# select_buffer

==> select_buffer/sizing.png <==
Scale: 3 px per um.
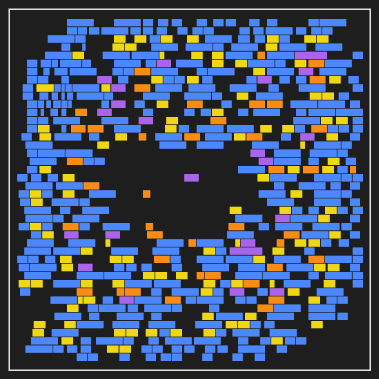

**src/rtl/select_buffer.sv**
```systemverilog
// Slot buffer feeding a bitmap-mode selector: writes fill the lowest free slot,
// granted reads release the slot named by the selector's one-hot position.
module select_buffer #(
  parameter int DATA = 32,
  parameter int IN   = 4
) (
  input  logic                     clk,
  input  logic                     reset,
  input  logic                     wr_en,
  input  logic [DATA-1:0]          wr_data,
  output logic                     wr_ready,
  output logic [DATA*IN-1:0]       entries,
  output logic [IN-1:0]            vld_map,
  input  logic                     grant_valid,
  input  logic [IN-1:0]            grant_pos,
  input  logic                     rd_ack,
  output logic [$clog2(IN+1)-1:0]  count,
  output logic                     err
);

  localparam int CW = $clog2(IN+1);
  localparam logic [IN-1:0] POS_ONE = IN'(1);
  localparam logic [CW-1:0] CNT_ONE = CW'(1);

  logic [IN-1:0]      vld_q, vld_d;
  logic [DATA*IN-1:0] entries_q, entries_d;
  logic [CW-1:0]      count_q, count_d;
  logic               err_q, err_d;

  logic [IN-1:0] wr_sel;
  logic          found;
  logic          wr_acc, rd_req, rd_acc, pos_onehot;

  assign wr_ready = ~(&vld_q);
  assign vld_map  = vld_q;
  assign entries  = entries_q;
  assign count    = count_q;
  assign err      = err_q;

  always_comb begin
    wr_sel = '0;
    found  = 1'b0;
    // Target is chosen from the pre-edge valid bits, so a slot freed this
    // cycle can never also be written this cycle.
    for (int i = 0; i < IN; i++) begin
      if (!vld_q[i] && !found) begin
        wr_sel[i] = 1'b1;
        found     = 1'b1;
      end
    end

    wr_acc     = wr_en & wr_ready;
    pos_onehot = (grant_pos != '0) && ((grant_pos & (grant_pos - POS_ONE)) == '0);
    rd_req     = rd_ack & grant_valid;
    rd_acc     = rd_req & pos_onehot & (|(grant_pos & vld_q));

    vld_d     = vld_q;
    entries_d = entries_q;
    if (wr_acc) begin
      vld_d = vld_d | wr_sel;
      for (int i = 0; i < IN; i++) begin
        if (wr_sel[i]) entries_d[DATA*i +: DATA] = wr_data;
      end
    end
    if (rd_acc) vld_d = vld_d & ~grant_pos;

    count_d = count_q;
    case ({wr_acc, rd_acc})
      2'b10:   count_d = count_q + CNT_ONE;
      2'b01:   count_d = count_q - CNT_ONE;
      default: count_d = count_q;
    endcase

    err_d = err_q | (wr_en & ~wr_ready) | (rd_req & ~rd_acc);
  end

  always_ff @(posedge clk or posedge reset) begin
    if (reset) begin
      vld_q     <= '0;
      entries_q <= '0;
      count_q   <= '0;
      err_q     <= 1'b0;
    end else begin
      vld_q     <= vld_d;
      entries_q <= entries_d;
      count_q   <= count_d;
      err_q     <= err_d;
    end
  end

endmodule
```
**config.mk**
```make
export PLATFORM = sky130hd
export DESIGN_NAME = select_buffer
export DESIGN_NICKNAME = d
export VERILOG_FILES = /design/src/rtl/select_buffer.sv
export SDC_FILE = /design/constraint.sdc
export NUM_CORES = 1
export LEC_CHECK = 0
export CORE_MARGIN = 2
export CORE_UTILIZATION = 40
export CTS_BUF_LIST = sky130_fd_sc_hd__clkbuf_2 sky130_fd_sc_hd__clkbuf_4 sky130_fd_sc_hd__clkbuf_8
export DETAILED_ROUTE_END_ITERATION = 8
export PLACE_DENSITY_LB_ADDON = 0.25
export SYNTH_ARGS = -nofsm -noshare
export SYNTH_HDL_FRONTEND = slang
export SYNTH_SLANG_ARGS = --single-unit
```
**constraint.sdc**
```tcl
create_clock -name clk -period 6.7 [get_ports clk]
set_input_delay 1.34 -clock clk [delete_from_list [all_inputs] [get_ports clk]]
set_output_delay 1.34 -clock clk [all_outputs]
set_load 0.02 [all_outputs]
```
# controle_chamada

===== config.mk =====
export PLATFORM = sky130hd
export DESIGN_NAME = controle_chamada
export DESIGN_NICKNAME = d
export VERILOG_FILES = /design/src/rtl/controle_chamada_pkg.sv /design/src/rtl/controle_chamada_profundidade.sv /design/src/rtl/controle_chamada.sv
export SDC_FILE = /design/constraint.sdc
export NUM_CORES = 1
export LEC_CHECK = 0
export CAP_MARGIN = 20
export CELL_PAD_IN_SITES_DETAIL_PLACEMENT = 1
export CELL_PAD_IN_SITES_GLOBAL_PLACEMENT = 1
export CORE_MARGIN = 10
export CORE_UTILIZATION = 34
export DETAILED_ROUTE_END_ITERATION = 10
export PLACE_DENSITY_LB_ADDON = 0.1
export SYNTH_ARGS = -nofsm -noshare
export SYNTH_HDL_FRONTEND = slang
export SYNTH_SLANG_ARGS = --single-unit

===== constraint.sdc =====
create_clock -name clk -period 3.3 [get_ports clk]
set_input_delay 0.495 -clock clk [delete_from_list [all_inputs] [get_ports clk]]
set_output_delay 0.495 -clock clk [all_outputs]
set_load 0.01 [all_outputs]

===== src/rtl/controle_chamada_pkg.sv =====
// Shared definitions for the call/return sequencer: default widths, full-stack constant, FSM encoding.
// Optional feature macro used across this slice: PILHA_MARCA_EN (high-water depth output).
package controle_chamada_pkg;

   localparam int LARGURA_PADRAO      = 11;
   localparam int PROFUNDIDADE_PADRAO = 7;
   localparam int PILHA_CHEIA         = 2 ** PROFUNDIDADE_PADRAO;

   localparam logic [0:0] EXEC       = 1'b0;
   localparam logic [0:0] RET_ESPERA = 1'b1;

endpackage


===== src/rtl/controle_chamada_profundidade.sv =====
// Saturating up/down counter tracking return-stack depth, with full/empty flags.
// With PILHA_MARCA_EN defined it also keeps the high-water depth since reset.
module contador_profundidade
   import controle_chamada_pkg::*;
#(
   parameter int PROFUNDIDADE = PROFUNDIDADE_PADRAO
) (
   input  logic                  clk,
   input  logic                  reset,
   input  logic                  incrementa,
   input  logic                  decrementa,
   output logic                  cheio,
   output logic                  vazio
`ifdef PILHA_MARCA_EN
   ,
   output logic [PROFUNDIDADE:0] marca_max
`endif
);

   localparam logic [PROFUNDIDADE:0] MAXIMO = {1'b1, {PROFUNDIDADE{1'b0}}};

   logic [PROFUNDIDADE:0] profundidade_reg;

   always_ff @(posedge clk or negedge reset) begin
      if (!reset) begin
         profundidade_reg <= '0;
      end else if (incrementa && !decrementa && !cheio) begin
         profundidade_reg <= profundidade_reg + 1'b1;
      end else if (decrementa && !incrementa && !vazio) begin
         profundidade_reg <= profundidade_reg - 1'b1;
      end
   end

   assign cheio = (profundidade_reg == MAXIMO);
   assign vazio = (profundidade_reg == '0);

`ifdef PILHA_MARCA_EN
   logic [PROFUNDIDADE:0] marca_reg;

   // Depth only grows by one per push, so a new maximum is reached exactly when depth equals the mark.
   always_ff @(posedge clk or negedge reset) begin
      if (!reset) begin
         marca_reg <= '0;
      end else if (incrementa && !decrementa && !cheio && (profundidade_reg == marca_reg)) begin
         marca_reg <= profundidade_reg + 1'b1;
      end
   end

   assign marca_max = marca_reg;
`endif

endmodule


===== src/rtl/controle_chamada.sv =====
// Program-counter sequencer and sole master of the return-address stack (push/pop/data side).
// Define PILHA_MARCA_EN to expose marca_max, the high-water stack depth since reset.
module controle_chamada
   import controle_chamada_pkg::*;
#(
   parameter int                 LARGURA      = LARGURA_PADRAO,
   parameter int                 PROFUNDIDADE = PROFUNDIDADE_PADRAO,
   parameter logic [LARGURA-1:0] PC_INICIAL   = '0
) (
   input  logic                  clk,
   input  logic                  reset,
   input  logic                  avanca,
   input  logic                  salto,
   input  logic                  chamada,
   input  logic                  retorno,
   input  logic [LARGURA-1:0]    alvo,
   output logic [LARGURA-1:0]    pc,
   output logic                  ocupado,
   output logic                  erro_over,
   output logic                  erro_under,
   output logic [LARGURA-1:0]    pilha_dado,
   output logic                  pilha_push,
   output logic                  pilha_pop,
   input  logic [LARGURA-1:0]    pilha_topo
`ifdef PILHA_MARCA_EN
   ,
   output logic [PROFUNDIDADE:0] marca_max
`endif
);

   logic [LARGURA-1:0] pc_reg, pc_next, pc_mais_um;
   logic [0:0]         state_reg, state_next;
   logic               erro_over_reg, erro_over_next;
   logic               erro_under_reg, erro_under_next;
   logic               cheio, vazio;
   logic               em_exec, faz_push, faz_pop;

   contador_profundidade #(
      .PROFUNDIDADE (PROFUNDIDADE)
   ) u_contador (
      .clk        (clk),
      .reset      (reset),
      .incrementa (faz_push),
      .decrementa (faz_pop),
      .cheio      (cheio),
      .vazio      (vazio)
`ifdef PILHA_MARCA_EN
      ,
      .marca_max  (marca_max)
`endif
   );

   // Strobes are combinational from inputs, so they are also masked while reset is held.
   assign pc_mais_um = pc_reg + 1'b1;
   assign em_exec    = reset && (state_reg == EXEC);
   assign faz_pop    = em_exec && retorno && !vazio;
   assign faz_push   = em_exec && !retorno && chamada && !cheio;

   always_comb begin
      pc_next         = pc_reg;
      state_next      = state_reg;
      erro_over_next  = erro_over_reg;
      erro_under_next = erro_under_reg;
      if (state_reg == RET_ESPERA) begin
         pc_next    = pilha_topo;
         state_next = EXEC;
      end else if (retorno) begin
         if (!vazio) begin
            state_next = RET_ESPERA;
         end else begin
            erro_under_next = 1'b1;
            pc_next         = pc_mais_um;
         end
      end else if (chamada) begin
         if (!cheio) begin
            pc_next = alvo;
         end else begin
            erro_over_next = 1'b1;
            pc_next        = pc_mais_um;
         end
      end else if (salto) begin
         pc_next = alvo;
      end else if (avanca) begin
         pc_next = pc_mais_um;
      end
   end

   always_ff @(posedge clk or negedge reset) begin
      if (!reset) begin
         pc_reg         <= PC_INICIAL;
         state_reg      <= EXEC;
         erro_over_reg  <= 1'b0;
         erro_under_reg <= 1'b0;
      end else begin
         pc_reg         <= pc_next;
         state_reg      <= state_next;
         erro_over_reg  <= erro_over_next;
         erro_under_reg <= erro_under_next;
      end
   end

   assign pc         = pc_reg;
   assign ocupado    = (state_reg == RET_ESPERA);
   assign erro_over  = erro_over_reg;
   assign erro_under = erro_under_reg;
   assign pilha_push = faz_push;
   assign pilha_pop  = faz_pop;
   assign pilha_dado = faz_push ? pc_mais_um : '0;

endmodule


# cdb_arbiter

===== src/rtl/cdb_arbiter.sv =====
// Common data bus arbiter: round-robin selection among functional-unit result
// ports into a single registered CDB slot. The slot can drain and refill in the
// same cycle, giving one result per cycle while the consumer is ready.

package cdb_pkg;
    typedef struct packed {
        logic [4:0]  rob_idx;
        logic [31:0] res_value;
        logic        except_raised;
        logic [3:0]  except_code;
    } cdb_data_t;
endpackage

module cdb_arbiter
    import cdb_pkg::*;
#(
    parameter  int NUM_FU   = 4,
    localparam int FU_IDX_W = $clog2(NUM_FU)
) (
    input  logic                   clk_i,
    input  logic                   rst_n_i,
    input  logic                   flush_i,
    input  logic [NUM_FU-1:0]      fu_valid_i,
    output logic [NUM_FU-1:0]      fu_ready_o,
    input  cdb_data_t [NUM_FU-1:0] fu_data_i,
    output logic                   cdb_valid_o,
    input  logic                   cdb_ready_i,
    output cdb_data_t              cdb_data_o,
    output logic [FU_IDX_W-1:0]    cdb_fu_idx_o
);

    logic                cdb_valid_q, cdb_valid_d;
    cdb_data_t           cdb_data_q, cdb_data_d;
    logic [FU_IDX_W-1:0] cdb_fu_idx_q, cdb_fu_idx_d;
    logic [FU_IDX_W-1:0] rr_ptr_q, rr_ptr_d;

    logic [NUM_FU-1:0]   grant;
    logic                grant_found;
    logic [FU_IDX_W-1:0] grant_idx;
    logic                slot_free;
    logic                accept;

    // Round-robin search: first valid requester starting at rr_ptr, wrapping.
    always_comb begin
        int                  cand;
        logic [FU_IDX_W-1:0] idx;
        cand        = 0;
        idx         = '0;
        grant       = '0;
        grant_found = 1'b0;
        grant_idx   = '0;
        for (int k = 0; k < NUM_FU; k++) begin
            cand = int'(rr_ptr_q) + k;
            if (cand >= NUM_FU) cand = cand - NUM_FU;
            idx = FU_IDX_W'(cand);
            if (!grant_found && fu_valid_i[idx]) begin
                grant_found = 1'b1;
                grant_idx   = idx;
                grant[idx]  = 1'b1;
            end
        end
    end

    // The slot accepts when empty or being drained this cycle; flush blocks all accepts.
    assign slot_free  = !cdb_valid_q || cdb_ready_i;
    assign fu_ready_o = grant & {NUM_FU{slot_free && !flush_i}};
    assign accept     = grant_found && slot_free && !flush_i;

    // Next-state for the CDB slot and the round-robin pointer; flush wins over all.
    always_comb begin
        cdb_valid_d  = cdb_valid_q;
        cdb_data_d   = cdb_data_q;
        cdb_fu_idx_d = cdb_fu_idx_q;
        rr_ptr_d     = rr_ptr_q;
        if (flush_i) begin
            cdb_valid_d = 1'b0;
            rr_ptr_d    = '0;
        end else if (accept) begin
            cdb_valid_d  = 1'b1;
            cdb_data_d   = fu_data_i[grant_idx];
            cdb_fu_idx_d = grant_idx;
            rr_ptr_d     = (grant_idx == FU_IDX_W'(NUM_FU - 1)) ? '0
                                                                : grant_idx + FU_IDX_W'(1);
        end else if (cdb_ready_i) begin
            // Drained with nothing to refill; payload is left as-is.
            cdb_valid_d = 1'b0;
        end
    end

    // Slot and pointer registers; reset empties the slot immediately.
    always_ff @(posedge clk_i or negedge rst_n_i) begin
        if (!rst_n_i) begin
            cdb_valid_q  <= 1'b0;
            cdb_data_q   <= '0;
            cdb_fu_idx_q <= '0;
            rr_ptr_q     <= '0;
        end else begin
            cdb_valid_q  <= cdb_valid_d;
            cdb_data_q   <= cdb_data_d;
            cdb_fu_idx_q <= cdb_fu_idx_d;
            rr_ptr_q     <= rr_ptr_d;
        end
    end

    assign cdb_valid_o  = cdb_valid_q;
    assign cdb_data_o   = cdb_data_q;
    assign cdb_fu_idx_o = cdb_fu_idx_q;

endmodule


===== config.mk =====
export PLATFORM = sky130hd
export DESIGN_NAME = cdb_arbiter
export DESIGN_NICKNAME = d
export VERILOG_FILES = /design/src/rtl/cdb_arbiter.sv
export SDC_FILE = /design/constraint.sdc
export NUM_CORES = 1
export LEC_CHECK = 0
export CORE_MARGIN = 2
export CORE_UTILIZATION = 41
export DETAILED_ROUTE_END_ITERATION = 8
export PLACE_DENSITY = 0.95
export SETUP_SLACK_MARGIN = 0.05
export SYNTH_ARGS = -nofsm -noshare
export SYNTH_HDL_FRONTEND = slang
export SYNTH_SLANG_ARGS = --single-unit

===== constraint.sdc =====
create_clock -name clk_i -period 8.9 [get_ports clk_i]
set_input_delay 1.78 -clock clk_i [delete_from_list [all_inputs] [get_ports clk_i]]
set_output_delay 1.78 -clock clk_i [all_outputs]
set_load 0.01 [all_outputs]

# keccak_feeder_flat

**config.mk**
```make
export PLATFORM = sky130hd
export DESIGN_NAME = keccak_feeder_flat
export DESIGN_NICKNAME = d
export VERILOG_FILES = /design/src/rtl/keccak_pkg.sv /design/src/rtl/keccak_feeder_if.sv /design/src/rtl/keccak_feeder.sv /design/src/flat_wrapper.sv
export SDC_FILE = /design/constraint.sdc
export NUM_CORES = 1
export LEC_CHECK = 0
export CAP_MARGIN = 5
export CORE_AREA = 2 2 232 234
export DETAILED_ROUTE_END_ITERATION = 12
export DIE_AREA = 0 0 234 236
export DONT_BUFFER_PORTS = 1
export SLEW_MARGIN = 10
export SYNTH_ARGS = -nofsm -noshare
export SYNTH_HDL_FRONTEND = slang
export SYNTH_SLANG_ARGS = --single-unit
```
**constraint.sdc**
```tcl
create_clock -name clk -period 5.2 [get_ports clk]
set_clock_uncertainty 0.2 [all_clocks]
set_input_delay 0.78 -clock clk [delete_from_list [all_inputs] [get_ports clk]]
set_output_delay 0.78 -clock clk [all_outputs]
set_load 0.01 [all_outputs]
```
**src/rtl/keccak_pkg.sv**
```systemverilog
// Shared constants and state encoding for the keccak message feeder.
package keccak_pkg;

   localparam int WORD_W          = 32;
   localparam int BLOCK_W         = 544;
   localparam int BLOCK_BYTES     = 68;
   localparam int WORDS_PER_BLOCK = 17;

   typedef enum logic [1:0] {
      FILL      = 2'd0,
      SEND      = 2'd1,
      SEND_LAST = 2'd2,
      DONE      = 2'd3
   } feeder_state_t;

endpackage

```
**src/rtl/keccak_feeder_if.sv**
```systemverilog
// Word-stream input and chunk output of the keccak feeder; slave is the feeder's view.
interface keccak_feeder_if;
   import keccak_pkg::*;

   logic [WORD_W-1:0]  s_data;
   logic               s_valid;
   logic               s_last;
   logic [2:0]         s_bytes;
   logic               s_ready;

   logic [BLOCK_W-1:0] k_in;
   logic               k_in_ready;
   logic               k_is_last;
   logic [7:0]         k_byte_num;
   logic               k_buffer_full;

   modport slave (
      input  s_data, s_valid, s_last, s_bytes, k_buffer_full,
      output s_ready, k_in, k_in_ready, k_is_last, k_byte_num
   );

   modport master (
      output s_data, s_valid, s_last, s_bytes, k_buffer_full,
      input  s_ready, k_in, k_in_ready, k_is_last, k_byte_num
   );

endinterface

```
**src/rtl/keccak_feeder.sv**
```systemverilog
// Packs a 32-bit word stream into 544-bit rate chunks and hands them to keccak,
// one message per reset.
module keccak_feeder
   import keccak_pkg::*;
(
   input  logic           clk,
   input  logic           reset,
   keccak_feeder_if.slave bus,
   output logic           busy,
   output logic           done
);

   feeder_state_t      state;
   logic [4:0]         count;
   logic               pend_empty;
   logic [BLOCK_W-1:0] chunk;
   logic [7:0]         last_bytes;
   logic               s_ready_r;
   logic               pulse;
   logic               is_last_r;
   logic [7:0]         byte_num_r;

   logic               accept;
   logic               fire;
   logic [2:0]         nb_c;
   logic [7:0]         nbytes_c;
   logic [WORD_W-1:0]  word_c;

   function automatic logic [2:0] clamp_bytes(input logic [2:0] n);
      return (n > 3'd4) ? 3'd4 : n;
   endfunction

   function automatic logic [WORD_W-1:0] mask_word(input logic [WORD_W-1:0] w,
                                                   input logic [2:0]        n);
      logic [WORD_W-1:0] m;
      m = '0;
      for (int i = 0; i < 4; i++) begin
         if (3'(i) < clamp_bytes(n))
            m[WORD_W-1-8*i -: 8] = 8'hFF;
      end
      return w & m;
   endfunction

   assign accept   = bus.s_valid && s_ready_r;
   assign nb_c     = clamp_bytes(bus.s_bytes);
   assign nbytes_c = {1'b0, count, 2'b00} + {5'b0, nb_c};
   assign word_c   = bus.s_last ? mask_word(bus.s_data, bus.s_bytes) : bus.s_data;
   // A pulse cycle is never followed directly by another pulse.
   assign fire     = (state == SEND || state == SEND_LAST) && !bus.k_buffer_full && !pulse;

   always_ff @(posedge clk) begin
      if (reset) begin
         state      <= FILL;
         count      <= '0;
         pend_empty <= 1'b0;
         chunk      <= '0;
         last_bytes <= '0;
         s_ready_r  <= 1'b1;
         pulse      <= 1'b0;
         is_last_r  <= 1'b0;
         byte_num_r <= '0;
         busy       <= 1'b0;
         done       <= 1'b0;
      end else begin
         pulse      <= 1'b0;
         is_last_r  <= 1'b0;
         byte_num_r <= '0;
         // The delivered chunk stays on k_in through its pulse, then clears.
         if (pulse)
            chunk <= '0;

         unique case (state)
            FILL: begin
               if (accept) begin
                  busy <= 1'b1;
                  if (count == 5'd0)
                     chunk <= {word_c, {(BLOCK_W-WORD_W){1'b0}}};
                  else
                     chunk[BLOCK_W-1-WORD_W*int'(count) -: WORD_W] <= word_c;

                  if (bus.s_last) begin
                     s_ready_r <= 1'b0;
                     if (nbytes_c == 8'(BLOCK_BYTES)) begin
                        state      <= SEND;
                        pend_empty <= 1'b1;
                     end else begin
                        state      <= SEND_LAST;
                        last_bytes <= nbytes_c;
                     end
                  end else if (count == 5'(WORDS_PER_BLOCK-1)) begin
                     state     <= SEND;
                     s_ready_r <= 1'b0;
                  end else begin
                     count <= count + 5'd1;
                  end
               end
            end

            SEND: begin
               if (fire) begin
                  pulse <= 1'b1;
                  count <= '0;
                  if (pend_empty) begin
                     // Exactly-full final chunk still owes keccak an empty last chunk.
                     state      <= SEND_LAST;
                     pend_empty <= 1'b0;
                     last_bytes <= '0;
                  end else begin
                     state     <= FILL;
                     s_ready_r <= 1'b1;
                  end
               end
            end

            SEND_LAST: begin
               if (fire) begin
                  pulse      <= 1'b1;
                  is_last_r  <= 1'b1;
                  byte_num_r <= last_bytes;
                  state      <= DONE;
               end
            end

            DONE: begin
               busy <= 1'b0;
               done <= 1'b1;
            end
         endcase
      end
   end

   assign bus.s_ready    = s_ready_r;
   assign bus.k_in       = chunk;
   assign bus.k_in_ready = pulse;
   assign bus.k_is_last  = is_last_r;
   assign bus.k_byte_num = byte_num_r;

endmodule

```
**src/flat_wrapper.sv**
```systemverilog
// flat-port wrapper written by rule: the top's interface ports become plain ports
module keccak_feeder_flat import keccak_pkg::*;
  (clk, reset, busy, done, bus_s_data, bus_s_valid, bus_s_last, bus_s_bytes, bus_k_buffer_full, bus_s_ready, bus_k_in, bus_k_in_ready, bus_k_is_last, bus_k_byte_num);
  keccak_feeder_if bus_i ();
  input  logic clk;
  input  logic reset;
  output logic busy;
  output logic done;
  input wire logic [$bits(bus_i.s_data)-1:0] bus_s_data;
  input wire logic [$bits(bus_i.s_valid)-1:0] bus_s_valid;
  input wire logic [$bits(bus_i.s_last)-1:0] bus_s_last;
  input wire logic [$bits(bus_i.s_bytes)-1:0] bus_s_bytes;
  input wire logic [$bits(bus_i.k_buffer_full)-1:0] bus_k_buffer_full;
  output wire logic [$bits(bus_i.s_ready)-1:0] bus_s_ready;
  output wire logic [$bits(bus_i.k_in)-1:0] bus_k_in;
  output wire logic [$bits(bus_i.k_in_ready)-1:0] bus_k_in_ready;
  output wire logic [$bits(bus_i.k_is_last)-1:0] bus_k_is_last;
  output wire logic [$bits(bus_i.k_byte_num)-1:0] bus_k_byte_num;
  assign bus_i.s_data = bus_s_data;
  assign bus_i.s_valid = bus_s_valid;
  assign bus_i.s_last = bus_s_last;
  assign bus_i.s_bytes = bus_s_bytes;
  assign bus_i.k_buffer_full = bus_k_buffer_full;
  assign bus_s_ready = bus_i.s_ready;
  assign bus_k_in = bus_i.k_in;
  assign bus_k_in_ready = bus_i.k_in_ready;
  assign bus_k_is_last = bus_i.k_is_last;
  assign bus_k_byte_num = bus_i.k_byte_num;
  keccak_feeder u_core (.clk(clk), .reset(reset), .bus(bus_i), .busy(busy), .done(done));
endmodule
```
# display_scan_ctrl

===== config.mk =====
export PLATFORM = sky130hd
export DESIGN_NAME = display_scan_ctrl
export DESIGN_NICKNAME = d
export VERILOG_FILES = /design/src/rtl/display_scan_ctrl.sv
export SDC_FILE = /design/constraint.sdc
export NUM_CORES = 1
export LEC_CHECK = 0
export ABC_CLOCK_PERIOD_IN_PS = 3400
export CAP_MARGIN = 20
export CORE_AREA = 5 5 106 108
export CTS_BUF_LIST = sky130_fd_sc_hd__clkbuf_8 sky130_fd_sc_hd__clkbuf_16
export CTS_CLUSTER_DIAMETER = 80
export DETAILED_ROUTE_END_ITERATION = 8
export DIE_AREA = 0 0 111 113
export PLACE_DENSITY_LB_ADDON = 0.05
export SETUP_SLACK_MARGIN = 0.5
export SLEW_MARGIN = 20
export SYNTH_ARGS = -nofsm -noshare
export SYNTH_HDL_FRONTEND = slang
export SYNTH_SLANG_ARGS = --single-unit

===== constraint.sdc =====
create_clock -name clk -period 3.4 [get_ports clk]
set_input_delay 0.68 -clock clk [delete_from_list [all_inputs] [get_ports clk]]
set_output_delay 0.68 -clock clk [all_outputs]
set_load 0.02 [all_outputs]

===== src/rtl/display_scan_ctrl.sv =====
// Scan engine for a 4-digit 7-segment display: digit index, active-low anodes with
// per-slot blanking dead-time, frame-synchronous value update and leading-zero blanking.
module display_scan_ctrl #(
   parameter int REFRESH_DIV  = 50000,
   parameter int BLANK_CYCLES = 500
) (
   input  logic        clk,
   input  logic        rst,
   input  logic        en,
   input  logic        load,
   input  logic [15:0] hex_num_in,
   input  logic        lz_blank,
   output logic [1:0]  digit,
   output logic [15:0] hex_num_4digit,
   output logic [3:0]  anodes,
   output logic        frame_tick
);

   localparam int PW = (REFRESH_DIV > 2) ? $clog2(REFRESH_DIV) : 1;
   localparam logic [PW-1:0] TERM_CNT   = PW'(REFRESH_DIV - 1);
   localparam logic [PW-1:0] BLANK_LAST = PW'((BLANK_CYCLES == 0) ? 0 : BLANK_CYCLES - 1);

   typedef enum logic [1:0] {IDLE, BLANK, ON} state_t;

   state_t          state_q, state_d;
   logic [PW-1:0]   presc_q, presc_d;
   logic [1:0]      digit_q, digit_d;
   logic [15:0]     hex_q, hex_d;
   logic [15:0]     pend_q, pend_d;
   logic            pend_valid_q, pend_valid_d;
   logic [3:0]      anodes_q, anodes_d;
   logic            tick_q;
   logic            rollover;
   logic [3:0]      upper_zero;

   // upper_zero[i]: nibbles i..3 of the value being displayed next are all zero
   for (genvar gi = 0; gi < 4; gi++) begin : g_lz
      assign upper_zero[gi] = ~|hex_d[15:4*gi];
   end

   always_comb begin
      state_d      = state_q;
      presc_d      = presc_q;
      digit_d      = digit_q;
      rollover     = 1'b0;
      if (!en) begin
         state_d = IDLE;
         presc_d = '0;
         digit_d = 2'd0;
      end else begin
         case (state_q)
            IDLE: begin
               presc_d = '0;
               state_d = (BLANK_CYCLES == 0) ? ON : BLANK;
            end
            BLANK: begin
               presc_d = presc_q + PW'(1);
               if (presc_q == BLANK_LAST) state_d = ON;
            end
            ON: begin
               if (presc_q == TERM_CNT) begin
                  presc_d  = '0;
                  digit_d  = digit_q + 2'd1;
                  state_d  = (BLANK_CYCLES == 0) ? ON : BLANK;
                  rollover = (digit_q == 2'd3);
               end else begin
                  presc_d = presc_q + PW'(1);
               end
            end
            default: state_d = IDLE;
         endcase
      end
   end

   // While idle nothing is lit, so a load can be shown immediately without tearing
   always_comb begin
      hex_d        = hex_q;
      pend_d       = pend_q;
      pend_valid_d = pend_valid_q;
      if (state_q == IDLE) begin
         if (load) begin
            hex_d        = hex_num_in;
            pend_valid_d = 1'b0;
         end
      end else if (rollover) begin
         if (load)
            hex_d = hex_num_in;
         else if (pend_valid_q)
            hex_d = pend_q;
         pend_valid_d = 1'b0;
      end else if (load) begin
         pend_d       = hex_num_in;
         pend_valid_d = 1'b1;
      end
   end

   always_comb begin
      anodes_d = 4'b1111;
      if (state_d == ON)
         anodes_d[digit_d] = ~((digit_d == 2'd0) | ~lz_blank | ~upper_zero[digit_d]);
   end

   always_ff @(posedge clk) begin
      if (rst) begin
         state_q      <= IDLE;
         presc_q      <= '0;
         digit_q      <= 2'd0;
         hex_q        <= 16'h0000;
         pend_q       <= 16'h0000;
         pend_valid_q <= 1'b0;
         anodes_q     <= 4'b1111;
         tick_q       <= 1'b0;
      end else begin
         state_q      <= state_d;
         presc_q      <= presc_d;
         digit_q      <= digit_d;
         hex_q        <= hex_d;
         pend_q       <= pend_d;
         pend_valid_q <= pend_valid_d;
         anodes_q     <= anodes_d;
         tick_q       <= rollover;
      end
   end

   assign digit          = digit_q;
   assign hex_num_4digit = hex_q;
   assign anodes         = anodes_q;
   assign frame_tick     = tick_q;

endmodule


==> controle_chamada/m1.png <==
Scale: 4 px per um.
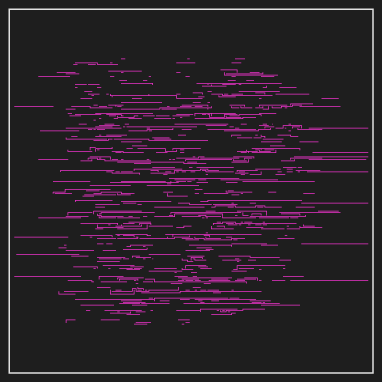
The wires run mostly horizontal. The layer holds 45% of the routed length. The longest straight run is 23.9 um. 251 nets have wire on it.
routing usage on met1: 17.4%
Post-Route WL: 5800 um
DR vias: 1635

==> run notes, controle_chamada <==
flow finished, numbers: hold_sp erro_over, final worst-path cycle share 91.9%, IO Pins 55, cell count listed in synth_stat.txt 184, cells after synthesis 184, maximum vdd drop 0.353 mV, Hold Path Class register to register, initial antenna violation count 0, crit end category output port, Top Layout Cells clkdlybuf4s50_1, nor2_1, dfrtp_1, Async SR Flop Fraction 100%, busiest grt layer met2, Setup crit start kind primary input, Antenna Violating Nets Remaining 0, outcome finished clean, RSZ-0062 raised after global routing no, clk latency of the worst-skew pair 0.27 ns
controle_chamada: where the power goes:
part           total, mW  internal, mW  switching (mW)
Clock              0.177        0.0818          0.0954
Sequential         0.501         0.360           0.141
Combinational      0.770         0.410           0.360
Total               1.45         0.852           0.597
controle_chamada: repair_timing:
item | 4_1_cts | 5_1_grt
hold buffers | 0 | 0
resized | 1 | 1
endpoints found under the setup margin | 1 | 1
controle_chamada: stage by stage:
step | setup slack (ns) | total power [mW]
2_1_floorplan | 0.449 | 0.998
3_3_place_gp | 0.0878 | 1.24
3_5_place_dp | -0.00541 | 1.28
4_1_cts | 0.0954 | 1.47
5_1_grt | 0.121 | 1.58
6_report | 0.269 | 1.45
controle_chamada: cell type report:
| cell class | instances | area share (%) |
|---|---|---|
| multi-input combinational | 150 | 45.6 |
| timing repair buffer | 61 | 25.0 |
| sequential | 22 | 23.2 |
| tap | 67 | 3.54 |
| clock buffer | 3 | 1.74 |
| inverter | 5 | 0.792 |
controle_chamada: worst max-delay path, delay by kind of cell:
kind / cells / cell delay, ns
AND/OR/NAND/NOR: 3 / 0.61
buffers and inverters: 4 / 1.44
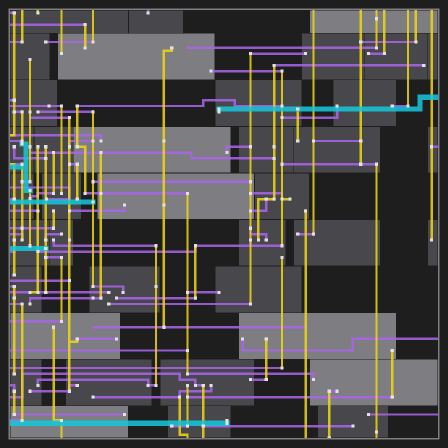
(select_buffer/closeup.png)
Region (17, 77) to (42, 102) um. Cells in gray, sequential cells in the stronger gray; small squares are vias.
Key: cyan = M3; purple = M1; yellow = M2
Netlist names of flops here include vld_map (4), entries (2). Sequential cells in the window: 7. 32 logic cells have their middle in the window. Most frequent: dfrtp_1 (7), clkbuf_8 (4), clkdlybuf4s50_1 (4).

Notes on select_buffer/sizing.png above:
Key: orange = x3 and x4 [cells 41, share 8.0%, most used mux2_4]; purple = x6 and larger [cells 22, share 4.3%, most used clkbuf_8]; yellow = x2 [cells 106, share 21%, most used mux2_2]; blue = x1 and smaller [cells 343, share 67%, most used clkdlybuf4s50_1]

==> run notes, select_buffer <==
flow finished, numbers: critical path peak fanout 17, critical path arrival 3.65 ns, pin count of the biggest net entering global routing 80, routing usage on met1 22.2%, drt first pass iters 4, outcome finished clean, Top non-seq family multiplexers, die width 120 um, Commonest Layout Cell clkdlybuf4s50_1, dpl cell area 7260 sq um, EDFF count, synth 0, IO Pins 178, met3 usage 6.70%, Final Max Tran Viols 0, Port-buffer cells 177, TNS Setup 0 ns, cells after synthesis 315
## select_buffer: flip-flops by register name (all words and copies together) (netlist names)
name,flops
count,3
entries,128
err,1
vld_map,4
## select_buffer: layout make-up
| type | count | area, sq um | area share [%] |
|---|---|---|---|
| sequential | 136 | 3400 | 44.5 |
| timing repair buffer | 181 | 1800 | 23.5 |
| inverter | 1 | 6.26 | 0.0818 |
| clock buffer | 23 | 298 | 3.89 |
| multi-input combinational | 162 | 1830 | 23.9 |
| clock inverter | 9 | 97.6 | 1.28 |
| tap | 176 | 220 | 2.88 |
## select_buffer: power breakdown
part	internal [mW]	switching, mW
Sequential	1.16	0.183
Combinational	0.877	0.718
Clock	0.369	0.300
## select_buffer: path summary, 6_finish.rpt
kind	to	slack [ns]	cells after the start
min in group asynchronous	entries[51]	1.48	2
max	entries[121]	3.36	5
max reg2reg	entries[121]	4.39	4
max in group asynchronous	entries[17]	3.90	3
min reg2reg	count[2]	0.47	1
min	count[2]	0.47	1
## select_buffer: routing by layer
metal	vias to the layer above	wire, um
met2	105	6010
met4	0	120
met1	1690	5180
li1	1495	-
met3	10	733
met5	-	0
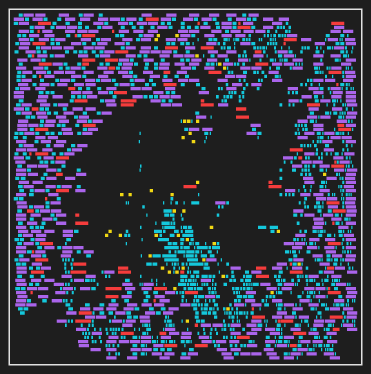
(keccak_feeder_flat/class_map.png)
Scale: 1.5 px per um.
Key: red = clock drivers and dummy loads [cells 103, share of their area 8.7%]; cyan = remaining logic cells [cells 1215, share of their area 37%]; purple = registers [cells 573, share of their area 52%]; yellow = remaining buffers and delay cells [cells 41, share of their area 1.4%]
Core Rows: 85
finished layout cell area: 22800 sq um
core footprint: 53100 sq um
sequential cell area share: 50.4%
Final Core Density: 42.9%

==> run notes, keccak_feeder_flat <==
flow finished, numbers: outcome finished clean, Hold Path Class primary input to register, fp_density 38.0%, vias in the first global route 15300, Clock buf/inv share 8.41%, Layout non-clock buf frac 1.35%, Async SR Flop Fraction 0%, cells after synthesis 1965, clock slew at reported path FFs 0.07 ns, pin count of the biggest net entering global routing 203, grt ovf 0, P_leak 7.83 nW, crit end category register, CP max stage delay 1.01 ns, final worst-path cycle share 86.3%, Setup crit start kind register, most frequent cell after synthesis dfxtp_1, number of DRC markers in iteration 0 1508
## keccak_feeder_flat: per-layer routing
| layer | GRT usage, % | routed length [um] |
|---|---|---|
| met5 | 0 | 13 |
| met4 | 8.78 | 2440 |
| met3 | 10.2 | 9320 |
| met2 | 44.4 | 37400 |
| met1 | 34.8 | 31500 |
## keccak_feeder_flat: flip-flops by register name, summed over array words and instances (netlist names), 2 cells and up
| signal | cells |
|---|---|
| u_core.bus.k_in | 544 |
| u_core.bus.k_byte_num | 8 |
| u_core.last_bytes | 8 |
| u_core.count | 5 |
| u_core.state | 2 |
## keccak_feeder_flat: cell families after synthesis
logic type,count (synthesis)
compound gates,668
buf+inv,280
simple gates,429
xor+xnor,5
fa+ha+maj,10
flops,573
## keccak_feeder_flat: final timing paths
check | startpoint | to | depth (start not counted)
max | u_core.count[0] | u_core.bus.k_in[456] | 11
min | reset | u_core.bus.k_in[199] | 1
max reg2reg | u_core.count[0] | u_core.bus.k_in[456] | 11
min reg2reg | u_core.last_bytes[5] | u_core.last_bytes[5] | 2
==> display_scan_ctrl/sizing.png <==
Scale: 3 px per um.
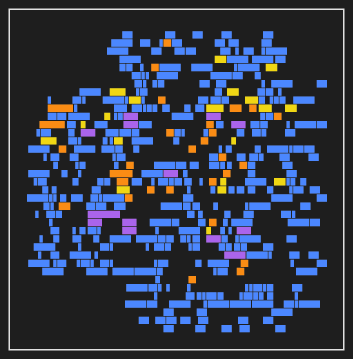
Key: orange = x3 and x4 [cells 29, share 7.2%, most used buf_4]; blue = x1 and smaller [cells 341, share 85%]; yellow = x2 [cells 19, share 4.7%, most used mux2_2]; purple = x6 and larger [cells 13, share 3.2%, most used clkbuf_8]
Layout Area Growth over Synthesis: 31.8%
post-route setup slack: 0.608 ns
nonclk buf count: 66

==> run notes, display_scan_ctrl <==
flow finished, numbers: Placed Cells 518, Netlist cell types 58, Log Warnings 30, Die Ht 113 um, Port-buffer cells 43, actual slew at the worst max-slew pin 0.570 ns, Critical Path RT 3.68 ns, RSZ-0062 raised after global routing no, # H-tree levels 3, maximum vdd drop 0.196 mV, internal cell power 1.18 mW, Async SR Flop Fraction 0%, top cells by count, synth dfxtp_1, nor2_1, mux2i_1, GP Congestion 0.769, clock power share 41.7%, hold path depth 2, cell count listed in synth_stat.txt 340, CTS tree built, mux share 8.22%, outcome finished clean, combinational power 206 uW, final worst-path cycle share 82.1%, Psw 415 uW, Final nets 425, critical path peak fanout 7, Gates resized, CTS repair 3, DR vias 2715, Sequential Power Share 45.3%, Setup crit start kind register, CTS sink count 58, top area contributor share 38.7%, HPWL Detailed 6310 um, fillers 1026, Pwr Density 404 nW/um^2, crit end category register, cells after synthesis 340, cell type with the highest aggregate area in the netlist dfxtp_1, Seq. pwr 723 uW, XORs/XNORs by Area 4.67%
-- display_scan_ctrl: per-layer routing --
| metal | vias up | part of all wire (%) |
|---|---|---|
| met3 | 15 | 3.9 |
| li1 | 1352 | - |
| met1 | 1309 | 47 |
| met5 | - | 0 |
| met2 | 39 | 47 |
| met4 | 0 | 2.0 |
-- display_scan_ctrl: critical path: stages, from the launching register on --
cell and delay (ns):
dfxtp_4 0.38, ha_2 0.19, nand4bb_1 0.15, or4_4 0.58
or4_4 0.55, o211a_1 0.16, o41ai_2 0.34, nand4_1 0.16
buf_4 0.16, nand4_1 0.07
-- display_scan_ctrl: cell type report --
cell class,count,area [sq um],area share (%)
repair buffers,66,616,15.6
clock buffers,11,151,3.83
multi-input cells,258,1780,45.0
flip-flops and latches,58,1170,29.6
inverters,4,15.0,0.380
clock inverters,5,52.6,1.33
well taps,136,170,4.31
-- display_scan_ctrl: sequential cells by signal, summed over array words and instances, names as in the netlist --
signal          cells
state_q             2
presc_q            16
pend_q             16
hex_num_4digit     16
digit               2
pend_valid_q        1
anodes              4
frame_tick          1
==> cdb_arbiter/m1.png <==
Scale: 4 px per um.
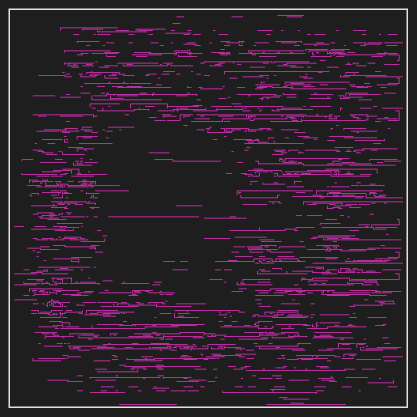
The longest straight run is 27.1 um. 599 nets have wire on it. The layer carries 4340 um of wire.
routing usage on met1: 24.2%
Post-Route WL: 12000 um
DR vias: 3427

==> run notes, cdb_arbiter <==
flow finished, numbers: hold path depth 1, # H-tree levels 2, cell count listed in synth_stat.txt 311, yosys adder share 2.36%, ao+oa area frac 21.3%, register area share after synthesis 31.7%, cell type with the highest aggregate area in the netlist dfrtp_1, cells after synthesis 311, critical path peak fanout 9, Synth flops 47, Final Core Density 67.3%, met3 usage 4.64%, Commonest Layout Cell clkdlybuf4s50_1, FF-to-FF End cdb_data_o[8], critical path arrival 4.29 ns, RSZ-0062 raised after global routing no, Hold Path Class register to register, Synth warnings 0, critical setup path kind primary input to output port, fillers 662, main flop type dfrtp_1, Die Ht 99.1 um, reg2reg start rr_ptr_q[0], initial antenna violation count 0, HPWL Detailed 9280 um, GRT Util Overall 23.3%, Pwr Total 1.54 mW, ANT cells 0, WL per Instance 19.0 um, outcome finished clean, setup violators final 0, GP Congestion 0.838
==> cdb_arbiter: final cells by class <==
cell class,count,area (sq um),share of cell area (%)
clock buffer,5,68.8,1.17
clock inverter,3,46.3,0.785
inverter,3,11.3,0.191
multi-input combinational,236,2200,37.3
sequential,47,1180,19.9
tap,108,135,2.29
timing repair buffer,227,2260,38.3
==> cdb_arbiter: where the power goes <==
part	total, mW	internal, mW	switching (mW)
Sequential	0.381	0.312	0.0692
Clock	0.162	0.0847	0.0769
Combinational	0.993	0.525	0.469
Total	1.54	0.922	0.615
==> cdb_arbiter: sequential cells by signal, indices dropped and copies added (netlist names) <==
signal and count:
cdb_data_o 42, cdb_fu_idx_o 2, rr_ptr_q 2, cdb_valid_o 1
==> cdb_arbiter: routing by layer <==
layer | part of all wire (%) | up-vias
met1 | 36 | 1668
met4 | 2.3 | 0
met3 | 6.1 | 24
li1 | - | 1611
met5 | 0 | -
met2 | 55 | 124
==> cdb_arbiter: critical path: cells and delay by family <==
kind / cells / cell delay (ns)
buffers and inverters: 2 / 1.09
and+or+nand+nor: 3 / 1.06
AOI/OAI and AO/OA: 2 / 0.36

# vram_arbiter

==> vram_arbiter/class_map.png <==
Scale: 4 px per um.
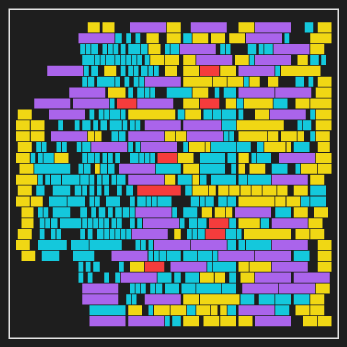

--- src/rtl/vga_text_pkg.sv ---
// rtl/vga_text_pkg.sv - text-mode geometry constants and writer state type
package vga_text_pkg;

    localparam int COLS   = 80;
    localparam int ROWS   = 30;
    localparam int CELL_W = 8;
    localparam int CELL_H = 16;
    localparam int DEPTH  = COLS * ROWS;

    typedef enum logic {
        W_IDLE = 1'b0,
        W_ACK  = 1'b1
    } wr_state_t;

endpackage

--- src/rtl/text_addr_gen.sv ---
// rtl/text_addr_gen.sv - pixel coordinate to character cell address, shift-add only
module text_addr_gen
    import vga_text_pkg::*;
#(
    parameter int AW = 12
) (
    input  logic [9:0]    x,
    input  logic [9:0]    y,
    output logic [AW-1:0] addr
);

    localparam int XS = $clog2(CELL_W);
    localparam int YS = $clog2(CELL_H);

    logic [AW-1:0] row;
    logic [AW-1:0] col;

    assign row  = AW'(y >> YS);
    assign col  = AW'(x >> XS);
    // row*80 as row*64 + row*16
    assign addr = (row << 6) + (row << 4) + col;

endmodule

--- src/rtl/vram_arbiter.sv ---
// rtl/vram_arbiter.sv - character RAM port shared by display fetch (priority) and a writer
module vram_arbiter #(
    parameter int COLS       = 80,
    parameter int ROWS       = 30,
    parameter int AW         = 12,
    parameter int DW         = 8,
    parameter bit BLANK_ONLY = 1'b0
) (
    input  logic          clk,
    input  logic          rst_n,
    input  logic          p_tick,
    input  logic          video_on,
    input  logic [9:0]    pixel_x,
    input  logic [9:0]    pixel_y,
    input  logic          wr_req,
    input  logic [AW-1:0] wr_addr,
    input  logic [DW-1:0] wr_data,
    output logic          wr_ack,
    output logic          wr_drop,
    output logic          ram_en,
    output logic          ram_we,
    output logic [AW-1:0] ram_addr,
    output logic [DW-1:0] ram_wdata,
    input  logic [DW-1:0] ram_rdata,
    output logic [DW-1:0] disp_char,
    output logic          disp_valid,
    output logic          frame_tick,
    output logic [7:0]    frame_cnt
);
    import vga_text_pkg::*;

    localparam logic [AW:0] CELLS = (AW+1)'(COLS * ROWS);

    wr_state_t     wstate;
    logic          ptick_d;
    logic          rise;
    logic          fetch_due;
    logic          rd_p1;
    logic          vblank_s;
    logic          grant;
    logic          in_range;
    logic          wr_do;
    logic [AW-1:0] cell_addr;
    logic [AW-1:0] fetch_addr;
    logic [AW-1:0] addr_hold;
    logic [DW-1:0] wdata_hold;

    text_addr_gen #(.AW(AW)) u_addr_gen (
        .x    (pixel_x),
        .y    (pixel_y),
        .addr (cell_addr)
    );

    assign rise     = p_tick & ~ptick_d;
    assign in_range = ({1'b0, wr_addr} < CELLS);
    // rst_n term keeps the RAM port quiet while reset is held with wr_req high
    assign grant    = rst_n & ~fetch_due & (wstate == W_IDLE) & wr_req & (~BLANK_ONLY | ~video_on);
    assign wr_do    = grant & in_range;

    assign ram_en    = fetch_due | wr_do;
    assign ram_we    = wr_do;
    assign ram_addr  = fetch_due ? fetch_addr : (wr_do ? wr_addr : addr_hold);
    assign ram_wdata = wr_do ? wr_data : wdata_hold;

    always_ff @(posedge clk or negedge rst_n) begin
        if (!rst_n) begin
            ptick_d    <= 1'b0;
            fetch_due  <= 1'b0;
            fetch_addr <= '0;
            addr_hold  <= '0;
            wdata_hold <= '0;
            rd_p1      <= 1'b0;
            disp_valid <= 1'b0;
            disp_char  <= '0;
            vblank_s   <= 1'b0;
            frame_tick <= 1'b0;
            frame_cnt  <= '0;
        end else begin
            ptick_d    <= p_tick;
            fetch_due  <= rise & video_on & (pixel_x[2:0] == 3'd0);
            if (rise)
                fetch_addr <= cell_addr;
            if (ram_en)
                addr_hold <= ram_addr;
            if (wr_do)
                wdata_hold <= wr_data;
            rd_p1      <= fetch_due;
            disp_valid <= rd_p1;
            if (rd_p1)
                disp_char <= ram_rdata;
            frame_tick <= 1'b0;
            if (rise) begin
                vblank_s <= (pixel_y == 10'h3FF);
                if ((pixel_y == 10'h3FF) && !vblank_s) begin
                    frame_tick <= 1'b1;
                    frame_cnt  <= frame_cnt + 8'd1;
                end
            end
        end
    end

    always_ff @(posedge clk or negedge rst_n) begin
        if (!rst_n) begin
            wstate  <= W_IDLE;
            wr_ack  <= 1'b0;
            wr_drop <= 1'b0;
        end else begin
            wr_ack  <= 1'b0;
            wr_drop <= 1'b0;
            case (wstate)
                W_IDLE: if (grant) begin
                    wstate  <= W_ACK;
                    wr_ack  <= 1'b1;
                    wr_drop <= ~in_range;
                end
                W_ACK:  wstate <= W_IDLE;
                default: wstate <= W_IDLE;
            endcase
        end
    end

endmodule
--- config.mk ---
export PLATFORM = sky130hd
export DESIGN_NAME = vram_arbiter
export DESIGN_NICKNAME = d
export VERILOG_FILES = /design/src/rtl/vga_text_pkg.sv /design/src/rtl/text_addr_gen.sv /design/src/rtl/vram_arbiter.sv
export SDC_FILE = /design/constraint.sdc
export NUM_CORES = 1
export LEC_CHECK = 0
export ABC_AREA = 1
export CAP_MARGIN = 10
export CORE_UTILIZATION = 46
export CTS_CLUSTER_SIZE = 28
export DETAILED_ROUTE_END_ITERATION = 10
export GPL_TIMING_DRIVEN = 0
export PLACE_DENSITY = 0.91
export SLEW_MARGIN = 5
export SYNTH_ARGS = -nofsm -noshare
export SYNTH_HDL_FRONTEND = slang
export SYNTH_SLANG_ARGS = --single-unit
export TNS_END_PERCENT = 5
--- constraint.sdc ---
create_clock -name clk -period 2.2 [get_ports clk]
set_input_delay 0.66 -clock clk [delete_from_list [all_inputs] [get_ports clk]]
set_output_delay 0.66 -clock clk [all_outputs]
set_load 0.05 [all_outputs]
# div_unit

--- src/rtl/div_unit.sv ---
// Iterative restoring divider (one quotient bit per cycle) producing {remainder, quotient}.
// Signed DIV support is compiled in only when DIV_SIGNED_EN is defined; otherwise all divides are unsigned.
module div_unit #(
   parameter int WIDTH = 32
) (
   input  logic               clk,
   input  logic               rst,
   input  logic               start,
   input  logic               signed_div,
   input  logic [WIDTH-1:0]   a,
   input  logic [WIDTH-1:0]   b,
   input  logic               annul,
   output logic [2*WIDTH-1:0] result,
   output logic               ready,
   output logic               stall_div
);

   // state  | meaning
   // S_IDLE | waiting for start; a zero divisor goes straight to S_DONE
   // S_BUSY | one restoring iteration per cycle, cnt_q counts 0..WIDTH-1
   // S_DONE | result valid, ready high for this single cycle
   typedef enum logic [1:0] {S_IDLE, S_BUSY, S_DONE} state_t;

   localparam int CW = 6;
   localparam logic [CW-1:0] LAST = CW'(WIDTH - 1);

   state_t             state_q, state_d;
   logic [CW-1:0]      cnt_q, cnt_d;
   logic [WIDTH-1:0]   rem_q, rem_d;
   logic [WIDTH-1:0]   quot_q, quot_d;
   logic [WIDTH-1:0]   dvs_q, dvs_d;
   logic [2*WIDTH-1:0] result_q, result_d;

   logic [WIDTH:0]     rem_sh, trial;
   logic [WIDTH-1:0]   rem_nx, quot_nx;
   logic [WIDTH-1:0]   abs_a, abs_b, rem_fix, quot_fix;

   assign rem_sh = {rem_q, quot_q[WIDTH-1]};
   assign trial  = rem_sh - {1'b0, dvs_q};
   assign rem_nx  = trial[WIDTH] ? rem_sh[WIDTH-1:0] : trial[WIDTH-1:0];
   assign quot_nx = {quot_q[WIDTH-2:0], ~trial[WIDTH]};

`ifdef DIV_SIGNED_EN
   logic neg_q_q, neg_q_d, neg_r_q, neg_r_d;
   logic sgn_a, sgn_b;
   assign sgn_a    = signed_div & a[WIDTH-1];
   assign sgn_b    = signed_div & b[WIDTH-1];
   assign abs_a    = sgn_a ? -a : a;
   assign abs_b    = sgn_b ? -b : b;
   assign quot_fix = neg_q_q ? -quot_nx : quot_nx;
   assign rem_fix  = neg_r_q ? -rem_nx : rem_nx;
`else
   logic unused_signed_div;
   assign unused_signed_div = signed_div;
   assign abs_a    = a;
   assign abs_b    = b;
   assign quot_fix = quot_nx;
   assign rem_fix  = rem_nx;
`endif

   always_comb begin
      state_d  = state_q;
      cnt_d    = cnt_q;
      rem_d    = rem_q;
      quot_d   = quot_q;
      dvs_d    = dvs_q;
      result_d = result_q;
`ifdef DIV_SIGNED_EN
      neg_q_d  = neg_q_q;
      neg_r_d  = neg_r_q;
`endif
      case (state_q)
         S_IDLE: begin
            if (start && !annul) begin
               if (b != '0) begin
                  state_d = S_BUSY;
                  cnt_d   = '0;
                  rem_d   = '0;
                  quot_d  = abs_a;
                  dvs_d   = abs_b;
`ifdef DIV_SIGNED_EN
                  neg_q_d = sgn_a ^ sgn_b;
                  neg_r_d = sgn_a;
`endif
               end else begin
                  // Divide by zero: raw dividend as remainder, no sign fix-up
                  state_d  = S_DONE;
                  result_d = {a, {WIDTH{1'b1}}};
               end
            end
         end
         S_BUSY: begin
            if (annul) begin
               state_d = S_IDLE;
            end else begin
               rem_d  = rem_nx;
               quot_d = quot_nx;
               cnt_d  = cnt_q + 1'b1;
               if (cnt_q == LAST) begin
                  state_d  = S_DONE;
                  result_d = {rem_fix, quot_fix};
               end
            end
         end
         S_DONE:  state_d = S_IDLE;
         default: state_d = S_IDLE;
      endcase
   end

   always_ff @(posedge clk) begin
      if (rst) begin
         state_q  <= S_IDLE;
         cnt_q    <= '0;
         rem_q    <= '0;
         quot_q   <= '0;
         dvs_q    <= '0;
         result_q <= '0;
`ifdef DIV_SIGNED_EN
         neg_q_q  <= 1'b0;
         neg_r_q  <= 1'b0;
`endif
      end else begin
         state_q  <= state_d;
         cnt_q    <= cnt_d;
         rem_q    <= rem_d;
         quot_q   <= quot_d;
         dvs_q    <= dvs_d;
         result_q <= result_d;
`ifdef DIV_SIGNED_EN
         neg_q_q  <= neg_q_d;
         neg_r_q  <= neg_r_d;
`endif
      end
   end

   assign result    = result_q;
   assign ready     = (state_q == S_DONE);
   assign stall_div = ((state_q == S_IDLE) && start && !annul) || (state_q == S_BUSY);

endmodule

--- config.mk ---
export PLATFORM = sky130hd
export DESIGN_NAME = div_unit
export DESIGN_NICKNAME = d
export VERILOG_FILES = /design/src/rtl/div_unit.sv
export SDC_FILE = /design/constraint.sdc
export NUM_CORES = 1
export LEC_CHECK = 0
export CORE_AREA = 3 3 139 141
export DETAILED_ROUTE_END_ITERATION = 8
export DIE_AREA = 0 0 142 144
export PLACE_DENSITY = 0.77
export SETUP_SLACK_MARGIN = 0.02
export SLEW_MARGIN = 20
export SYNTH_ARGS = -nofsm -noshare
export SYNTH_HDL_FRONTEND = slang
export SYNTH_SLANG_ARGS = --single-unit
--- constraint.sdc ---
create_clock -name clk -period 3 [get_ports clk]
set_input_delay 0.6 -clock clk [delete_from_list [all_inputs] [get_ports clk]]
set_output_delay 0.6 -clock clk [all_outputs]
set_load 0.02 [all_outputs]
# divisor_restoring_flat

<file path="src/rtl/divisor_restoring_pkg.sv">
// divisor_restoring_pkg: shared FSM encoding and default operand width for the restoring divider
package divisor_restoring_pkg;
    typedef enum logic [1:0] {IDLE = 2'd0, SHIFT = 2'd1, SUB = 2'd2, END1 = 2'd3} state_t;
    localparam int N_DEF = 8;
endpackage

</file>
<file path="src/rtl/divisor_restoring_if.sv">
// divisor_restoring_if: init/done handshake plus operands and results of the divider
import divisor_restoring_pkg::*;
interface divisor_restoring_if #(parameter int N = N_DEF);
    logic init;
    logic [N-1:0] DV, DR, Q, R;
    logic busy, done, div0;
    modport master (output init, DV, DR, input busy, done, div0, Q, R);
    modport slave (input init, DV, DR, output busy, done, div0, Q, R);
endinterface

</file>
<file path="src/rtl/divisor_restoring_resta_comparador.sv">
// resta_comparador: combinational compare/subtract of the partial remainder against the divisor
import divisor_restoring_pkg::*;
module resta_comparador #(parameter int W = N_DEF + 1) (
    input  logic [W-1:0] i_a,
    input  logic [W-1:0] i_b,
    output logic         o_ge,
    output logic [W-1:0] o_diff
);
    assign o_ge = i_a >= i_b;
    assign o_diff = i_a - i_b;
endmodule

</file>
<file path="src/rtl/divisor_restoring.sv">
// divisor_restoring: sequential unsigned restoring divider, one quotient bit per SHIFT/SUB pair
module divisor_restoring
    import divisor_restoring_pkg::*;
#(parameter int N = N_DEF) (
    input logic clk,
    input logic rst,
    divisor_restoring_if.slave bus
);
    localparam int CW = $clog2(N + 1);
    state_t r_state, w_next;
    logic [N:0] r_a, w_diff;
    logic [N-1:0] r_qr, r_d, r_q, r_r;
    logic [CW-1:0] r_cnt;
    logic r_busy, r_done, r_div0, w_ge;
    resta_comparador #(.W(N + 1)) u_rc (.i_a(r_a), .i_b({1'b0, r_d}), .o_ge(w_ge), .o_diff(w_diff));
    always_comb begin
        w_next = r_state == IDLE  ? (bus.init ? (bus.DR == '0 ? END1 : SHIFT) : IDLE) :
                 r_state == SHIFT ? SUB :
                 r_state == SUB   ? (r_cnt == '0 ? END1 : SHIFT) : IDLE;
    end
    always_ff @(posedge clk)
        if (rst) r_state <= IDLE;
        else r_state <= w_next;
    always_ff @(posedge clk) begin
        if (rst) begin
            r_a <= '0;
            r_qr <= '0;
            r_d <= '0;
            r_cnt <= '0;
            r_q <= '0;
            r_r <= '0;
            r_busy <= 1'b0;
            r_done <= 1'b0;
            r_div0 <= 1'b0;
        end else begin
            case (r_state)
                IDLE: if (bus.init) begin
                    r_busy <= 1'b1;
                    if (bus.DR == '0) begin
                        r_q <= '1;
                        r_r <= bus.DV;
                        r_div0 <= 1'b1;
                        r_done <= 1'b1;
                    end else begin
                        r_a <= '0;
                        r_qr <= bus.DV;
                        r_d <= bus.DR;
                        r_cnt <= CW'(N);
                        r_div0 <= 1'b0;
                    end
                end
                SHIFT: begin
                    r_a <= {r_a[N-1:0], r_qr[N-1]};
                    r_qr <= {r_qr[N-2:0], 1'b0};
                    r_cnt <= r_cnt - CW'(1);
                end
                SUB: begin
                    // A restore is simply not writing A back
                    if (w_ge) r_a <= w_diff;
                    r_qr[0] <= w_ge;
                    if (r_cnt == '0) begin
                        r_q <= {r_qr[N-1:1], w_ge};
                        r_r <= w_ge ? w_diff[N-1:0] : r_a[N-1:0];
                        r_done <= 1'b1;
                    end
                end
                default: begin
                    r_done <= 1'b0;
                    r_busy <= 1'b0;
                end
            endcase
        end
    end
    assign bus.Q = r_q;
    assign bus.R = r_r;
    assign bus.busy = r_busy;
    assign bus.done = r_done;
    assign bus.div0 = r_div0;
endmodule
</file>
<file path="src/flat_wrapper.sv">
// flat-port wrapper written by rule: the top's interface ports become plain ports
module divisor_restoring_flat import divisor_restoring_pkg::*;
#(parameter int N = N_DEF)
  (clk, rst, bus_init, bus_DV, bus_DR, bus_busy, bus_done, bus_div0, bus_Q, bus_R);
  divisor_restoring_if #(.N(N)) bus_i ();
  input logic clk;
  input logic rst;
  input wire logic [$bits(bus_i.init)-1:0] bus_init;
  input wire logic [$bits(bus_i.DV)-1:0] bus_DV;
  input wire logic [$bits(bus_i.DR)-1:0] bus_DR;
  output wire logic [$bits(bus_i.busy)-1:0] bus_busy;
  output wire logic [$bits(bus_i.done)-1:0] bus_done;
  output wire logic [$bits(bus_i.div0)-1:0] bus_div0;
  output wire logic [$bits(bus_i.Q)-1:0] bus_Q;
  output wire logic [$bits(bus_i.R)-1:0] bus_R;
  assign bus_i.init = bus_init;
  assign bus_i.DV = bus_DV;
  assign bus_i.DR = bus_DR;
  assign bus_busy = bus_i.busy;
  assign bus_done = bus_i.done;
  assign bus_div0 = bus_i.div0;
  assign bus_Q = bus_i.Q;
  assign bus_R = bus_i.R;
  divisor_restoring #(.N(N)) u_core (.clk(clk), .rst(rst), .bus(bus_i));
endmodule
</file>
<file path="config.mk">
export PLATFORM = sky130hd
export DESIGN_NAME = divisor_restoring_flat
export DESIGN_NICKNAME = d
export VERILOG_FILES = /design/src/rtl/divisor_restoring_pkg.sv /design/src/rtl/divisor_restoring_if.sv /design/src/rtl/divisor_restoring_resta_comparador.sv /design/src/rtl/divisor_restoring.sv /design/src/flat_wrapper.sv
export SDC_FILE = /design/constraint.sdc
export NUM_CORES = 1
export LEC_CHECK = 0
export ABC_CLOCK_PERIOD_IN_PS = 2050
export CORE_MARGIN = 5
export CORE_UTILIZATION = 50
export CTS_CLUSTER_DIAMETER = 40
export CTS_CLUSTER_SIZE = 10
export DETAILED_ROUTE_END_ITERATION = 10
export GPL_ROUTABILITY_DRIVEN = 0
export MAX_ROUTING_LAYER = met4
export PLACE_DENSITY = 0.76
export SLEW_MARGIN = 40
export SYNTH_ARGS = -nofsm -noshare
export SYNTH_HDL_FRONTEND = slang
export SYNTH_SLANG_ARGS = --single-unit
export TNS_END_PERCENT = 30
</file>
<file path="constraint.sdc">
create_clock -name clk -period 2.05 [get_ports clk]
set_input_delay 0.41 -clock clk [delete_from_list [all_inputs] [get_ports clk]]
set_output_delay 0.41 -clock clk [all_outputs]
set_load 0.005 [all_outputs]
</file>
# vector_player

**config.mk**
```make
export PLATFORM = sky130hd
export DESIGN_NAME = vector_player
export DESIGN_NICKNAME = d
export VERILOG_FILES = /design/src/rtl/vector_player.sv
export SDC_FILE = /design/constraint.sdc
export NUM_CORES = 1
export LEC_CHECK = 0
export CORE_ASPECT_RATIO = 1.25
export CORE_MARGIN = 10
export CORE_UTILIZATION = 42
export CTS_CLUSTER_DIAMETER = 120
export DETAILED_ROUTE_END_ITERATION = 16
export GPL_TIMING_DRIVEN = 0
export MAX_ROUTING_LAYER = met4
export PLACE_DENSITY = 0.6
export SETUP_SLACK_MARGIN = 0.5
export SLEW_MARGIN = 10
export SYNTH_ARGS = -nofsm -noshare
export SYNTH_HDL_FRONTEND = slang
export SYNTH_SLANG_ARGS = --single-unit
```
**constraint.sdc**
```tcl
create_clock -name clk -period 4.7 [get_ports clk]
set_clock_uncertainty 0.1 [all_clocks]
set_input_delay 0.94 -clock clk [delete_from_list [all_inputs] [get_ports clk]]
set_output_delay 0.94 -clock clk [all_outputs]
set_load 0.005 [all_outputs]
```
**src/rtl/vector_player.sv**
```systemverilog
// Table-driven stimulus player: replays stored vectors, checks the masked
// response one cycle later, and counts failing compares and completed passes.
module vector_player #(
  parameter int VW = 15,
  parameter int RW = 8,
  parameter int AW = 2
) (
  input  logic          clk,
  input  logic          rst,
  input  logic          load_en,
  input  logic [AW-1:0] load_addr,
  input  logic [VW-1:0] load_stim,
  input  logic [RW-1:0] load_exp,
  input  logic [RW-1:0] load_mask,
  input  logic          start,
  input  logic          mode,
  input  logic [AW-1:0] last_idx,
  input  logic          stop,
  input  logic [RW-1:0] resp_in,
  output logic [VW-1:0] stim_out,
  output logic          stim_valid,
  output logic          busy,
  output logic          done,
  output logic          mismatch,
  output logic [AW-1:0] mismatch_idx,
  output logic [15:0]   err_count,
  output logic [15:0]   pass_count
);

  localparam int DEPTH = 2 ** AW;

  typedef enum logic [1:0] {IDLE, RUN, DRAIN} state_t;

  state_t        state, state_nxt;
  logic [VW-1:0] stim_mem [DEPTH];
  logic [RW-1:0] exp_mem  [DEPTH];
  logic [RW-1:0] mask_mem [DEPTH];
  logic [AW-1:0] idx;
  logic [AW-1:0] last_r;
  logic          mode_r;
  logic          complete;
  logic [AW-1:0] cmp_idx_p1;
  logic          accept, at_last, wrap, to_drain, fail_p1;

  function automatic logic [15:0] sat_inc(input logic [15:0] v);
    return (v == 16'hFFFF) ? v : v + 16'd1;
  endfunction

  always_comb begin
    state_nxt = state;
    accept    = 1'b0;
    wrap      = 1'b0;
    to_drain  = 1'b0;
    at_last   = (idx == last_r);
    case (state)
      IDLE: begin
        if (start && !load_en) begin
          accept    = 1'b1;
          state_nxt = RUN;
        end
      end
      RUN: begin
        if (stop || (at_last && !mode_r)) begin
          to_drain  = 1'b1;
          state_nxt = DRAIN;
        end else if (at_last) begin
          wrap = 1'b1;
        end
      end
      DRAIN:   state_nxt = IDLE;
      default: state_nxt = IDLE;
    endcase
    // stim_valid marks that last cycle's stim_out is what resp_in answers
    fail_p1 = stim_valid &&
              (((resp_in ^ exp_mem[cmp_idx_p1]) & mask_mem[cmp_idx_p1]) != '0);
  end

  always_ff @(posedge clk) begin
    if (rst) state <= IDLE;
    else     state <= state_nxt;
  end

  // Table is deliberately outside reset so it survives an aborted run
  always_ff @(posedge clk) begin
    if (load_en && state == IDLE) begin
      stim_mem[load_addr] <= load_stim;
      exp_mem[load_addr]  <= load_exp;
      mask_mem[load_addr] <= load_mask;
    end
  end

  always_ff @(posedge clk) begin
    if (rst) begin
      stim_out     <= '0;
      stim_valid   <= 1'b0;
      done         <= 1'b0;
      mismatch     <= 1'b0;
      mismatch_idx <= '0;
      err_count    <= '0;
      pass_count   <= '0;
      idx          <= '0;
      last_r       <= '0;
      mode_r       <= 1'b0;
      complete     <= 1'b0;
      cmp_idx_p1   <= '0;
    end else begin
      done     <= 1'b0;
      mismatch <= fail_p1;
      if (fail_p1) begin
        mismatch_idx <= cmp_idx_p1;
        err_count    <= sat_inc(err_count);
      end
      case (state)
        IDLE: begin
          stim_valid <= 1'b0;
          if (accept) begin
            mode_r       <= mode;
            last_r       <= last_idx;
            err_count    <= '0;
            pass_count   <= '0;
            mismatch_idx <= '0;
            idx          <= '0;
            complete     <= 1'b0;
          end
        end
        // issue stage: present vector idx, remember it for next cycle's compare
        RUN: begin
          stim_out   <= stim_mem[idx];
          stim_valid <= 1'b1;
          cmp_idx_p1 <= idx;
          complete   <= at_last;
          if (wrap) begin
            idx        <= '0;
            pass_count <= sat_inc(pass_count);
          end else if (!to_drain) begin
            idx <= idx + 1'b1;
          end
        end
        DRAIN: begin
          stim_valid <= 1'b0;
          done       <= 1'b1;
          if (complete) pass_count <= sat_inc(pass_count);
        end
        default: stim_valid <= 1'b0;
      endcase
    end
  end

  assign busy = (state != IDLE);

endmodule

```
==> vector_player/sizing.png <==
Scale: 2 px per um.
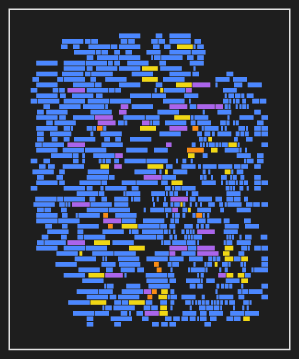
Key: blue = x1 and smaller [cells 599, share 88%, most used edfxtp_1]; purple = x6 and larger [cells 31, share 4.6%, most used clkbuf_16]; yellow = x2 [cells 38, share 5.6%, most used mux4_2]; orange = x3 and x4 [cells 10, share 1.5%, most used buf_4]

==> vector_player/m1.png <==
Scale: 3 px per um.
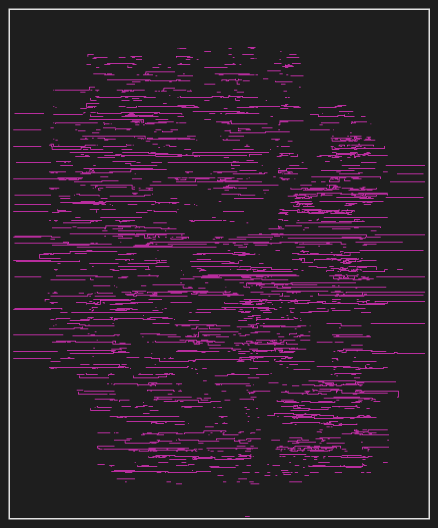
The longest straight run is 46.5 um. 670 nets have wire on it. The layer holds 41% of the routed length. The layer carries 6770 um of wire. The wires run mostly horizontal.
routing usage on met1: 15.9%
Post-Route WL: 16300 um
DR vias: 4629

==> run notes, vector_player <==
flow finished, numbers: Setup WS pre-CTS 1.10 ns, register area share after synthesis 66.8%, RSZ-0062 raised after global routing no, Final Core Density 54.1%, Synth flops 188, Avg Inst Size Synth 14.0 sq um, worst-case clock buffer depth 2, die width 139 um, IO Pins 102, critical setup path kind primary input to register, first-pass GRT wire length 26200 um, hold path depth 2, Sequential Power Share 48.0%, CTS Buf Count 17, fmax 0.312 GHz, reg2reg path depth 11, top area contributor share 49.7%, Sw Ratio 27.2%, Comb area 2370 sq um, top cells, area edfxtp_1, dfxtp_1, xor2_1, yosys stat area 7490 sq um, GR Util met2 25.0%, Netlist cell types 52, critical path peak fanout 10, clock power share 32.2%, Top non-seq family simple AND/OR/NAND/NOR gates, Pwr Total 4.15 mW, Critical Path Slowest Stage Cell a21oi_1, Port-buffer cells 101, post-route setup slack 1.50 ns, core footprint 17500 sq um, minimum clock period 3.20 ns, Synth warnings 0, cells after synthesis 534, Antenna Violating Nets Remaining 0, outcome finished clean
==> vector_player: worst max-delay path, delay by kind of cell <==
family                 cells  cell delay (ns)
AND-OR/OR-AND              2             0.99
XOR/XNOR                   1             0.20
buffers and inverters      2             0.72
multiplexers               1             0.15
AND/OR/NAND/NOR            3             0.37
==> vector_player: cell type report <==
| class | instances | share of cell area, % |
|---|---|---|
| plain buffers | 18 | 0.911 |
| well taps | 224 | 2.96 |
| flip-flops and latches | 188 | 52.8 |
| multi-input cells | 316 | 25.1 |
| clock inverters | 12 | 1.19 |
| inverters | 12 | 0.475 |
| repair buffers | 113 | 12.0 |
| clock buffers | 19 | 4.57 |
==> vector_player: stage by stage <==
| stage | instance area [sq um] | std cells | TNS, ns |
|---|---|---|---|
| 2_1_floorplan | 7490 | 534 | 0 |
| 3_3_place_gp | 8790 | 859 | -133.30 |
| 3_5_place_dp | 8930 | 871 | 0 |
| 4_1_cts | 9470 | 902 | 0 |
| 5_1_grt | 9470 | 902 | 0 |
| 6_report | 9470 | 902 | 0 |
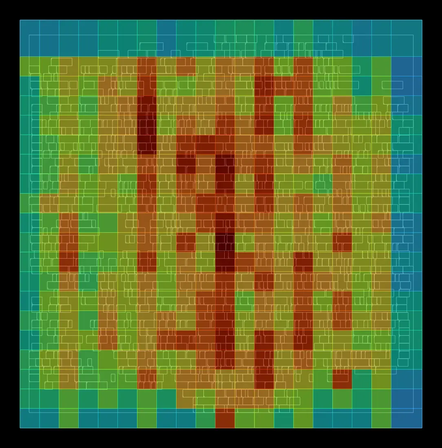
(div_unit/congestion_map.png)
met3 usage: 4.60%
routing usage on met1: 35.0%
WL per Instance: 17.5 um
GR Util met2: 40.4%
busiest grt layer: met2

==> run notes, div_unit <==
flow finished, numbers: outcome finished, violations left, post-synth net total 1198, Commonest Layout Cell dfxtp_1, Sw Ratio 29.1%, number of DRC markers in iteration 0 698, total clock network power 2.10 mW, clk latency of the worst-skew pair 0.43 ns, Port-buffer cells 133, Avg Inst Size Synth 8.05 sq um, IO Pins 135, RSZ-0062 raised after global routing yes, DIE AREA 20400 sq um, yosys adder share 4.91%, post-route setup slack -0.305 ns, Slew HR 53.8%, Hold Buf Count CTS 0, final cell count without fillers 1542, Log Warnings 29, HPWL Detailed 18600 um, ANT cells 0, setup violators final 65, crit end category register, Seq. pwr 2.33 mW, Antenna Violating Nets Remaining 0, violated checks negative setup slack
==> div_unit: critical path, delay by kind of cell (launching register included) <==
kind	cells	cell delay [ns]
DFF	1	0.34
and+or+nand+nor	2	0.34
muxes	1	0.31
AOI/OAI and AO/OA	6	1.29
adders and majority gates	2	0.49
buffers and inverters	4	0.41
==> div_unit: flip-flops by register name, indices dropped and copies added (netlist names) <==
signal and cells:
result 64, state_q 2, rem_q 32, quot_q 32, dvs_q 32, cnt_q 6
==> div_unit: metal layers <==
metal	track usage, %	part of all wire [%]	vias up
met3	4.60	6.3	39
met5	0	0.026	-
met1	35.0	46	4207
li1	-	-	4325
met2	40.4	47	361
met4	8.13	1.6	2
==> div_unit: final cells by class <==
class | instances | share of cell area (%)
Sequential cell | 168 | 27.3
Tap cell | 229 | 2.32
Timing Repair Buffer | 268 | 20.7
Multi-Input combinational cell | 804 | 43.9
Clock buffer | 18 | 3.47
Clock inverter | 13 | 0.982
Inverter | 42 | 1.30
==> div_unit: final timing paths <==
check | from | to | slack (ns)
min | result[58] | result[58] | 0.46
min reg2reg | result[58] | result[58] | 0.46
max | quot_q[31] | result[48] | -0.31
max reg2reg | quot_q[31] | result[48] | -0.31
==> divisor_restoring_flat/sizing.png <==
Scale: 4 px per um.
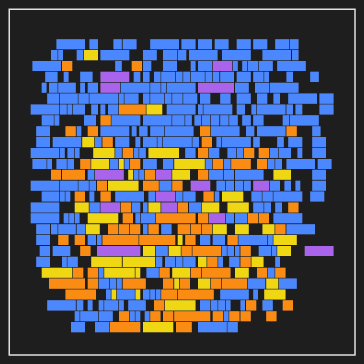
Key: purple = x6 and larger [cells 14, share 3.2%, most used clkbuf_8]; blue = x1 and smaller [cells 290, share 67%, most used dfxtp_1]; orange = x3 and x4 [cells 87, share 20%, most used buf_4]; yellow = x2 [cells 44, share 10%, most used dfxtp_2]

==> run notes, divisor_restoring_flat <==
flow finished, numbers: outcome finished, violations left, violated checks negative setup slack, sequential cell area share 24.0%, Comb area 1900 sq um, top cells by count, synth dfxtp_1, a21oi_1, nand2_1, reg2reg start u_core.r_d[4], post-route setup slack -0.0941 ns, Via density 5.91, fp_density 51.9%, Top Layout Cells buf_4, dfxtp_1, clkdlybuf4s50_1, HPWL Detailed 5730 um, Antenna Violating Nets Remaining 0, AND/OR/NAND/NOR Cells, Area Fraction 17.7%, clk latency of the worst-skew pair 0.31 ns, setup violators final 13, Hold Buf Count CTS 0, Synth warnings 0, register area 1010 sq um, DR vias 2996, most frequent cell after synthesis dfxtp_1, clock buffer count 5, XORs/XNORs by Area 2.12%, Final nets 469, CTS sink count 50, clk_skew 0.0107 ns, P_leak 1.66 nW, # H-tree levels 2, critical path's most frequent cell buf_4, Pwr Total 2.94 mW, main flop type dfxtp_1, max cap viols 0
## divisor_restoring_flat: sequential cells by signal, indices dropped and copies added (netlist names)
register	count
u_core.r_a	9
u_core.bus.Q	8
u_core.bus.R	8
u_core.r_d	8
u_core.r_qr	8
u_core.r_cnt	4
u_core.r_state	2
u_core.bus.busy	1
u_core.bus.div0	1
u_core.bus.done	1
## divisor_restoring_flat: per-layer routing
metal  routed length, um  part of all wire, %  track usage [%]  vias to the layer above
li1                    -                    -                -                     1416
met1                3770                   42             30.1                     1422
met2                4400                   49             40.0                      135
met3                 617                  6.8             3.65                       23
met4                 242                  2.7             8.20                        0
met5                   0                    0                -                        -
## divisor_restoring_flat: final timing paths
| kind | to | cells past startpoint |
|---|---|---|
| worst min register to register | u_core.r_d[7] | 2 |
| worst max-delay path | u_core.bus.R[4] | 11 |
| worst min-delay path | u_core.r_d[4] | 3 |
| worst max register to register | u_core.bus.R[4] | 11 |
## divisor_restoring_flat: through the flow
step,utilization [%],instance area (sq um),setup slack [ns]
after floorplan,-,2930,-0.0251
after global placement,67.3,3750,-0.332
after detailed placement,67.3,3750,-0.377
after CTS,72.6,4050,-0.0413
after global routing,75.5,4210,-0.170
final,75.5,4210,-0.0941
==> vram_arbiter/congestion_map.png <==
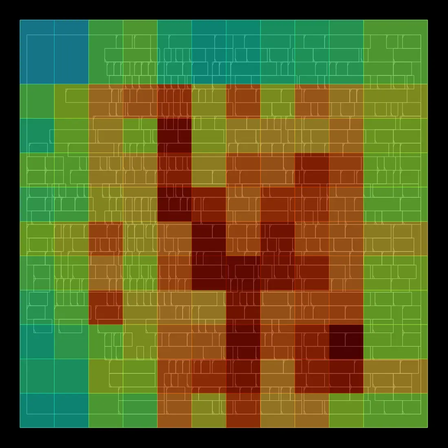
WL per Instance: 17.3 um
Final Core Density: 79.1%

==> vram_arbiter/sizing.png <==
Scale: 4 px per um.
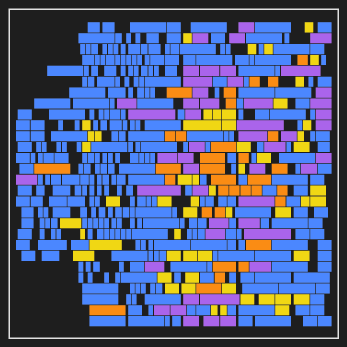
Key: orange = x3 and x4 [cells 33, share 6.9%, most used buf_4]; yellow = x2 [cells 55, share 12%, most used nand3_2]; blue = x1 and smaller [cells 341, share 71%, most used nand2_1]; purple = x6 and larger [cells 49, share 10%, most used buf_6]
Layout Area Growth over Synthesis: 62.5%
finished layout cell area: 4770 sq um
post-route setup slack: -0.320 ns

Notes on vram_arbiter/class_map.png above:
Key: red = clock drivers and dummy loads [cells 8, share of their area 2.7%]; yellow = remaining buffers and delay cells [cells 137, share of their area 31%]; purple = registers [cells 56, share of their area 30%]; cyan = remaining logic cells [cells 277, share of their area 36%]

==> run notes, vram_arbiter <==
flow finished, numbers: cell count listed in synth_stat.txt 344, CP Cell Sequence nor3_4 -> buf_6 -> buf_8 -> nand4_1 -> nand3_4 -> buf_8, P_leak 2.49 nW, core footprint 6030 sq um, fillers 367, crit end category output port, setup violators final 26, pin count of the biggest net entering global routing 21, fmax 0.397 GHz, AND/OR/NAND/NOR Cells, Area Fraction 34.2%, flip-flops 56, ao+oa area frac 1.83%, violated checks negative setup slack, top cells, area dfrtp_1, nand2_1, nand3_1, cell type with the highest aggregate area in the netlist dfrtp_1, vias in the first global route 2852, delay-heaviest family, CP simple AND/OR/NAND/NOR gates, post-route setup slack -0.320 ns, clock slew at reported path FFs 0.10 ns, minimum clock period 2.52 ns, mux share 3.07%, metal2 WL 5030 um, critical setup path kind register to output port, main flop type dfrtp_1, initial antenna violation count 0, cells after synthesis 344, outcome finished, violations left, die width 81.9 um, Via density 5.50, DIE AREA 6700 sq um, Hold Path Class primary input to asynchronous set/reset pin
## vram_arbiter: power by group
group	total, mW	leakage [nW]	switching, mW	internal (mW)
Combinational	1.44	1.71	0.848	0.591
Clock	0.725	0.0645	0.323	0.402
Sequential	1.28	0.715	0.0992	1.18
Total	3.45	2.49	1.27	2.18
## vram_arbiter: path summary, 6_finish.rpt
check                          start            end  slack [ns]  depth (start not counted)
hold reg to reg                rd_p1     disp_valid        0.41                          0
hold / removal                 rst_n  wdata_hold[1]        0.26                          2
setup / recovery           fetch_due   ram_addr[10]       -0.32                          6
min in group clk               rd_p1     disp_valid        0.41                          0
max in group asynchronous      rst_n      fetch_due        1.47                          3
setup reg to reg           fetch_due   addr_hold[9]       -0.08                         13
## vram_arbiter: what timing repair did
action / 4_1_cts / 5_1_grt
setup endpoints to repair: 36 / 29
setup buffers: 22 / 5
pin swaps: 13 / 10
gates cloned: 5 / 1
resized: 214 / 33
## vram_arbiter: flip-flops by register name (all words and copies together) (netlist names)
name	count
disp_valid	1
fetch_addr	12
wr_ack	1
fetch_due	1
frame_tick	1
wr_drop	1
frame_cnt	8
addr_hold	12
ptick_d	1
disp_char	8
wdata_hold	8
vblank_s	1
rd_p1	1

## Gallery

Layout detail.
panel A
Region (22, 115) to (47, 140) um. Cells in gray, sequential cells in the stronger gray; small squares are vias.
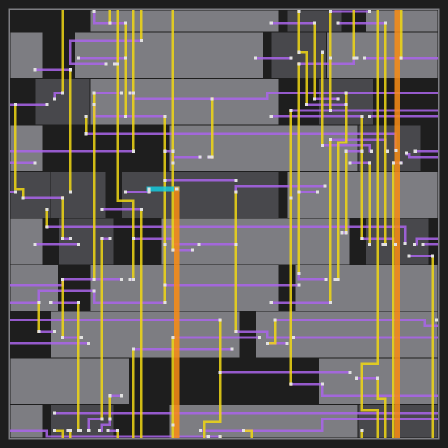
panel B
Region (8, 49) to (33, 74) um. Cells in gray, sequential cells in the stronger gray; small squares are vias.
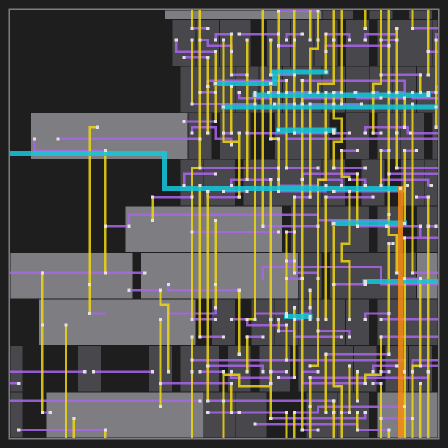
panel C
Region (23, 96) to (48, 121) um. Cells in gray, sequential cells in the stronger gray; small squares are vias.
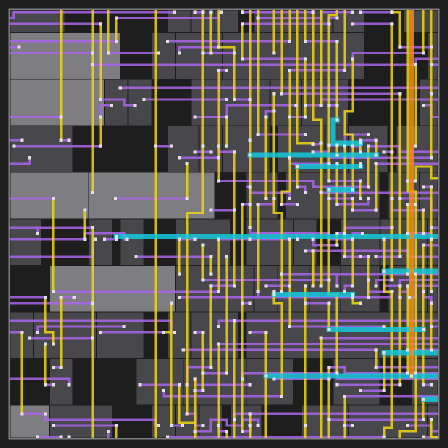
panel D
Region (9, 52) to (34, 77) um. Cells in gray, sequential cells in the stronger gray; small squares are vias.
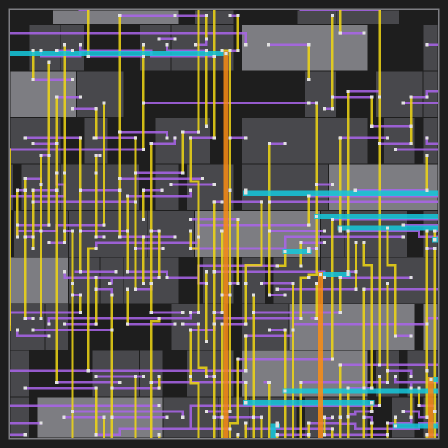
panel C -> div_unit
panel B -> vram_arbiter
panel A -> vector_player
panel D -> divisor_restoring_flat

Key to panel A:
Key: yellow = M2; purple = M1; cyan = M3; orange = M4
Most frequent: edfxtp_1 (13), xor2_1 (6), a222oi_1 (3). Sequential cells in the window: 13. 24 logic cells have their middle in the window. Netlist names of flops here include mask_mem (10), exp_mem (3).


# uart_core

==> uart_core/congestion_map.png <==
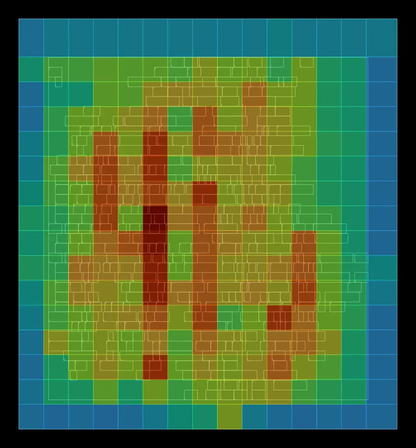

===== config.mk =====
export PLATFORM = sky130hd
export DESIGN_NAME = uart_core
export DESIGN_NICKNAME = d
export VERILOG_FILES = /design/src/rtl/uart_pkg.sv /design/src/rtl/uart_core_blocks.sv /design/src/rtl/uart_core.sv
export SDC_FILE = /design/constraint.sdc
export NUM_CORES = 1
export LEC_CHECK = 0
export ABC_CLOCK_PERIOD_IN_PS = 3000
export CORE_ASPECT_RATIO = 1.1
export CORE_MARGIN = 8
export CORE_UTILIZATION = 45
export CTS_CLUSTER_SIZE = 40
export DETAILED_ROUTE_END_ITERATION = 10
export PLACE_DENSITY = 0.77
export SLEW_MARGIN = 5
export SYNTH_ARGS = -nofsm -noshare
export SYNTH_HDL_FRONTEND = slang
export SYNTH_SLANG_ARGS = --single-unit

===== constraint.sdc =====
create_clock -name i_clk -period 3 [get_ports i_clk]
set_clock_uncertainty 0.2 [all_clocks]
set_input_delay 0.45 -clock i_clk [delete_from_list [all_inputs] [get_ports i_clk]]
set_output_delay 0.45 -clock i_clk [all_outputs]
set_load 0.01 [all_outputs]

===== src/rtl/uart_pkg.sv =====
// Shared definitions for the UART datapath: default frame geometry and the
// state encodings of the transmit and receive FSMs.
package uart_pkg;

   localparam int SIZE_DATA_DEF   = 8;
   localparam int OVER_SAMPLE_DEF = 16;
   localparam int MID_SAMPLE_DEF  = 8;
   localparam int SIZE_BAUD_DEF   = 24;

   typedef enum logic [1:0] {
      TX_IDLE  = 2'd0,
      TX_START = 2'd1,
      TX_DATA  = 2'd2,
      TX_STOP  = 2'd3
   } tx_state_e;

   typedef enum logic [1:0] {
      RX_IDLE  = 2'd0,
      RX_START = 2'd1,
      RX_DATA  = 2'd2,
      RX_STOP  = 2'd3
   } rx_state_e;

endpackage


===== src/rtl/uart_core_blocks.sv =====
// Building blocks of uart_core: baud tick generator, frame transmitter and
// frame receiver. All share one clock, one async active-low reset and the
// single baud tick produced by baud_generator.
//
// baud_generator
//   i_clk, i_rst_n   clock / async active-low reset
//   i_baud_rate      divisor; tick period = i_baud_rate+1 clocks
//   o_tick           one-clock pulse per baud period
module baud_generator #(
   parameter int SIZE_BAUD = 24
) (
   input  logic                 i_clk,
   input  logic                 i_rst_n,
   input  logic [SIZE_BAUD-1:0] i_baud_rate,
   output logic                 o_tick
);

   logic [SIZE_BAUD-1:0] count_q;
   logic                 tick_q;

   // A divisor lowered below the running count is not caught here: the count
   // carries on to the all-ones wrap, so divisor changes land on a wrap.
   always_ff @(posedge i_clk or negedge i_rst_n) begin
      if (!i_rst_n) begin
         count_q <= '0;
         tick_q  <= 1'b0;
      end else if (count_q == i_baud_rate) begin
         count_q <= '0;
         tick_q  <= 1'b1;
      end else begin
         count_q <= count_q + 1'b1;
         tick_q  <= 1'b0;
      end
   end

   assign o_tick = tick_q;

endmodule

// transmitter
//   i_tick                  shared baud tick
//   i_tx_en, i_fifo_empty   frame start qualifiers, looked at only in IDLE
//   i_tx_data               byte captured at frame start
//   o_tx_serial             line out, idle high
//   o_tx_valid              high for the whole frame
//   o_tx_done               one-clock pulse at the end of the stop bit
//
//   state    | meaning
//   TX_IDLE  | line high, waiting for enable and a non-empty FIFO
//   TX_START | start bit (low) for OVER_SAMPLE ticks
//   TX_DATA  | data bits LSB first, OVER_SAMPLE ticks each
//   TX_STOP  | stop bit (high); done pulse on its last tick
module transmitter
   import uart_pkg::*;
#(
   parameter int SIZE_DATA   = SIZE_DATA_DEF,
   parameter int OVER_SAMPLE = OVER_SAMPLE_DEF
) (
   input  logic                 i_clk,
   input  logic                 i_rst_n,
   input  logic                 i_tick,
   input  logic                 i_tx_en,
   input  logic                 i_fifo_empty,
   input  logic [SIZE_DATA-1:0] i_tx_data,
   output logic                 o_tx_serial,
   output logic                 o_tx_done,
   output logic                 o_tx_valid
);

   localparam int TW = (OVER_SAMPLE > 1) ? $clog2(OVER_SAMPLE) : 1;
   localparam int BW = (SIZE_DATA > 1) ? $clog2(SIZE_DATA) : 1;

   tx_state_e            state_q;
   logic [TW-1:0]        tick_cnt_q;
   logic [BW-1:0]        bit_cnt_q;
   logic [SIZE_DATA-1:0] shift_q;
   logic                 serial_q;
   logic                 valid_q;
   logic                 done_q;
   logic                 last_tick;

   assign last_tick = i_tick && (tick_cnt_q == TW'(OVER_SAMPLE - 1));

   always_ff @(posedge i_clk or negedge i_rst_n) begin
      if (!i_rst_n) begin
         state_q    <= TX_IDLE;
         tick_cnt_q <= '0;
         bit_cnt_q  <= '0;
         shift_q    <= '0;
         serial_q   <= 1'b1;
         valid_q    <= 1'b0;
         done_q     <= 1'b0;
      end else begin
         done_q <= 1'b0;
         if (i_tick && state_q != TX_IDLE) begin
            tick_cnt_q <= tick_cnt_q + 1'b1;
         end
         case (state_q)
            TX_IDLE: begin
               serial_q <= 1'b1;
               if (i_tx_en && !i_fifo_empty) begin
                  shift_q    <= i_tx_data;
                  valid_q    <= 1'b1;
                  serial_q   <= 1'b0;
                  tick_cnt_q <= '0;
                  state_q    <= TX_START;
               end
            end
            TX_START: begin
               if (last_tick) begin
                  bit_cnt_q <= '0;
                  serial_q  <= shift_q[0];
                  state_q   <= TX_DATA;
               end
            end
            TX_DATA: begin
               if (last_tick) begin
                  if (bit_cnt_q == BW'(SIZE_DATA - 1)) begin
                     serial_q <= 1'b1;
                     state_q  <= TX_STOP;
                  end else begin
                     // Next bit is presented straight from the pre-shift value.
                     bit_cnt_q <= bit_cnt_q + 1'b1;
                     shift_q   <= shift_q >> 1;
                     serial_q  <= shift_q[1];
                  end
               end
            end
            TX_STOP: begin
               if (last_tick) begin
                  done_q  <= 1'b1;
                  valid_q <= 1'b0;
                  state_q <= TX_IDLE;
               end
            end
            default: state_q <= TX_IDLE;
         endcase
      end
   end

   assign o_tx_serial = serial_q;
   assign o_tx_valid  = valid_q;
   assign o_tx_done   = done_q;

endmodule

// receiver
//   i_tick                 shared baud tick
//   i_rx_en, i_rx_valid    gate start-bit detection only
//   i_fifo_full            drop the byte at the stop bit when set
//   i_rx_serial            asynchronous line in (synchronised here)
//   o_rx_data              last accepted byte
//   o_rx_done              one-clock pulse when o_rx_data updates
//
//   state    | meaning
//   RX_IDLE  | waiting for a qualified low on the synchronised line
//   RX_START | counting to the start-bit centre; high there = glitch
//   RX_DATA  | sampling SIZE_DATA bits at OVER_SAMPLE-tick spacing
//   RX_STOP  | sampling the stop bit; deliver or drop the byte
module receiver
   import uart_pkg::*;
#(
   parameter int SIZE_DATA   = SIZE_DATA_DEF,
   parameter int OVER_SAMPLE = OVER_SAMPLE_DEF,
   parameter int MID_SAMPLE  = MID_SAMPLE_DEF
) (
   input  logic                 i_clk,
   input  logic                 i_rst_n,
   input  logic                 i_tick,
   input  logic                 i_rx_en,
   input  logic                 i_rx_valid,
   input  logic                 i_fifo_full,
   input  logic                 i_rx_serial,
   output logic [SIZE_DATA-1:0] o_rx_data,
   output logic                 o_rx_done
);

   localparam int TW = (OVER_SAMPLE > 1) ? $clog2(OVER_SAMPLE) : 1;
   localparam int BW = (SIZE_DATA > 1) ? $clog2(SIZE_DATA) : 1;

   rx_state_e            state_q;
   logic [1:0]           sync_q;
   logic [TW-1:0]        tick_cnt_q;
   logic [BW-1:0]        bit_cnt_q;
   logic [SIZE_DATA-1:0] shift_q;
   logic [SIZE_DATA-1:0] data_q;
   logic                 done_q;
   logic                 line;
   logic                 last_tick;

   assign line      = sync_q[1];
   assign last_tick = i_tick && (tick_cnt_q == TW'(OVER_SAMPLE - 1));

   always_ff @(posedge i_clk or negedge i_rst_n) begin
      if (!i_rst_n) begin
         sync_q     <= 2'b11;
         state_q    <= RX_IDLE;
         tick_cnt_q <= '0;
         bit_cnt_q  <= '0;
         shift_q    <= '0;
         data_q     <= '0;
         done_q     <= 1'b0;
      end else begin
         sync_q <= {sync_q[0], i_rx_serial};
         done_q <= 1'b0;
         case (state_q)
            RX_IDLE: begin
               if (i_rx_en && i_rx_valid && !line) begin
                  tick_cnt_q <= '0;
                  state_q    <= RX_START;
               end
            end
            RX_START: begin
               if (i_tick) begin
                  if (tick_cnt_q == TW'(MID_SAMPLE - 1)) begin
                     // Restart the count so later samples sit at bit centres.
                     tick_cnt_q <= '0;
                     bit_cnt_q  <= '0;
                     state_q    <= line ? RX_IDLE : RX_DATA;
                  end else begin
                     tick_cnt_q <= tick_cnt_q + 1'b1;
                  end
               end
            end
            RX_DATA: begin
               if (i_tick) begin
                  tick_cnt_q <= tick_cnt_q + 1'b1;
               end
               if (last_tick) begin
                  shift_q <= {line, shift_q[SIZE_DATA-1:1]};
                  if (bit_cnt_q == BW'(SIZE_DATA - 1)) begin
                     state_q <= RX_STOP;
                  end else begin
                     bit_cnt_q <= bit_cnt_q + 1'b1;
                  end
               end
            end
            RX_STOP: begin
               if (i_tick) begin
                  tick_cnt_q <= tick_cnt_q + 1'b1;
               end
               if (last_tick) begin
                  if (line && !i_fifo_full) begin
                     data_q <= shift_q;
                     done_q <= 1'b1;
                  end
                  state_q <= RX_IDLE;
               end
            end
            default: state_q <= RX_IDLE;
         endcase
      end
   end

   assign o_rx_data = data_q;
   assign o_rx_done = done_q;

endmodule


===== src/rtl/uart_core.sv =====
// Full-duplex 8N1 UART datapath between the TX/RX FIFOs and the serial pins.
// Only wiring: one baud generator whose tick is shared by both directions.
//
// Ports
//   i_clk, i_rst_n                  clock / async active-low reset
//   i_baud_rate                     tick period = i_baud_rate+1 clocks
//   i_tx_en, i_fifo_empty, i_tx_data, o_tx_serial, o_tx_done, o_tx_valid
//                                   transmit side
//   i_rx_en, i_fifo_full, i_rx_serial, i_rx_valid, o_rx_data, o_rx_done
//                                   receive side
module uart_core
   import uart_pkg::*;
#(
   parameter int SIZE_DATA   = SIZE_DATA_DEF,
   parameter int OVER_SAMPLE = OVER_SAMPLE_DEF,
   parameter int MID_SAMPLE  = MID_SAMPLE_DEF,
   parameter int SIZE_BAUD   = SIZE_BAUD_DEF
) (
   input  logic                 i_clk,
   input  logic                 i_rst_n,
   input  logic [SIZE_BAUD-1:0] i_baud_rate,
   input  logic                 i_tx_en,
   input  logic                 i_fifo_empty,
   input  logic [SIZE_DATA-1:0] i_tx_data,
   output logic                 o_tx_serial,
   output logic                 o_tx_done,
   output logic                 o_tx_valid,
   input  logic                 i_rx_en,
   input  logic                 i_fifo_full,
   input  logic                 i_rx_serial,
   input  logic                 i_rx_valid,
   output logic [SIZE_DATA-1:0] o_rx_data,
   output logic                 o_rx_done
);

   logic tick;

   baud_generator #(.SIZE_BAUD(SIZE_BAUD)) u_baud (
      .i_clk       (i_clk),
      .i_rst_n     (i_rst_n),
      .i_baud_rate (i_baud_rate),
      .o_tick      (tick)
   );

   transmitter #(.SIZE_DATA(SIZE_DATA), .OVER_SAMPLE(OVER_SAMPLE)) u_tx (
      .i_clk        (i_clk),
      .i_rst_n      (i_rst_n),
      .i_tick       (tick),
      .i_tx_en      (i_tx_en),
      .i_fifo_empty (i_fifo_empty),
      .i_tx_data    (i_tx_data),
      .o_tx_serial  (o_tx_serial),
      .o_tx_done    (o_tx_done),
      .o_tx_valid   (o_tx_valid)
   );

   receiver #(
      .SIZE_DATA   (SIZE_DATA),
      .OVER_SAMPLE (OVER_SAMPLE),
      .MID_SAMPLE  (MID_SAMPLE)
   ) u_rx (
      .i_clk       (i_clk),
      .i_rst_n     (i_rst_n),
      .i_tick      (tick),
      .i_rx_en     (i_rx_en),
      .i_rx_valid  (i_rx_valid),
      .i_fifo_full (i_fifo_full),
      .i_rx_serial (i_rx_serial),
      .o_rx_data   (o_rx_data),
      .o_rx_done   (o_rx_done)
   );

endmodule


# slot_game_ctrl

## src/rtl/slot_pkg.sv

```systemverilog
// Shared types for the slot-machine controller: FSM state codes and payout classes.
// The state codes double as the LCD page select, so their values are fixed.
package slot_pkg;

    typedef enum logic [2:0] {
        ST_IDLE  = 3'd0,
        ST_READY = 3'd1,
        ST_SPIN  = 3'd2,
        ST_EVAL  = 3'd3,
        ST_SHOW  = 3'd4
    } state_e;

    typedef enum logic [1:0] {
        CLS_NONE = 2'd0,
        CLS_PAIR = 2'd1,
        CLS_ALL  = 2'd2
    } pay_class_e;

    function automatic logic isBusy(input state_e s);
        return (s == ST_SPIN) || (s == ST_EVAL);
    endfunction

endpackage

```

## src/rtl/slot_reel.sv

```systemverilog
// One reel: counts through 0..SYM_MAX in a fixed direction while running.
// A stop request wins over a coincident step, so the reel freezes on its pre-step symbol.
module slot_reel #(
    parameter int SYM_W   = 4,
    parameter int SYM_MAX = 9,
    parameter bit DIR     = 1'b1
) (
    input  logic             CLK,
    input  logic             RST,
    input  logic             arm_i,
    input  logic             step_i,
    input  logic             stop_i,
    output logic [SYM_W-1:0] sym_o
);

    logic             run_q, run_d;
    logic [SYM_W-1:0] sym_q, sym_d;

    // Up-counting reels wrap SYM_MAX->0, down-counting reels wrap 0->SYM_MAX.
    always_comb begin
        run_d = run_q;
        sym_d = sym_q;
        if (arm_i) begin
            run_d = 1'b1;
        end else if (stop_i) begin
            run_d = 1'b0;
        end else if (run_q && step_i) begin
            if (DIR) begin
                sym_d = (sym_q == SYM_W'(SYM_MAX)) ? '0 : sym_q + 1'b1;
            end else begin
                sym_d = (sym_q == '0) ? SYM_W'(SYM_MAX) : sym_q - 1'b1;
            end
        end
    end

    always_ff @(posedge CLK or posedge RST) begin
        if (RST) begin
            run_q <= 1'b0;
            sym_q <= '0;
        end else begin
            run_q <= run_d;
            sym_q <= sym_d;
        end
    end

    assign sym_o = sym_q;

endmodule

```

## src/rtl/slot_game_ctrl.sv

```systemverilog
// Slot-machine game controller: coin credit, N-reel spin/stop sequencing, match scoring, payout.
// Credit saturates at CREDIT_MAX; every output comes straight from a register.
module slot_game_ctrl
    import slot_pkg::*;
#(
    parameter int N_REEL     = 3,
    parameter int SYM_W      = 4,
    parameter int SYM_MAX    = 9,
    parameter int CREDIT_W   = 7,
    parameter int CREDIT_MAX = 99,
    parameter int COST       = 1,
    parameter int PAY_ALL    = 10,
    parameter int PAY_PAIR   = 2,
    parameter int SPIN_DIV   = 250000,
    parameter int SHOW_CYC   = 50000000
) (
    input  logic                    CLK,
    input  logic                    RST,
    input  logic                    C_IN,
    input  logic                    GAME_START,
    input  logic                    SBTN,
    output logic [CREDIT_W-1:0]     CREDIT,
    output logic [N_REEL*SYM_W-1:0] REEL,
    output logic [2:0]              STATE,
    output logic [CREDIT_W-1:0]     WIN_AMT,
    output logic                    WIN_PULSE,
    output logic                    BUSY
);

    localparam int IDX_W  = $clog2(N_REEL);
    localparam int DIV_W  = $clog2(SPIN_DIV + 1);
    localparam int SHOW_W = $clog2(SHOW_CYC + 1);
    localparam int SUM_W  = CREDIT_W + 2;

    state_e state_q, state_d;

    logic                coinPrev_q, startPrev_q, sbtnPrev_q;
    logic                coinEv, startEv, sbtnEv;
    logic [DIV_W-1:0]    divCnt_q;
    logic [SHOW_W-1:0]   showCnt_q;
    logic                stepTick, showDone;
    logic [CREDIT_W-1:0] credit_q, credit_d;
    logic [CREDIT_W-1:0] winAmt_q, winAmt_d;
    logic                winPulse_q, winPulse_d;
    logic                busy_q, busy_d;
    logic [IDX_W-1:0]    stopIdx_q, stopIdx_d;
    logic                creditOk, gameGo, lastStop;
    logic [SUM_W-1:0]    creditSum;
    logic [N_REEL-1:0]   reelStop;
    logic [SYM_W-1:0]    reelSym [N_REEL];
    logic                allEq, anyPair;
    pay_class_e          payClass;
    logic [CREDIT_W-1:0] payout;

    assign coinEv   = C_IN & ~coinPrev_q;
    assign startEv  = GAME_START & ~startPrev_q;
    assign sbtnEv   = SBTN & ~sbtnPrev_q;
    assign creditOk = credit_q >= CREDIT_W'(COST);
    assign gameGo   = (state_q == ST_READY) && startEv && creditOk;
    assign lastStop = (state_q == ST_SPIN) && sbtnEv && (stopIdx_q == IDX_W'(N_REEL - 1));
    assign stepTick = (state_q == ST_SPIN) && (divCnt_q == DIV_W'(SPIN_DIV - 1));
    assign showDone = (state_q == ST_SHOW) && (showCnt_q == SHOW_W'(SHOW_CYC - 1));

    // Input edge detectors, reel-step prescaler and result-display timer.
    always_ff @(posedge CLK or posedge RST) begin
        if (RST) begin
            coinPrev_q  <= 1'b0;
            startPrev_q <= 1'b0;
            sbtnPrev_q  <= 1'b0;
            divCnt_q    <= '0;
            showCnt_q   <= '0;
        end else begin
            coinPrev_q  <= C_IN;
            startPrev_q <= GAME_START;
            sbtnPrev_q  <= SBTN;
            divCnt_q    <= (state_q != ST_SPIN || stepTick) ? '0 : divCnt_q + 1'b1;
            showCnt_q   <= (state_q != ST_SHOW || showDone) ? '0 : showCnt_q + 1'b1;
        end
    end

    // The all-equal class takes priority over any pair.
    always_comb begin
        allEq   = 1'b1;
        anyPair = 1'b0;
        for (int i = 1; i < N_REEL; i++) begin
            if (reelSym[i] != reelSym[0]) allEq = 1'b0;
        end
        for (int i = 0; i < N_REEL; i++) begin
            for (int j = i + 1; j < N_REEL; j++) begin
                if (reelSym[i] == reelSym[j]) anyPair = 1'b1;
            end
        end
        payClass = allEq ? CLS_ALL : (anyPair ? CLS_PAIR : CLS_NONE);
        case (payClass)
            CLS_ALL:  payout = CREDIT_W'(PAY_ALL);
            CLS_PAIR: payout = CREDIT_W'(PAY_PAIR);
            default:  payout = '0;
        endcase
    end

    always_ff @(posedge CLK or posedge RST) begin
        if (RST) begin
            state_q <= ST_IDLE;
        end else begin
            state_q <= state_d;
        end
    end

    always_comb begin
        state_d = state_q;
        case (state_q)
            ST_IDLE: begin
                if (creditOk) state_d = ST_READY;
            end
            ST_READY: begin
                if (!creditOk) begin
                    state_d = ST_IDLE;
                end else if (startEv) begin
                    state_d = ST_SPIN;
                end
            end
            ST_SPIN: begin
                if (lastStop) state_d = ST_EVAL;
            end
            ST_EVAL: begin
                state_d = ST_SHOW;
            end
            ST_SHOW: begin
                if (showDone || startEv) state_d = creditOk ? ST_READY : ST_IDLE;
            end
            default: begin
                state_d = ST_IDLE;
            end
        endcase
    end

    // Coin, game charge and payout are folded into one sum so a coin is never lost
    // on a start or evaluation cycle; saturation is applied last.
    always_comb begin
        creditSum = SUM_W'(credit_q) + SUM_W'(coinEv);
        if (state_q == ST_EVAL) begin
            creditSum = creditSum + SUM_W'(payout);
        end else if (gameGo) begin
            creditSum = creditSum - SUM_W'(COST);
        end
        credit_d = (creditSum > SUM_W'(CREDIT_MAX)) ? CREDIT_W'(CREDIT_MAX)
                                                    : creditSum[CREDIT_W-1:0];

        winAmt_d = winAmt_q;
        if (gameGo) begin
            winAmt_d = '0;
        end else if (state_q == ST_EVAL) begin
            winAmt_d = payout;
        end
        winPulse_d = (state_q == ST_EVAL) && (payout != '0);
        busy_d     = isBusy(state_d);

        stopIdx_d = stopIdx_q;
        if (gameGo) begin
            stopIdx_d = '0;
        end else if ((state_q == ST_SPIN) && sbtnEv && !lastStop) begin
            stopIdx_d = stopIdx_q + 1'b1;
        end

        reelStop = '0;
        for (int i = 0; i < N_REEL; i++) begin
            reelStop[i] = (state_q == ST_SPIN) && sbtnEv && (stopIdx_q == IDX_W'(i));
        end
    end

    always_ff @(posedge CLK or posedge RST) begin
        if (RST) begin
            credit_q   <= '0;
            winAmt_q   <= '0;
            winPulse_q <= 1'b0;
            busy_q     <= 1'b0;
            stopIdx_q  <= '0;
        end else begin
            credit_q   <= credit_d;
            winAmt_q   <= winAmt_d;
            winPulse_q <= winPulse_d;
            busy_q     <= busy_d;
            stopIdx_q  <= stopIdx_d;
        end
    end

    // Even reels count up, odd reels count down.
    for (genvar i = 0; i < N_REEL; i++) begin : g_reel
        slot_reel #(
            .SYM_W  (SYM_W),
            .SYM_MAX(SYM_MAX),
            .DIR    ((i % 2) == 0)
        ) u_reel (
            .CLK   (CLK),
            .RST   (RST),
            .arm_i (gameGo),
            .step_i(stepTick),
            .stop_i(reelStop[i]),
            .sym_o (reelSym[i])
        );
        assign REEL[i*SYM_W +: SYM_W] = reelSym[i];
    end

    assign CREDIT    = credit_q;
    assign STATE     = state_q;
    assign WIN_AMT   = winAmt_q;
    assign WIN_PULSE = winPulse_q;
    assign BUSY      = busy_q;

endmodule
```

## config.mk

```make
export PLATFORM = sky130hd
export DESIGN_NAME = slot_game_ctrl
export DESIGN_NICKNAME = d
export VERILOG_FILES = /design/src/rtl/slot_pkg.sv /design/src/rtl/slot_reel.sv /design/src/rtl/slot_game_ctrl.sv
export SDC_FILE = /design/constraint.sdc
export NUM_CORES = 1
export LEC_CHECK = 0
export CORE_ASPECT_RATIO = 0.5
export CORE_MARGIN = 3
export CORE_UTILIZATION = 35
export CTS_BUF_LIST = sky130_fd_sc_hd__clkbuf_8 sky130_fd_sc_hd__clkbuf_16
export DETAILED_ROUTE_END_ITERATION = 8
export PLACE_DENSITY_LB_ADDON = 0.15
export SYNTH_ARGS = -nofsm -noshare
export SYNTH_HDL_FRONTEND = slang
export SYNTH_SLANG_ARGS = --single-unit
export TNS_END_PERCENT = 20
```

## constraint.sdc

```tcl
create_clock -name CLK -period 3.55 [get_ports CLK]
set_input_delay 0.8875 -clock CLK [delete_from_list [all_inputs] [get_ports CLK]]
set_output_delay 0.8875 -clock CLK [all_outputs]
set_load 0.02 [all_outputs]
```

# alu_4_issue

$ cat config.mk
export PLATFORM = sky130hd
export DESIGN_NAME = alu_4_issue
export DESIGN_NICKNAME = d
export VERILOG_FILES = /design/src/rtl/alu_4_pkg.sv /design/src/rtl/alu_4_issue_sync_fifo.sv /design/src/rtl/alu_4_issue.sv
export SDC_FILE = /design/constraint.sdc
export NUM_CORES = 1
export LEC_CHECK = 0
export CAP_MARGIN = 10
export CELL_PAD_IN_SITES_DETAIL_PLACEMENT = 0
export CELL_PAD_IN_SITES_GLOBAL_PLACEMENT = 1
export CORE_MARGIN = 5
export CORE_UTILIZATION = 30
export CTS_CLUSTER_DIAMETER = 80
export DETAILED_ROUTE_END_ITERATION = 12
export GPL_ROUTABILITY_DRIVEN = 0
export PLACE_DENSITY = 0.62
export SLEW_MARGIN = 15
export SYNTH_ARGS = -nofsm -noshare
export SYNTH_HDL_FRONTEND = slang
export SYNTH_SLANG_ARGS = --single-unit
$ cat constraint.sdc
create_clock -name clk -period 5.9 [get_ports clk]
set_clock_uncertainty 0.15 [all_clocks]
set_input_delay 1.18 -clock clk [delete_from_list [all_inputs] [get_ports clk]]
set_output_delay 1.18 -clock clk [all_outputs]
set_load 0.02 [all_outputs]
$ cat src/rtl/alu_4_pkg.sv
// Shared opcode encoding and request layout for alu_4 and its issue stage.
// The request word packs {a, b, ctrl} into 12 bits.
package alu_4_pkg;

    localparam logic [3:0] OP_ADD  = 4'd0;
    localparam logic [3:0] OP_SUB  = 4'd1;
    localparam logic [3:0] OP_AND  = 4'd2;
    localparam logic [3:0] OP_OR   = 4'd3;
    localparam logic [3:0] OP_NOT  = 4'd4;
    localparam logic [3:0] OP_NAND = 4'd5;
    localparam logic [3:0] OP_NOR  = 4'd6;
    localparam logic [3:0] OP_XOR  = 4'd7;
    localparam logic [3:0] OP_XNOR = 4'd8;
    localparam logic [3:0] OP_MUL  = 4'd9;
    localparam logic [3:0] OP_LAST = OP_MUL;

    localparam int DATA_W = 4;
    localparam int RES_W  = 8;
    localparam int REQ_W  = 3 * DATA_W;

    typedef struct packed {
        logic [DATA_W-1:0] a;
        logic [DATA_W-1:0] b;
        logic [DATA_W-1:0] ctrl;
    } alu_req_t;

    function automatic logic is_illegal_op(input logic [3:0] ctrl);
        return ctrl > OP_LAST;
    endfunction

endpackage

$ cat src/rtl/alu_4_issue_sync_fifo.sv
// Synchronous FIFO with an occupancy counter. Full and empty come from the
// count, and the read port shows zero when the FIFO is empty.
module sync_fifo #(
    parameter int WIDTH = 12,
    parameter int DEPTH = 4
) (
    input  logic                     clk,
    input  logic                     rst,
    input  logic                     push,
    input  logic [WIDTH-1:0]         wdata,
    input  logic                     pop,
    output logic [WIDTH-1:0]         rdata,
    output logic [$clog2(DEPTH):0]   count,
    output logic                     empty,
    output logic                     full
);

    localparam int AW = $clog2(DEPTH);
    localparam int CW = AW + 1;
    localparam logic [CW-1:0] CNT_ONE  = CW'(1);
    localparam logic [CW-1:0] CNT_FULL = CW'(DEPTH);

    logic [WIDTH-1:0] mem [DEPTH];
    logic [AW-1:0]    wptr;
    logic [AW-1:0]    rptr;

    assign empty = (count == '0);
    assign full  = (count == CNT_FULL);
    assign rdata = empty ? '0 : mem[rptr];

    // Storage holds data only; contents are meaningless until counted in.
    always_ff @(posedge clk) begin
        if (push)
            mem[wptr] <= wdata;
    end

    // Pointers wrap naturally because DEPTH is a power of two.
    always_ff @(posedge clk or posedge rst) begin
        if (rst) begin
            wptr  <= '0;
            rptr  <= '0;
            count <= '0;
        end else begin
            if (push)
                wptr <= wptr + 1'b1;
            if (pop)
                rptr <= rptr + 1'b1;
            case ({push, pop})
                2'b10:   count <= count + CNT_ONE;
                2'b01:   count <= count - CNT_ONE;
                default: count <= count;
            endcase
        end
    end

endmodule

$ cat src/rtl/alu_4_issue.sv
// Issue/capture stage around an external combinational alu_4: requests queue
// in a FIFO, the head drives the ALU, and the result lands in an output register.
module alu_4_issue
    import alu_4_pkg::*;
#(
    parameter int DEPTH = 4
) (
    input  logic                    clk,
    input  logic                    rst,
    input  logic                    in_valid,
    output logic                    in_ready,
    input  logic [3:0]              in_a,
    input  logic [3:0]              in_b,
    input  logic [3:0]              in_ctrl,
    output logic [3:0]              alu_a,
    output logic [3:0]              alu_b,
    output logic [3:0]              alu_ctrl,
    input  logic [7:0]              alu_y,
    output logic                    out_valid,
    input  logic                    out_ready,
    output logic [7:0]              out_y,
    output logic [3:0]              out_ctrl,
    output logic                    out_zero,
    output logic                    out_err,
    output logic [$clog2(DEPTH):0]  count
);

    alu_req_t          req_p0;
    alu_req_t          head_p0;
    logic [REQ_W-1:0]  head_raw;
    logic              push;
    logic              load;
    logic              empty;
    logic              full;

    logic              vld_p1;
    logic [RES_W-1:0]  y_p1;
    logic [3:0]        ctrl_p1;
    logic              zero_p1;
    logic              err_p1;

    // Stage p0: request queue; head entry drives alu_4 combinationally.
    assign req_p0   = '{a: in_a, b: in_b, ctrl: in_ctrl};
    assign in_ready = !full;
    assign push     = in_valid && in_ready;
    assign load     = !empty && (!vld_p1 || out_ready);

    sync_fifo #(
        .WIDTH (REQ_W),
        .DEPTH (DEPTH)
    ) u_fifo (
        .clk   (clk),
        .rst   (rst),
        .push  (push),
        .wdata (req_p0),
        .pop   (load),
        .rdata (head_raw),
        .count (count),
        .empty (empty),
        .full  (full)
    );

    assign head_p0  = alu_req_t'(head_raw);
    assign alu_a    = head_p0.a;
    assign alu_b    = head_p0.b;
    assign alu_ctrl = head_p0.ctrl;

    // Stage p1: capture alu_4 result and flags; held stable under back-pressure.
    always_ff @(posedge clk or posedge rst) begin
        if (rst) begin
            vld_p1  <= 1'b0;
            y_p1    <= '0;
            ctrl_p1 <= '0;
            zero_p1 <= 1'b0;
            err_p1  <= 1'b0;
        end else if (load) begin
            vld_p1  <= 1'b1;
            y_p1    <= alu_y;
            ctrl_p1 <= head_p0.ctrl;
            zero_p1 <= (alu_y == '0);
            err_p1  <= is_illegal_op(head_p0.ctrl);
        end else if (out_ready) begin
            vld_p1  <= 1'b0;
        end
    end

    assign out_valid = vld_p1;
    assign out_y     = y_p1;
    assign out_ctrl  = ctrl_p1;
    assign out_zero  = zero_p1;
    assign out_err   = err_p1;

endmodule

==> alu_4_issue/sizing.png <==
Scale: 3 px per um.
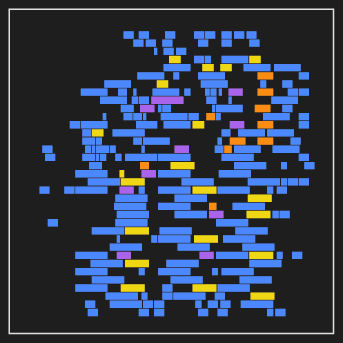
Key: orange = x3 and x4 [cells 10, share 4.6%, most used mux2_4]; purple = x6 and larger [cells 10, share 4.6%, most used clkbuf_8]; blue = x1 and smaller [cells 177, share 82%, most used clkdlybuf4s50_1]; yellow = x2 [cells 20, share 9.2%, most used mux4_2]

==> run notes, alu_4_issue <==
flow finished, numbers: nonclk buf count 54, critical setup path kind register to output port, Layout Area Growth over Synthesis 29.1%, ao+oa area frac 0.656%, final cell count without fillers 346, MI comb cells 68, most frequent cell after synthesis edfxtp_1, Comb area 773 sq um, critical path peak fanout 14, setup violators final 0, combinational power share 42.0%, Die Ht 108 um, # H-tree levels 3, clock buffer count 10, Synth Cell Area 2860 sq um, RSZ-0062 raised after global routing no, yosys stat area 2860 sq um, IO Pins 55, maximum vdd drop 0.137 mV, Log Warnings 29, actual slew at the worst max-slew pin 0.864 ns, DIE AREA 11600 sq um, P_leak 1.34 nW, outcome finished clean, Final Max Tran Viols 0, XORs/XNORs by Area 1.84%, max cap viols 0, Synth flops 70, crit end category output port, Netlist cell types 28, Avg Inst Size Synth 18.6 sq um, Core Rows 35
==> alu_4_issue: per-layer routing <==
layer	up-vias	share of wire [%]	track usage, %
met2	31	51	16.5
li1	689	-	-
met3	11	4.7	2.40
met1	735	42	11.3
met4	0	2.3	6.22
met5	-	0	0
==> alu_4_issue: final timing paths <==
kind / slack [ns] / cells past startpoint / to / from
worst max-delay path: 1.97 / 3 / alu_ctrl[2] / u_fifo.rptr[0]
worst min-delay path: 0.36 / 1 / out_y[6] / out_y[6]
worst max register to register: 3.24 / 8 / u_fifo.count[2] / u_fifo.count[0]
worst min register to register: 0.36 / 1 / out_y[6] / out_y[6]
max in group asynchronous: 3.89 / 2 / u_fifo.rptr[0] / rst
min in group asynchronous: 1.17 / 2 / out_y[5] / rst
==> alu_4_issue: state kept, by name (all words and copies together) (netlist names) <==
signal,cells
out_ctrl,4
out_err,1
out_valid,1
out_y,8
out_zero,1
u_fifo.count,3
u_fifo.mem,48
u_fifo.rptr,2
u_fifo.wptr,2
==> alu_4_issue: critical path, stage by stage (launching register included) <==
cell	delay, ns
dfrtp_1	0.90
mux4_2	0.65
and2_1	0.18
clkdlybuf4s50_1	0.54
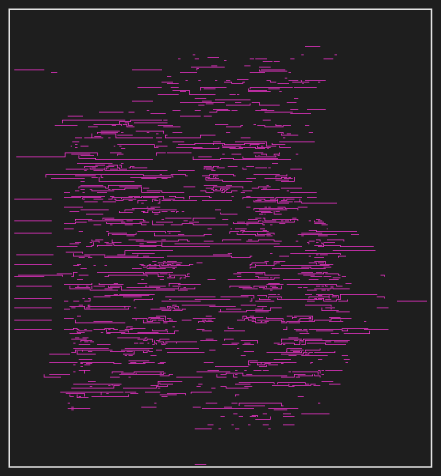
(uart_core/m1.png)
Scale: 4 px per um.
The layer carries 3570 um of wire. 412 nets have wire on it.
DR vias: 2853
routing usage on met1: 17.6%
Post-Route WL: 8180 um

About uart_core/congestion_map.png:
busiest grt layer: met2
met3 usage: 4.17%

==> run notes, uart_core <==
flow finished, numbers: outcome finished clean, Synth warnings 0, setup violators final 0, nonclk buf count 58, number of DRC markers in iteration 0 119, worst-case clock buffer depth 2, Biggest register u_baud.count_q, combinational power share 23.8%, fillers 688, Pwr Total 2.66 mW, clk latency of the worst-skew pair 0.35 ns, internal cell power 1.89 mW, EDFF count, synth 0, Gates resized, CTS repair 0, mux share 10.2%, Final Hold Vio Count 0, cell count listed in synth_stat.txt 351, Core Rows 35, Layout non-clock buf frac 11.8%, AND/OR/NAND/NOR Cells, Area Fraction 14.1%, Synth Cell Area 3940 sq um, most frequent cell after synthesis dfrtp_1, top cells, area dfrtp_1, mux2_2, xnor2_1, Netlist cell types 51, initial antenna violation count 0, Hold Buf Count CTS 1, WL per Instance 15.7 um, CTS Buf Count 9, Sw Ratio 28.9%, Log Warnings 31, Hold Path Class register to register, cell type with the highest aggregate area in the netlist dfrtp_1, crit path from u_tx.state_q[0], FF-to-FF setup slack 0.65 ns, detailed-route DRC error count 0, clock buffer count 11, total clock network power 841 uW, dominant class by area combinational gates
-- uart_core: stage by stage --
step	worst slack [ns]	instances	utilization, %	hold WS (ns)
floorplan	0.986	351	-	-0.0456
global placement	0.578	503	53.7	0.145
detailed placement	0.518	503	53.7	0.150
CTS	0.624	520	56.3	0.162
global route	0.500	520	56.3	0.167
finish	0.652	520	56.3	0.159
-- uart_core: layout by cell type, fill, tap and decap left out, types with 2 or more instances in the layout --
cell             instances
nand2_1                 16
nand3_4                  2
o31ai_1                 11
clkdlybuf4s50_1         50
nand4_1                 15
inv_1                   10
or4_1                    8
clkbuf_8                 9
or3_1                    2
nand3_1                 10
and3_1                   2
a31oi_1                  3
a21oi_1                 15
mux2_1                   5
o21a_1                   4
xnor2_1                 28
a22oi_1                  6
mux2_2                  27
o21ai_0                 16
nand3_2                  2
bufinv_16                2
a22oi_2                  4
a22o_1                   6
buf_4                    6
clkbuf_1                 2
and2_1                   6
ha_1                    13
mux2i_1                  4
xor2_1                  11
and4_1                   3
dfstp_2                  3
nand2b_1                 2
nor3b_1                  2
nor2_1                  12
dfrtp_1                 70
==> slot_game_ctrl/class_map.png <==
Scale: 3 px per um.
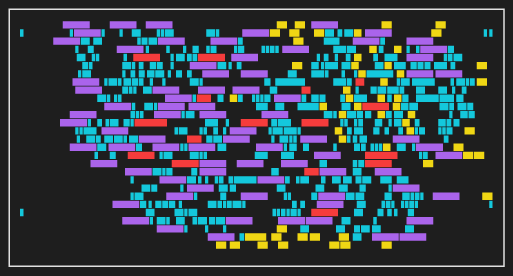
Key: yellow = remaining buffers and delay cells [cells 56, share of their area 9.7%]; red = clock drivers and dummy loads [cells 16, share of their area 6.6%]; cyan = remaining logic cells [cells 381, share of their area 46%]; purple = registers [cells 78, share of their area 37%]

==> slot_game_ctrl/m1.png <==
Scale: 4 px per um.
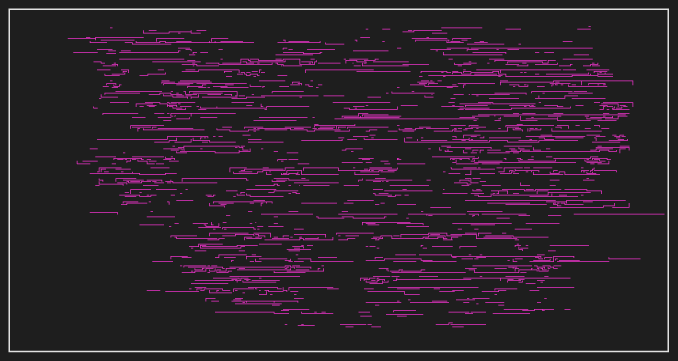
The layer holds 52% of the routed length. The longest straight run is 36.8 um. The layer carries 4850 um of wire. 495 nets have wire on it.
Post-Route WL: 9310 um
routing usage on met1: 20.2%
DR vias: 3387

==> run notes, slot_game_ctrl <==
flow finished, numbers: top cells by count, synth dfrtp_1, nor2_1, nand2_1, P_leak 2.26 nW, number of non-clock inverters in the layout 18, number of DRC markers in iteration 0 202, outcome finished clean, Sw Ratio 34.2%, yosys adder share 3.13%, ANT cells 0, Port-buffer cells 30, Synth warnings 0, AND/OR/NAND/NOR Cells, Area Fraction 27.1%, fillers 1103, hold_ws 0.475 ns, Gates resized, CTS repair 0, layout cell share with drive strength beyond 1 12.4%, cell type with the highest aggregate area in the netlist dfrtp_1, most frequent cell after synthesis dfrtp_1, initial antenna violation count 0, first-pass GRT wire length 16100 um, Final Hold Vio Count 0, mux share 0.969%, Biggest register showCnt_q, Layout non-clock buf frac 9.35%, CP Cell Sequence clkdlybuf4s50_1 -> nor2b_2 -> ha_2 -> nand3_1 -> xor2_1 -> inv_1 -> ha_4 -> a21oi_1 -> or3_1 -> and2_4 -> o2111a_1 -> or3_4 -> nor4_4, main flop type dfrtp_1, detailed-route DRC error count 0, vias in the first global route 3277, Log Warnings 28, top cells, area dfrtp_1, xor2_1, xnor2_1, CP max stage delay 0.47 ns, register area share after synthesis 44.5%, Layout Area Growth over Synthesis 23.7%, root buffer cell clkbuf_16, Pwr Density 618 nW/um^2, Critical Path Slowest Stage Cell clkdlybuf4s50_1, Netlist cell types 56, grt ovf 0, critical path arrival 3.68 ns, Setup crit start kind primary input, Critical Path RT 3.79 ns
## slot_game_ctrl: power by group through the flow
stage | Combinational [mW] | Clock, mW | Sequential, mW
after global placement | 1.12 | 0 | 1.13
after global routing | 1.33 | 1.12 | 1.13
after CTS | 1.12 | 1.07 | 1.11
final | 1.20 | 1.04 | 1.11
after floorplan | 0.627 | 0 | 1.17
after detailed placement | 1.12 | 0 | 1.13
## slot_game_ctrl: path summary, 6_finish.rpt
path | slack (ns) | cells past startpoint | to | startpoint
min in group asynchronous | 0.95 | 2 | divCnt_q[14] | RST
setup reg to reg | 0.54 | 12 | CREDIT[3] | g_reel[2].u_reel.sym_o[1]
setup / recovery | 0.11 | 13 | CREDIT[3] | C_IN
hold / removal | 0.48 | 1 | divCnt_q[0] | divCnt_q[0]
hold reg to reg | 0.48 | 1 | divCnt_q[0] | divCnt_q[0]
max in group asynchronous | 1.96 | 3 | BUSY | RST
## slot_game_ctrl: metal layers
metal  vias up  GRT usage [%]  wire length, um  part of all wire, %
li1       1708              -                -                    -
met1      1619           20.2             4850                   52
met2        44           21.6             4000                   43
met3        16           3.75              286                  3.1
met4         0           4.72              176                  1.9
met5         -              0                0                    0


==> layout pictures side by side <==
Cell classes on the final placement.
Plate I
Scale: 3 px per um.
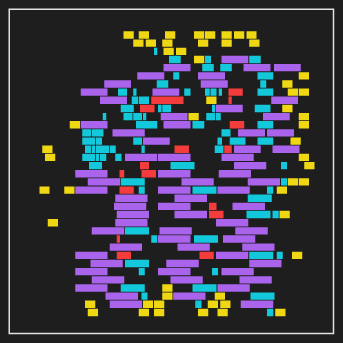
Plate II
Scale: 4 px per um.
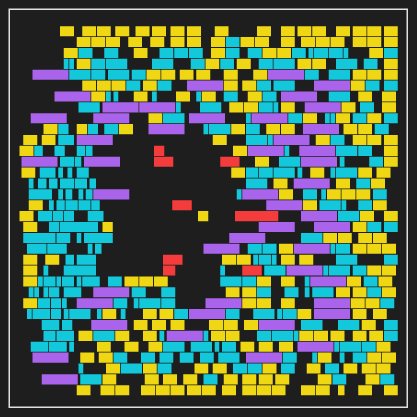
Plate III
Scale: 2 px per um.
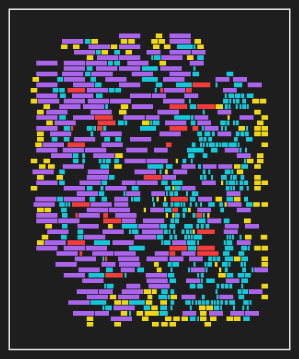
Plate IV
Scale: 4 px per um.
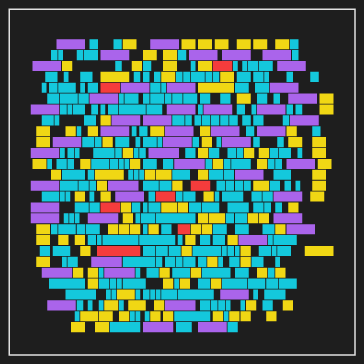
Plate V
Scale: 4 px per um.
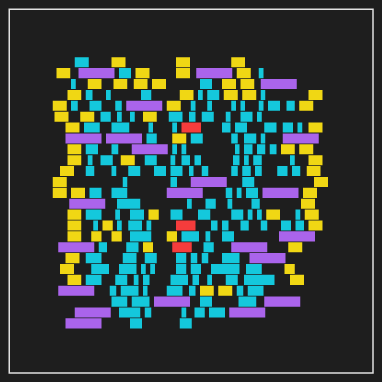
Plate VI
Scale: 2 px per um.
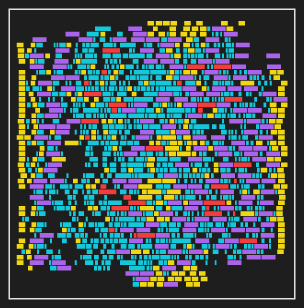
Plate VI -> div_unit
Plate V -> controle_chamada
Plate IV -> divisor_restoring_flat
Plate II -> cdb_arbiter
Plate III -> vector_player
Plate I -> alu_4_issue
Of these, most cells: Plate VI

Key to Plate II:
Key: yellow = remaining buffers and delay cells [cells 227, share of their area 39%]; cyan = remaining logic cells [cells 239, share of their area 38%]; red = clock drivers and dummy loads [cells 8, share of their area 2.0%]; purple = registers [cells 47, share of their area 20%]


## Gallery

Congestion heat map.
picture 1
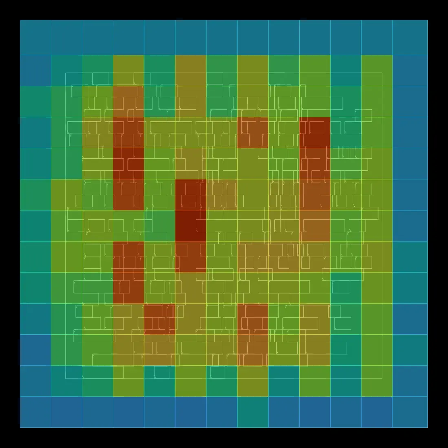
picture 2
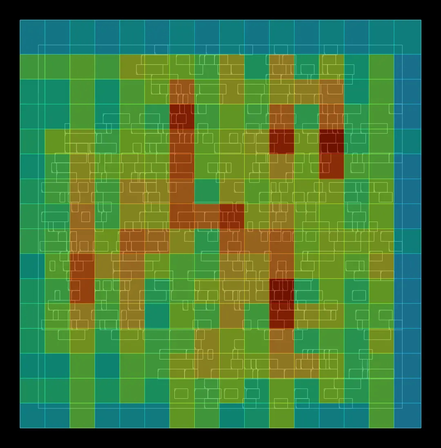
picture 3
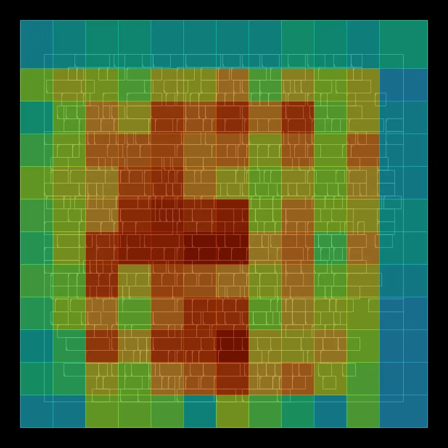
picture 4
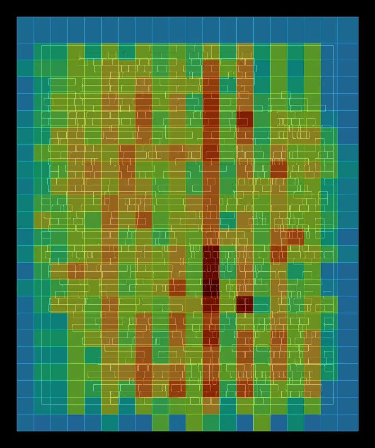
picture 5
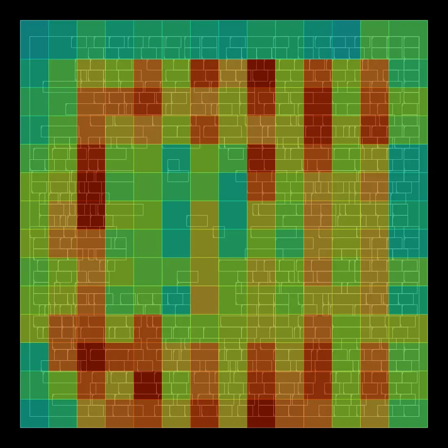
picture 6
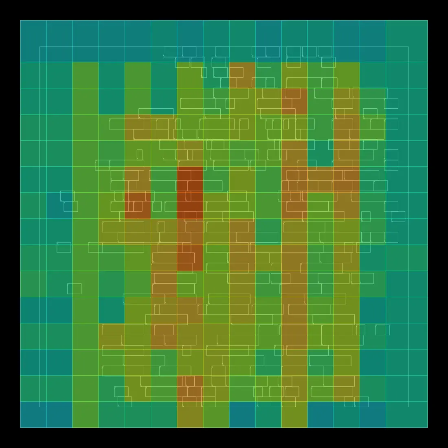
cdb_arbiter -> picture 5
divisor_restoring_flat -> picture 3
display_scan_ctrl -> picture 2
controle_chamada -> picture 1
vector_player -> picture 4
alu_4_issue -> picture 6
The one with the lowest track usage is picture 6.

Power figures rest on the tool's default switching activity, not on a simulated workload.
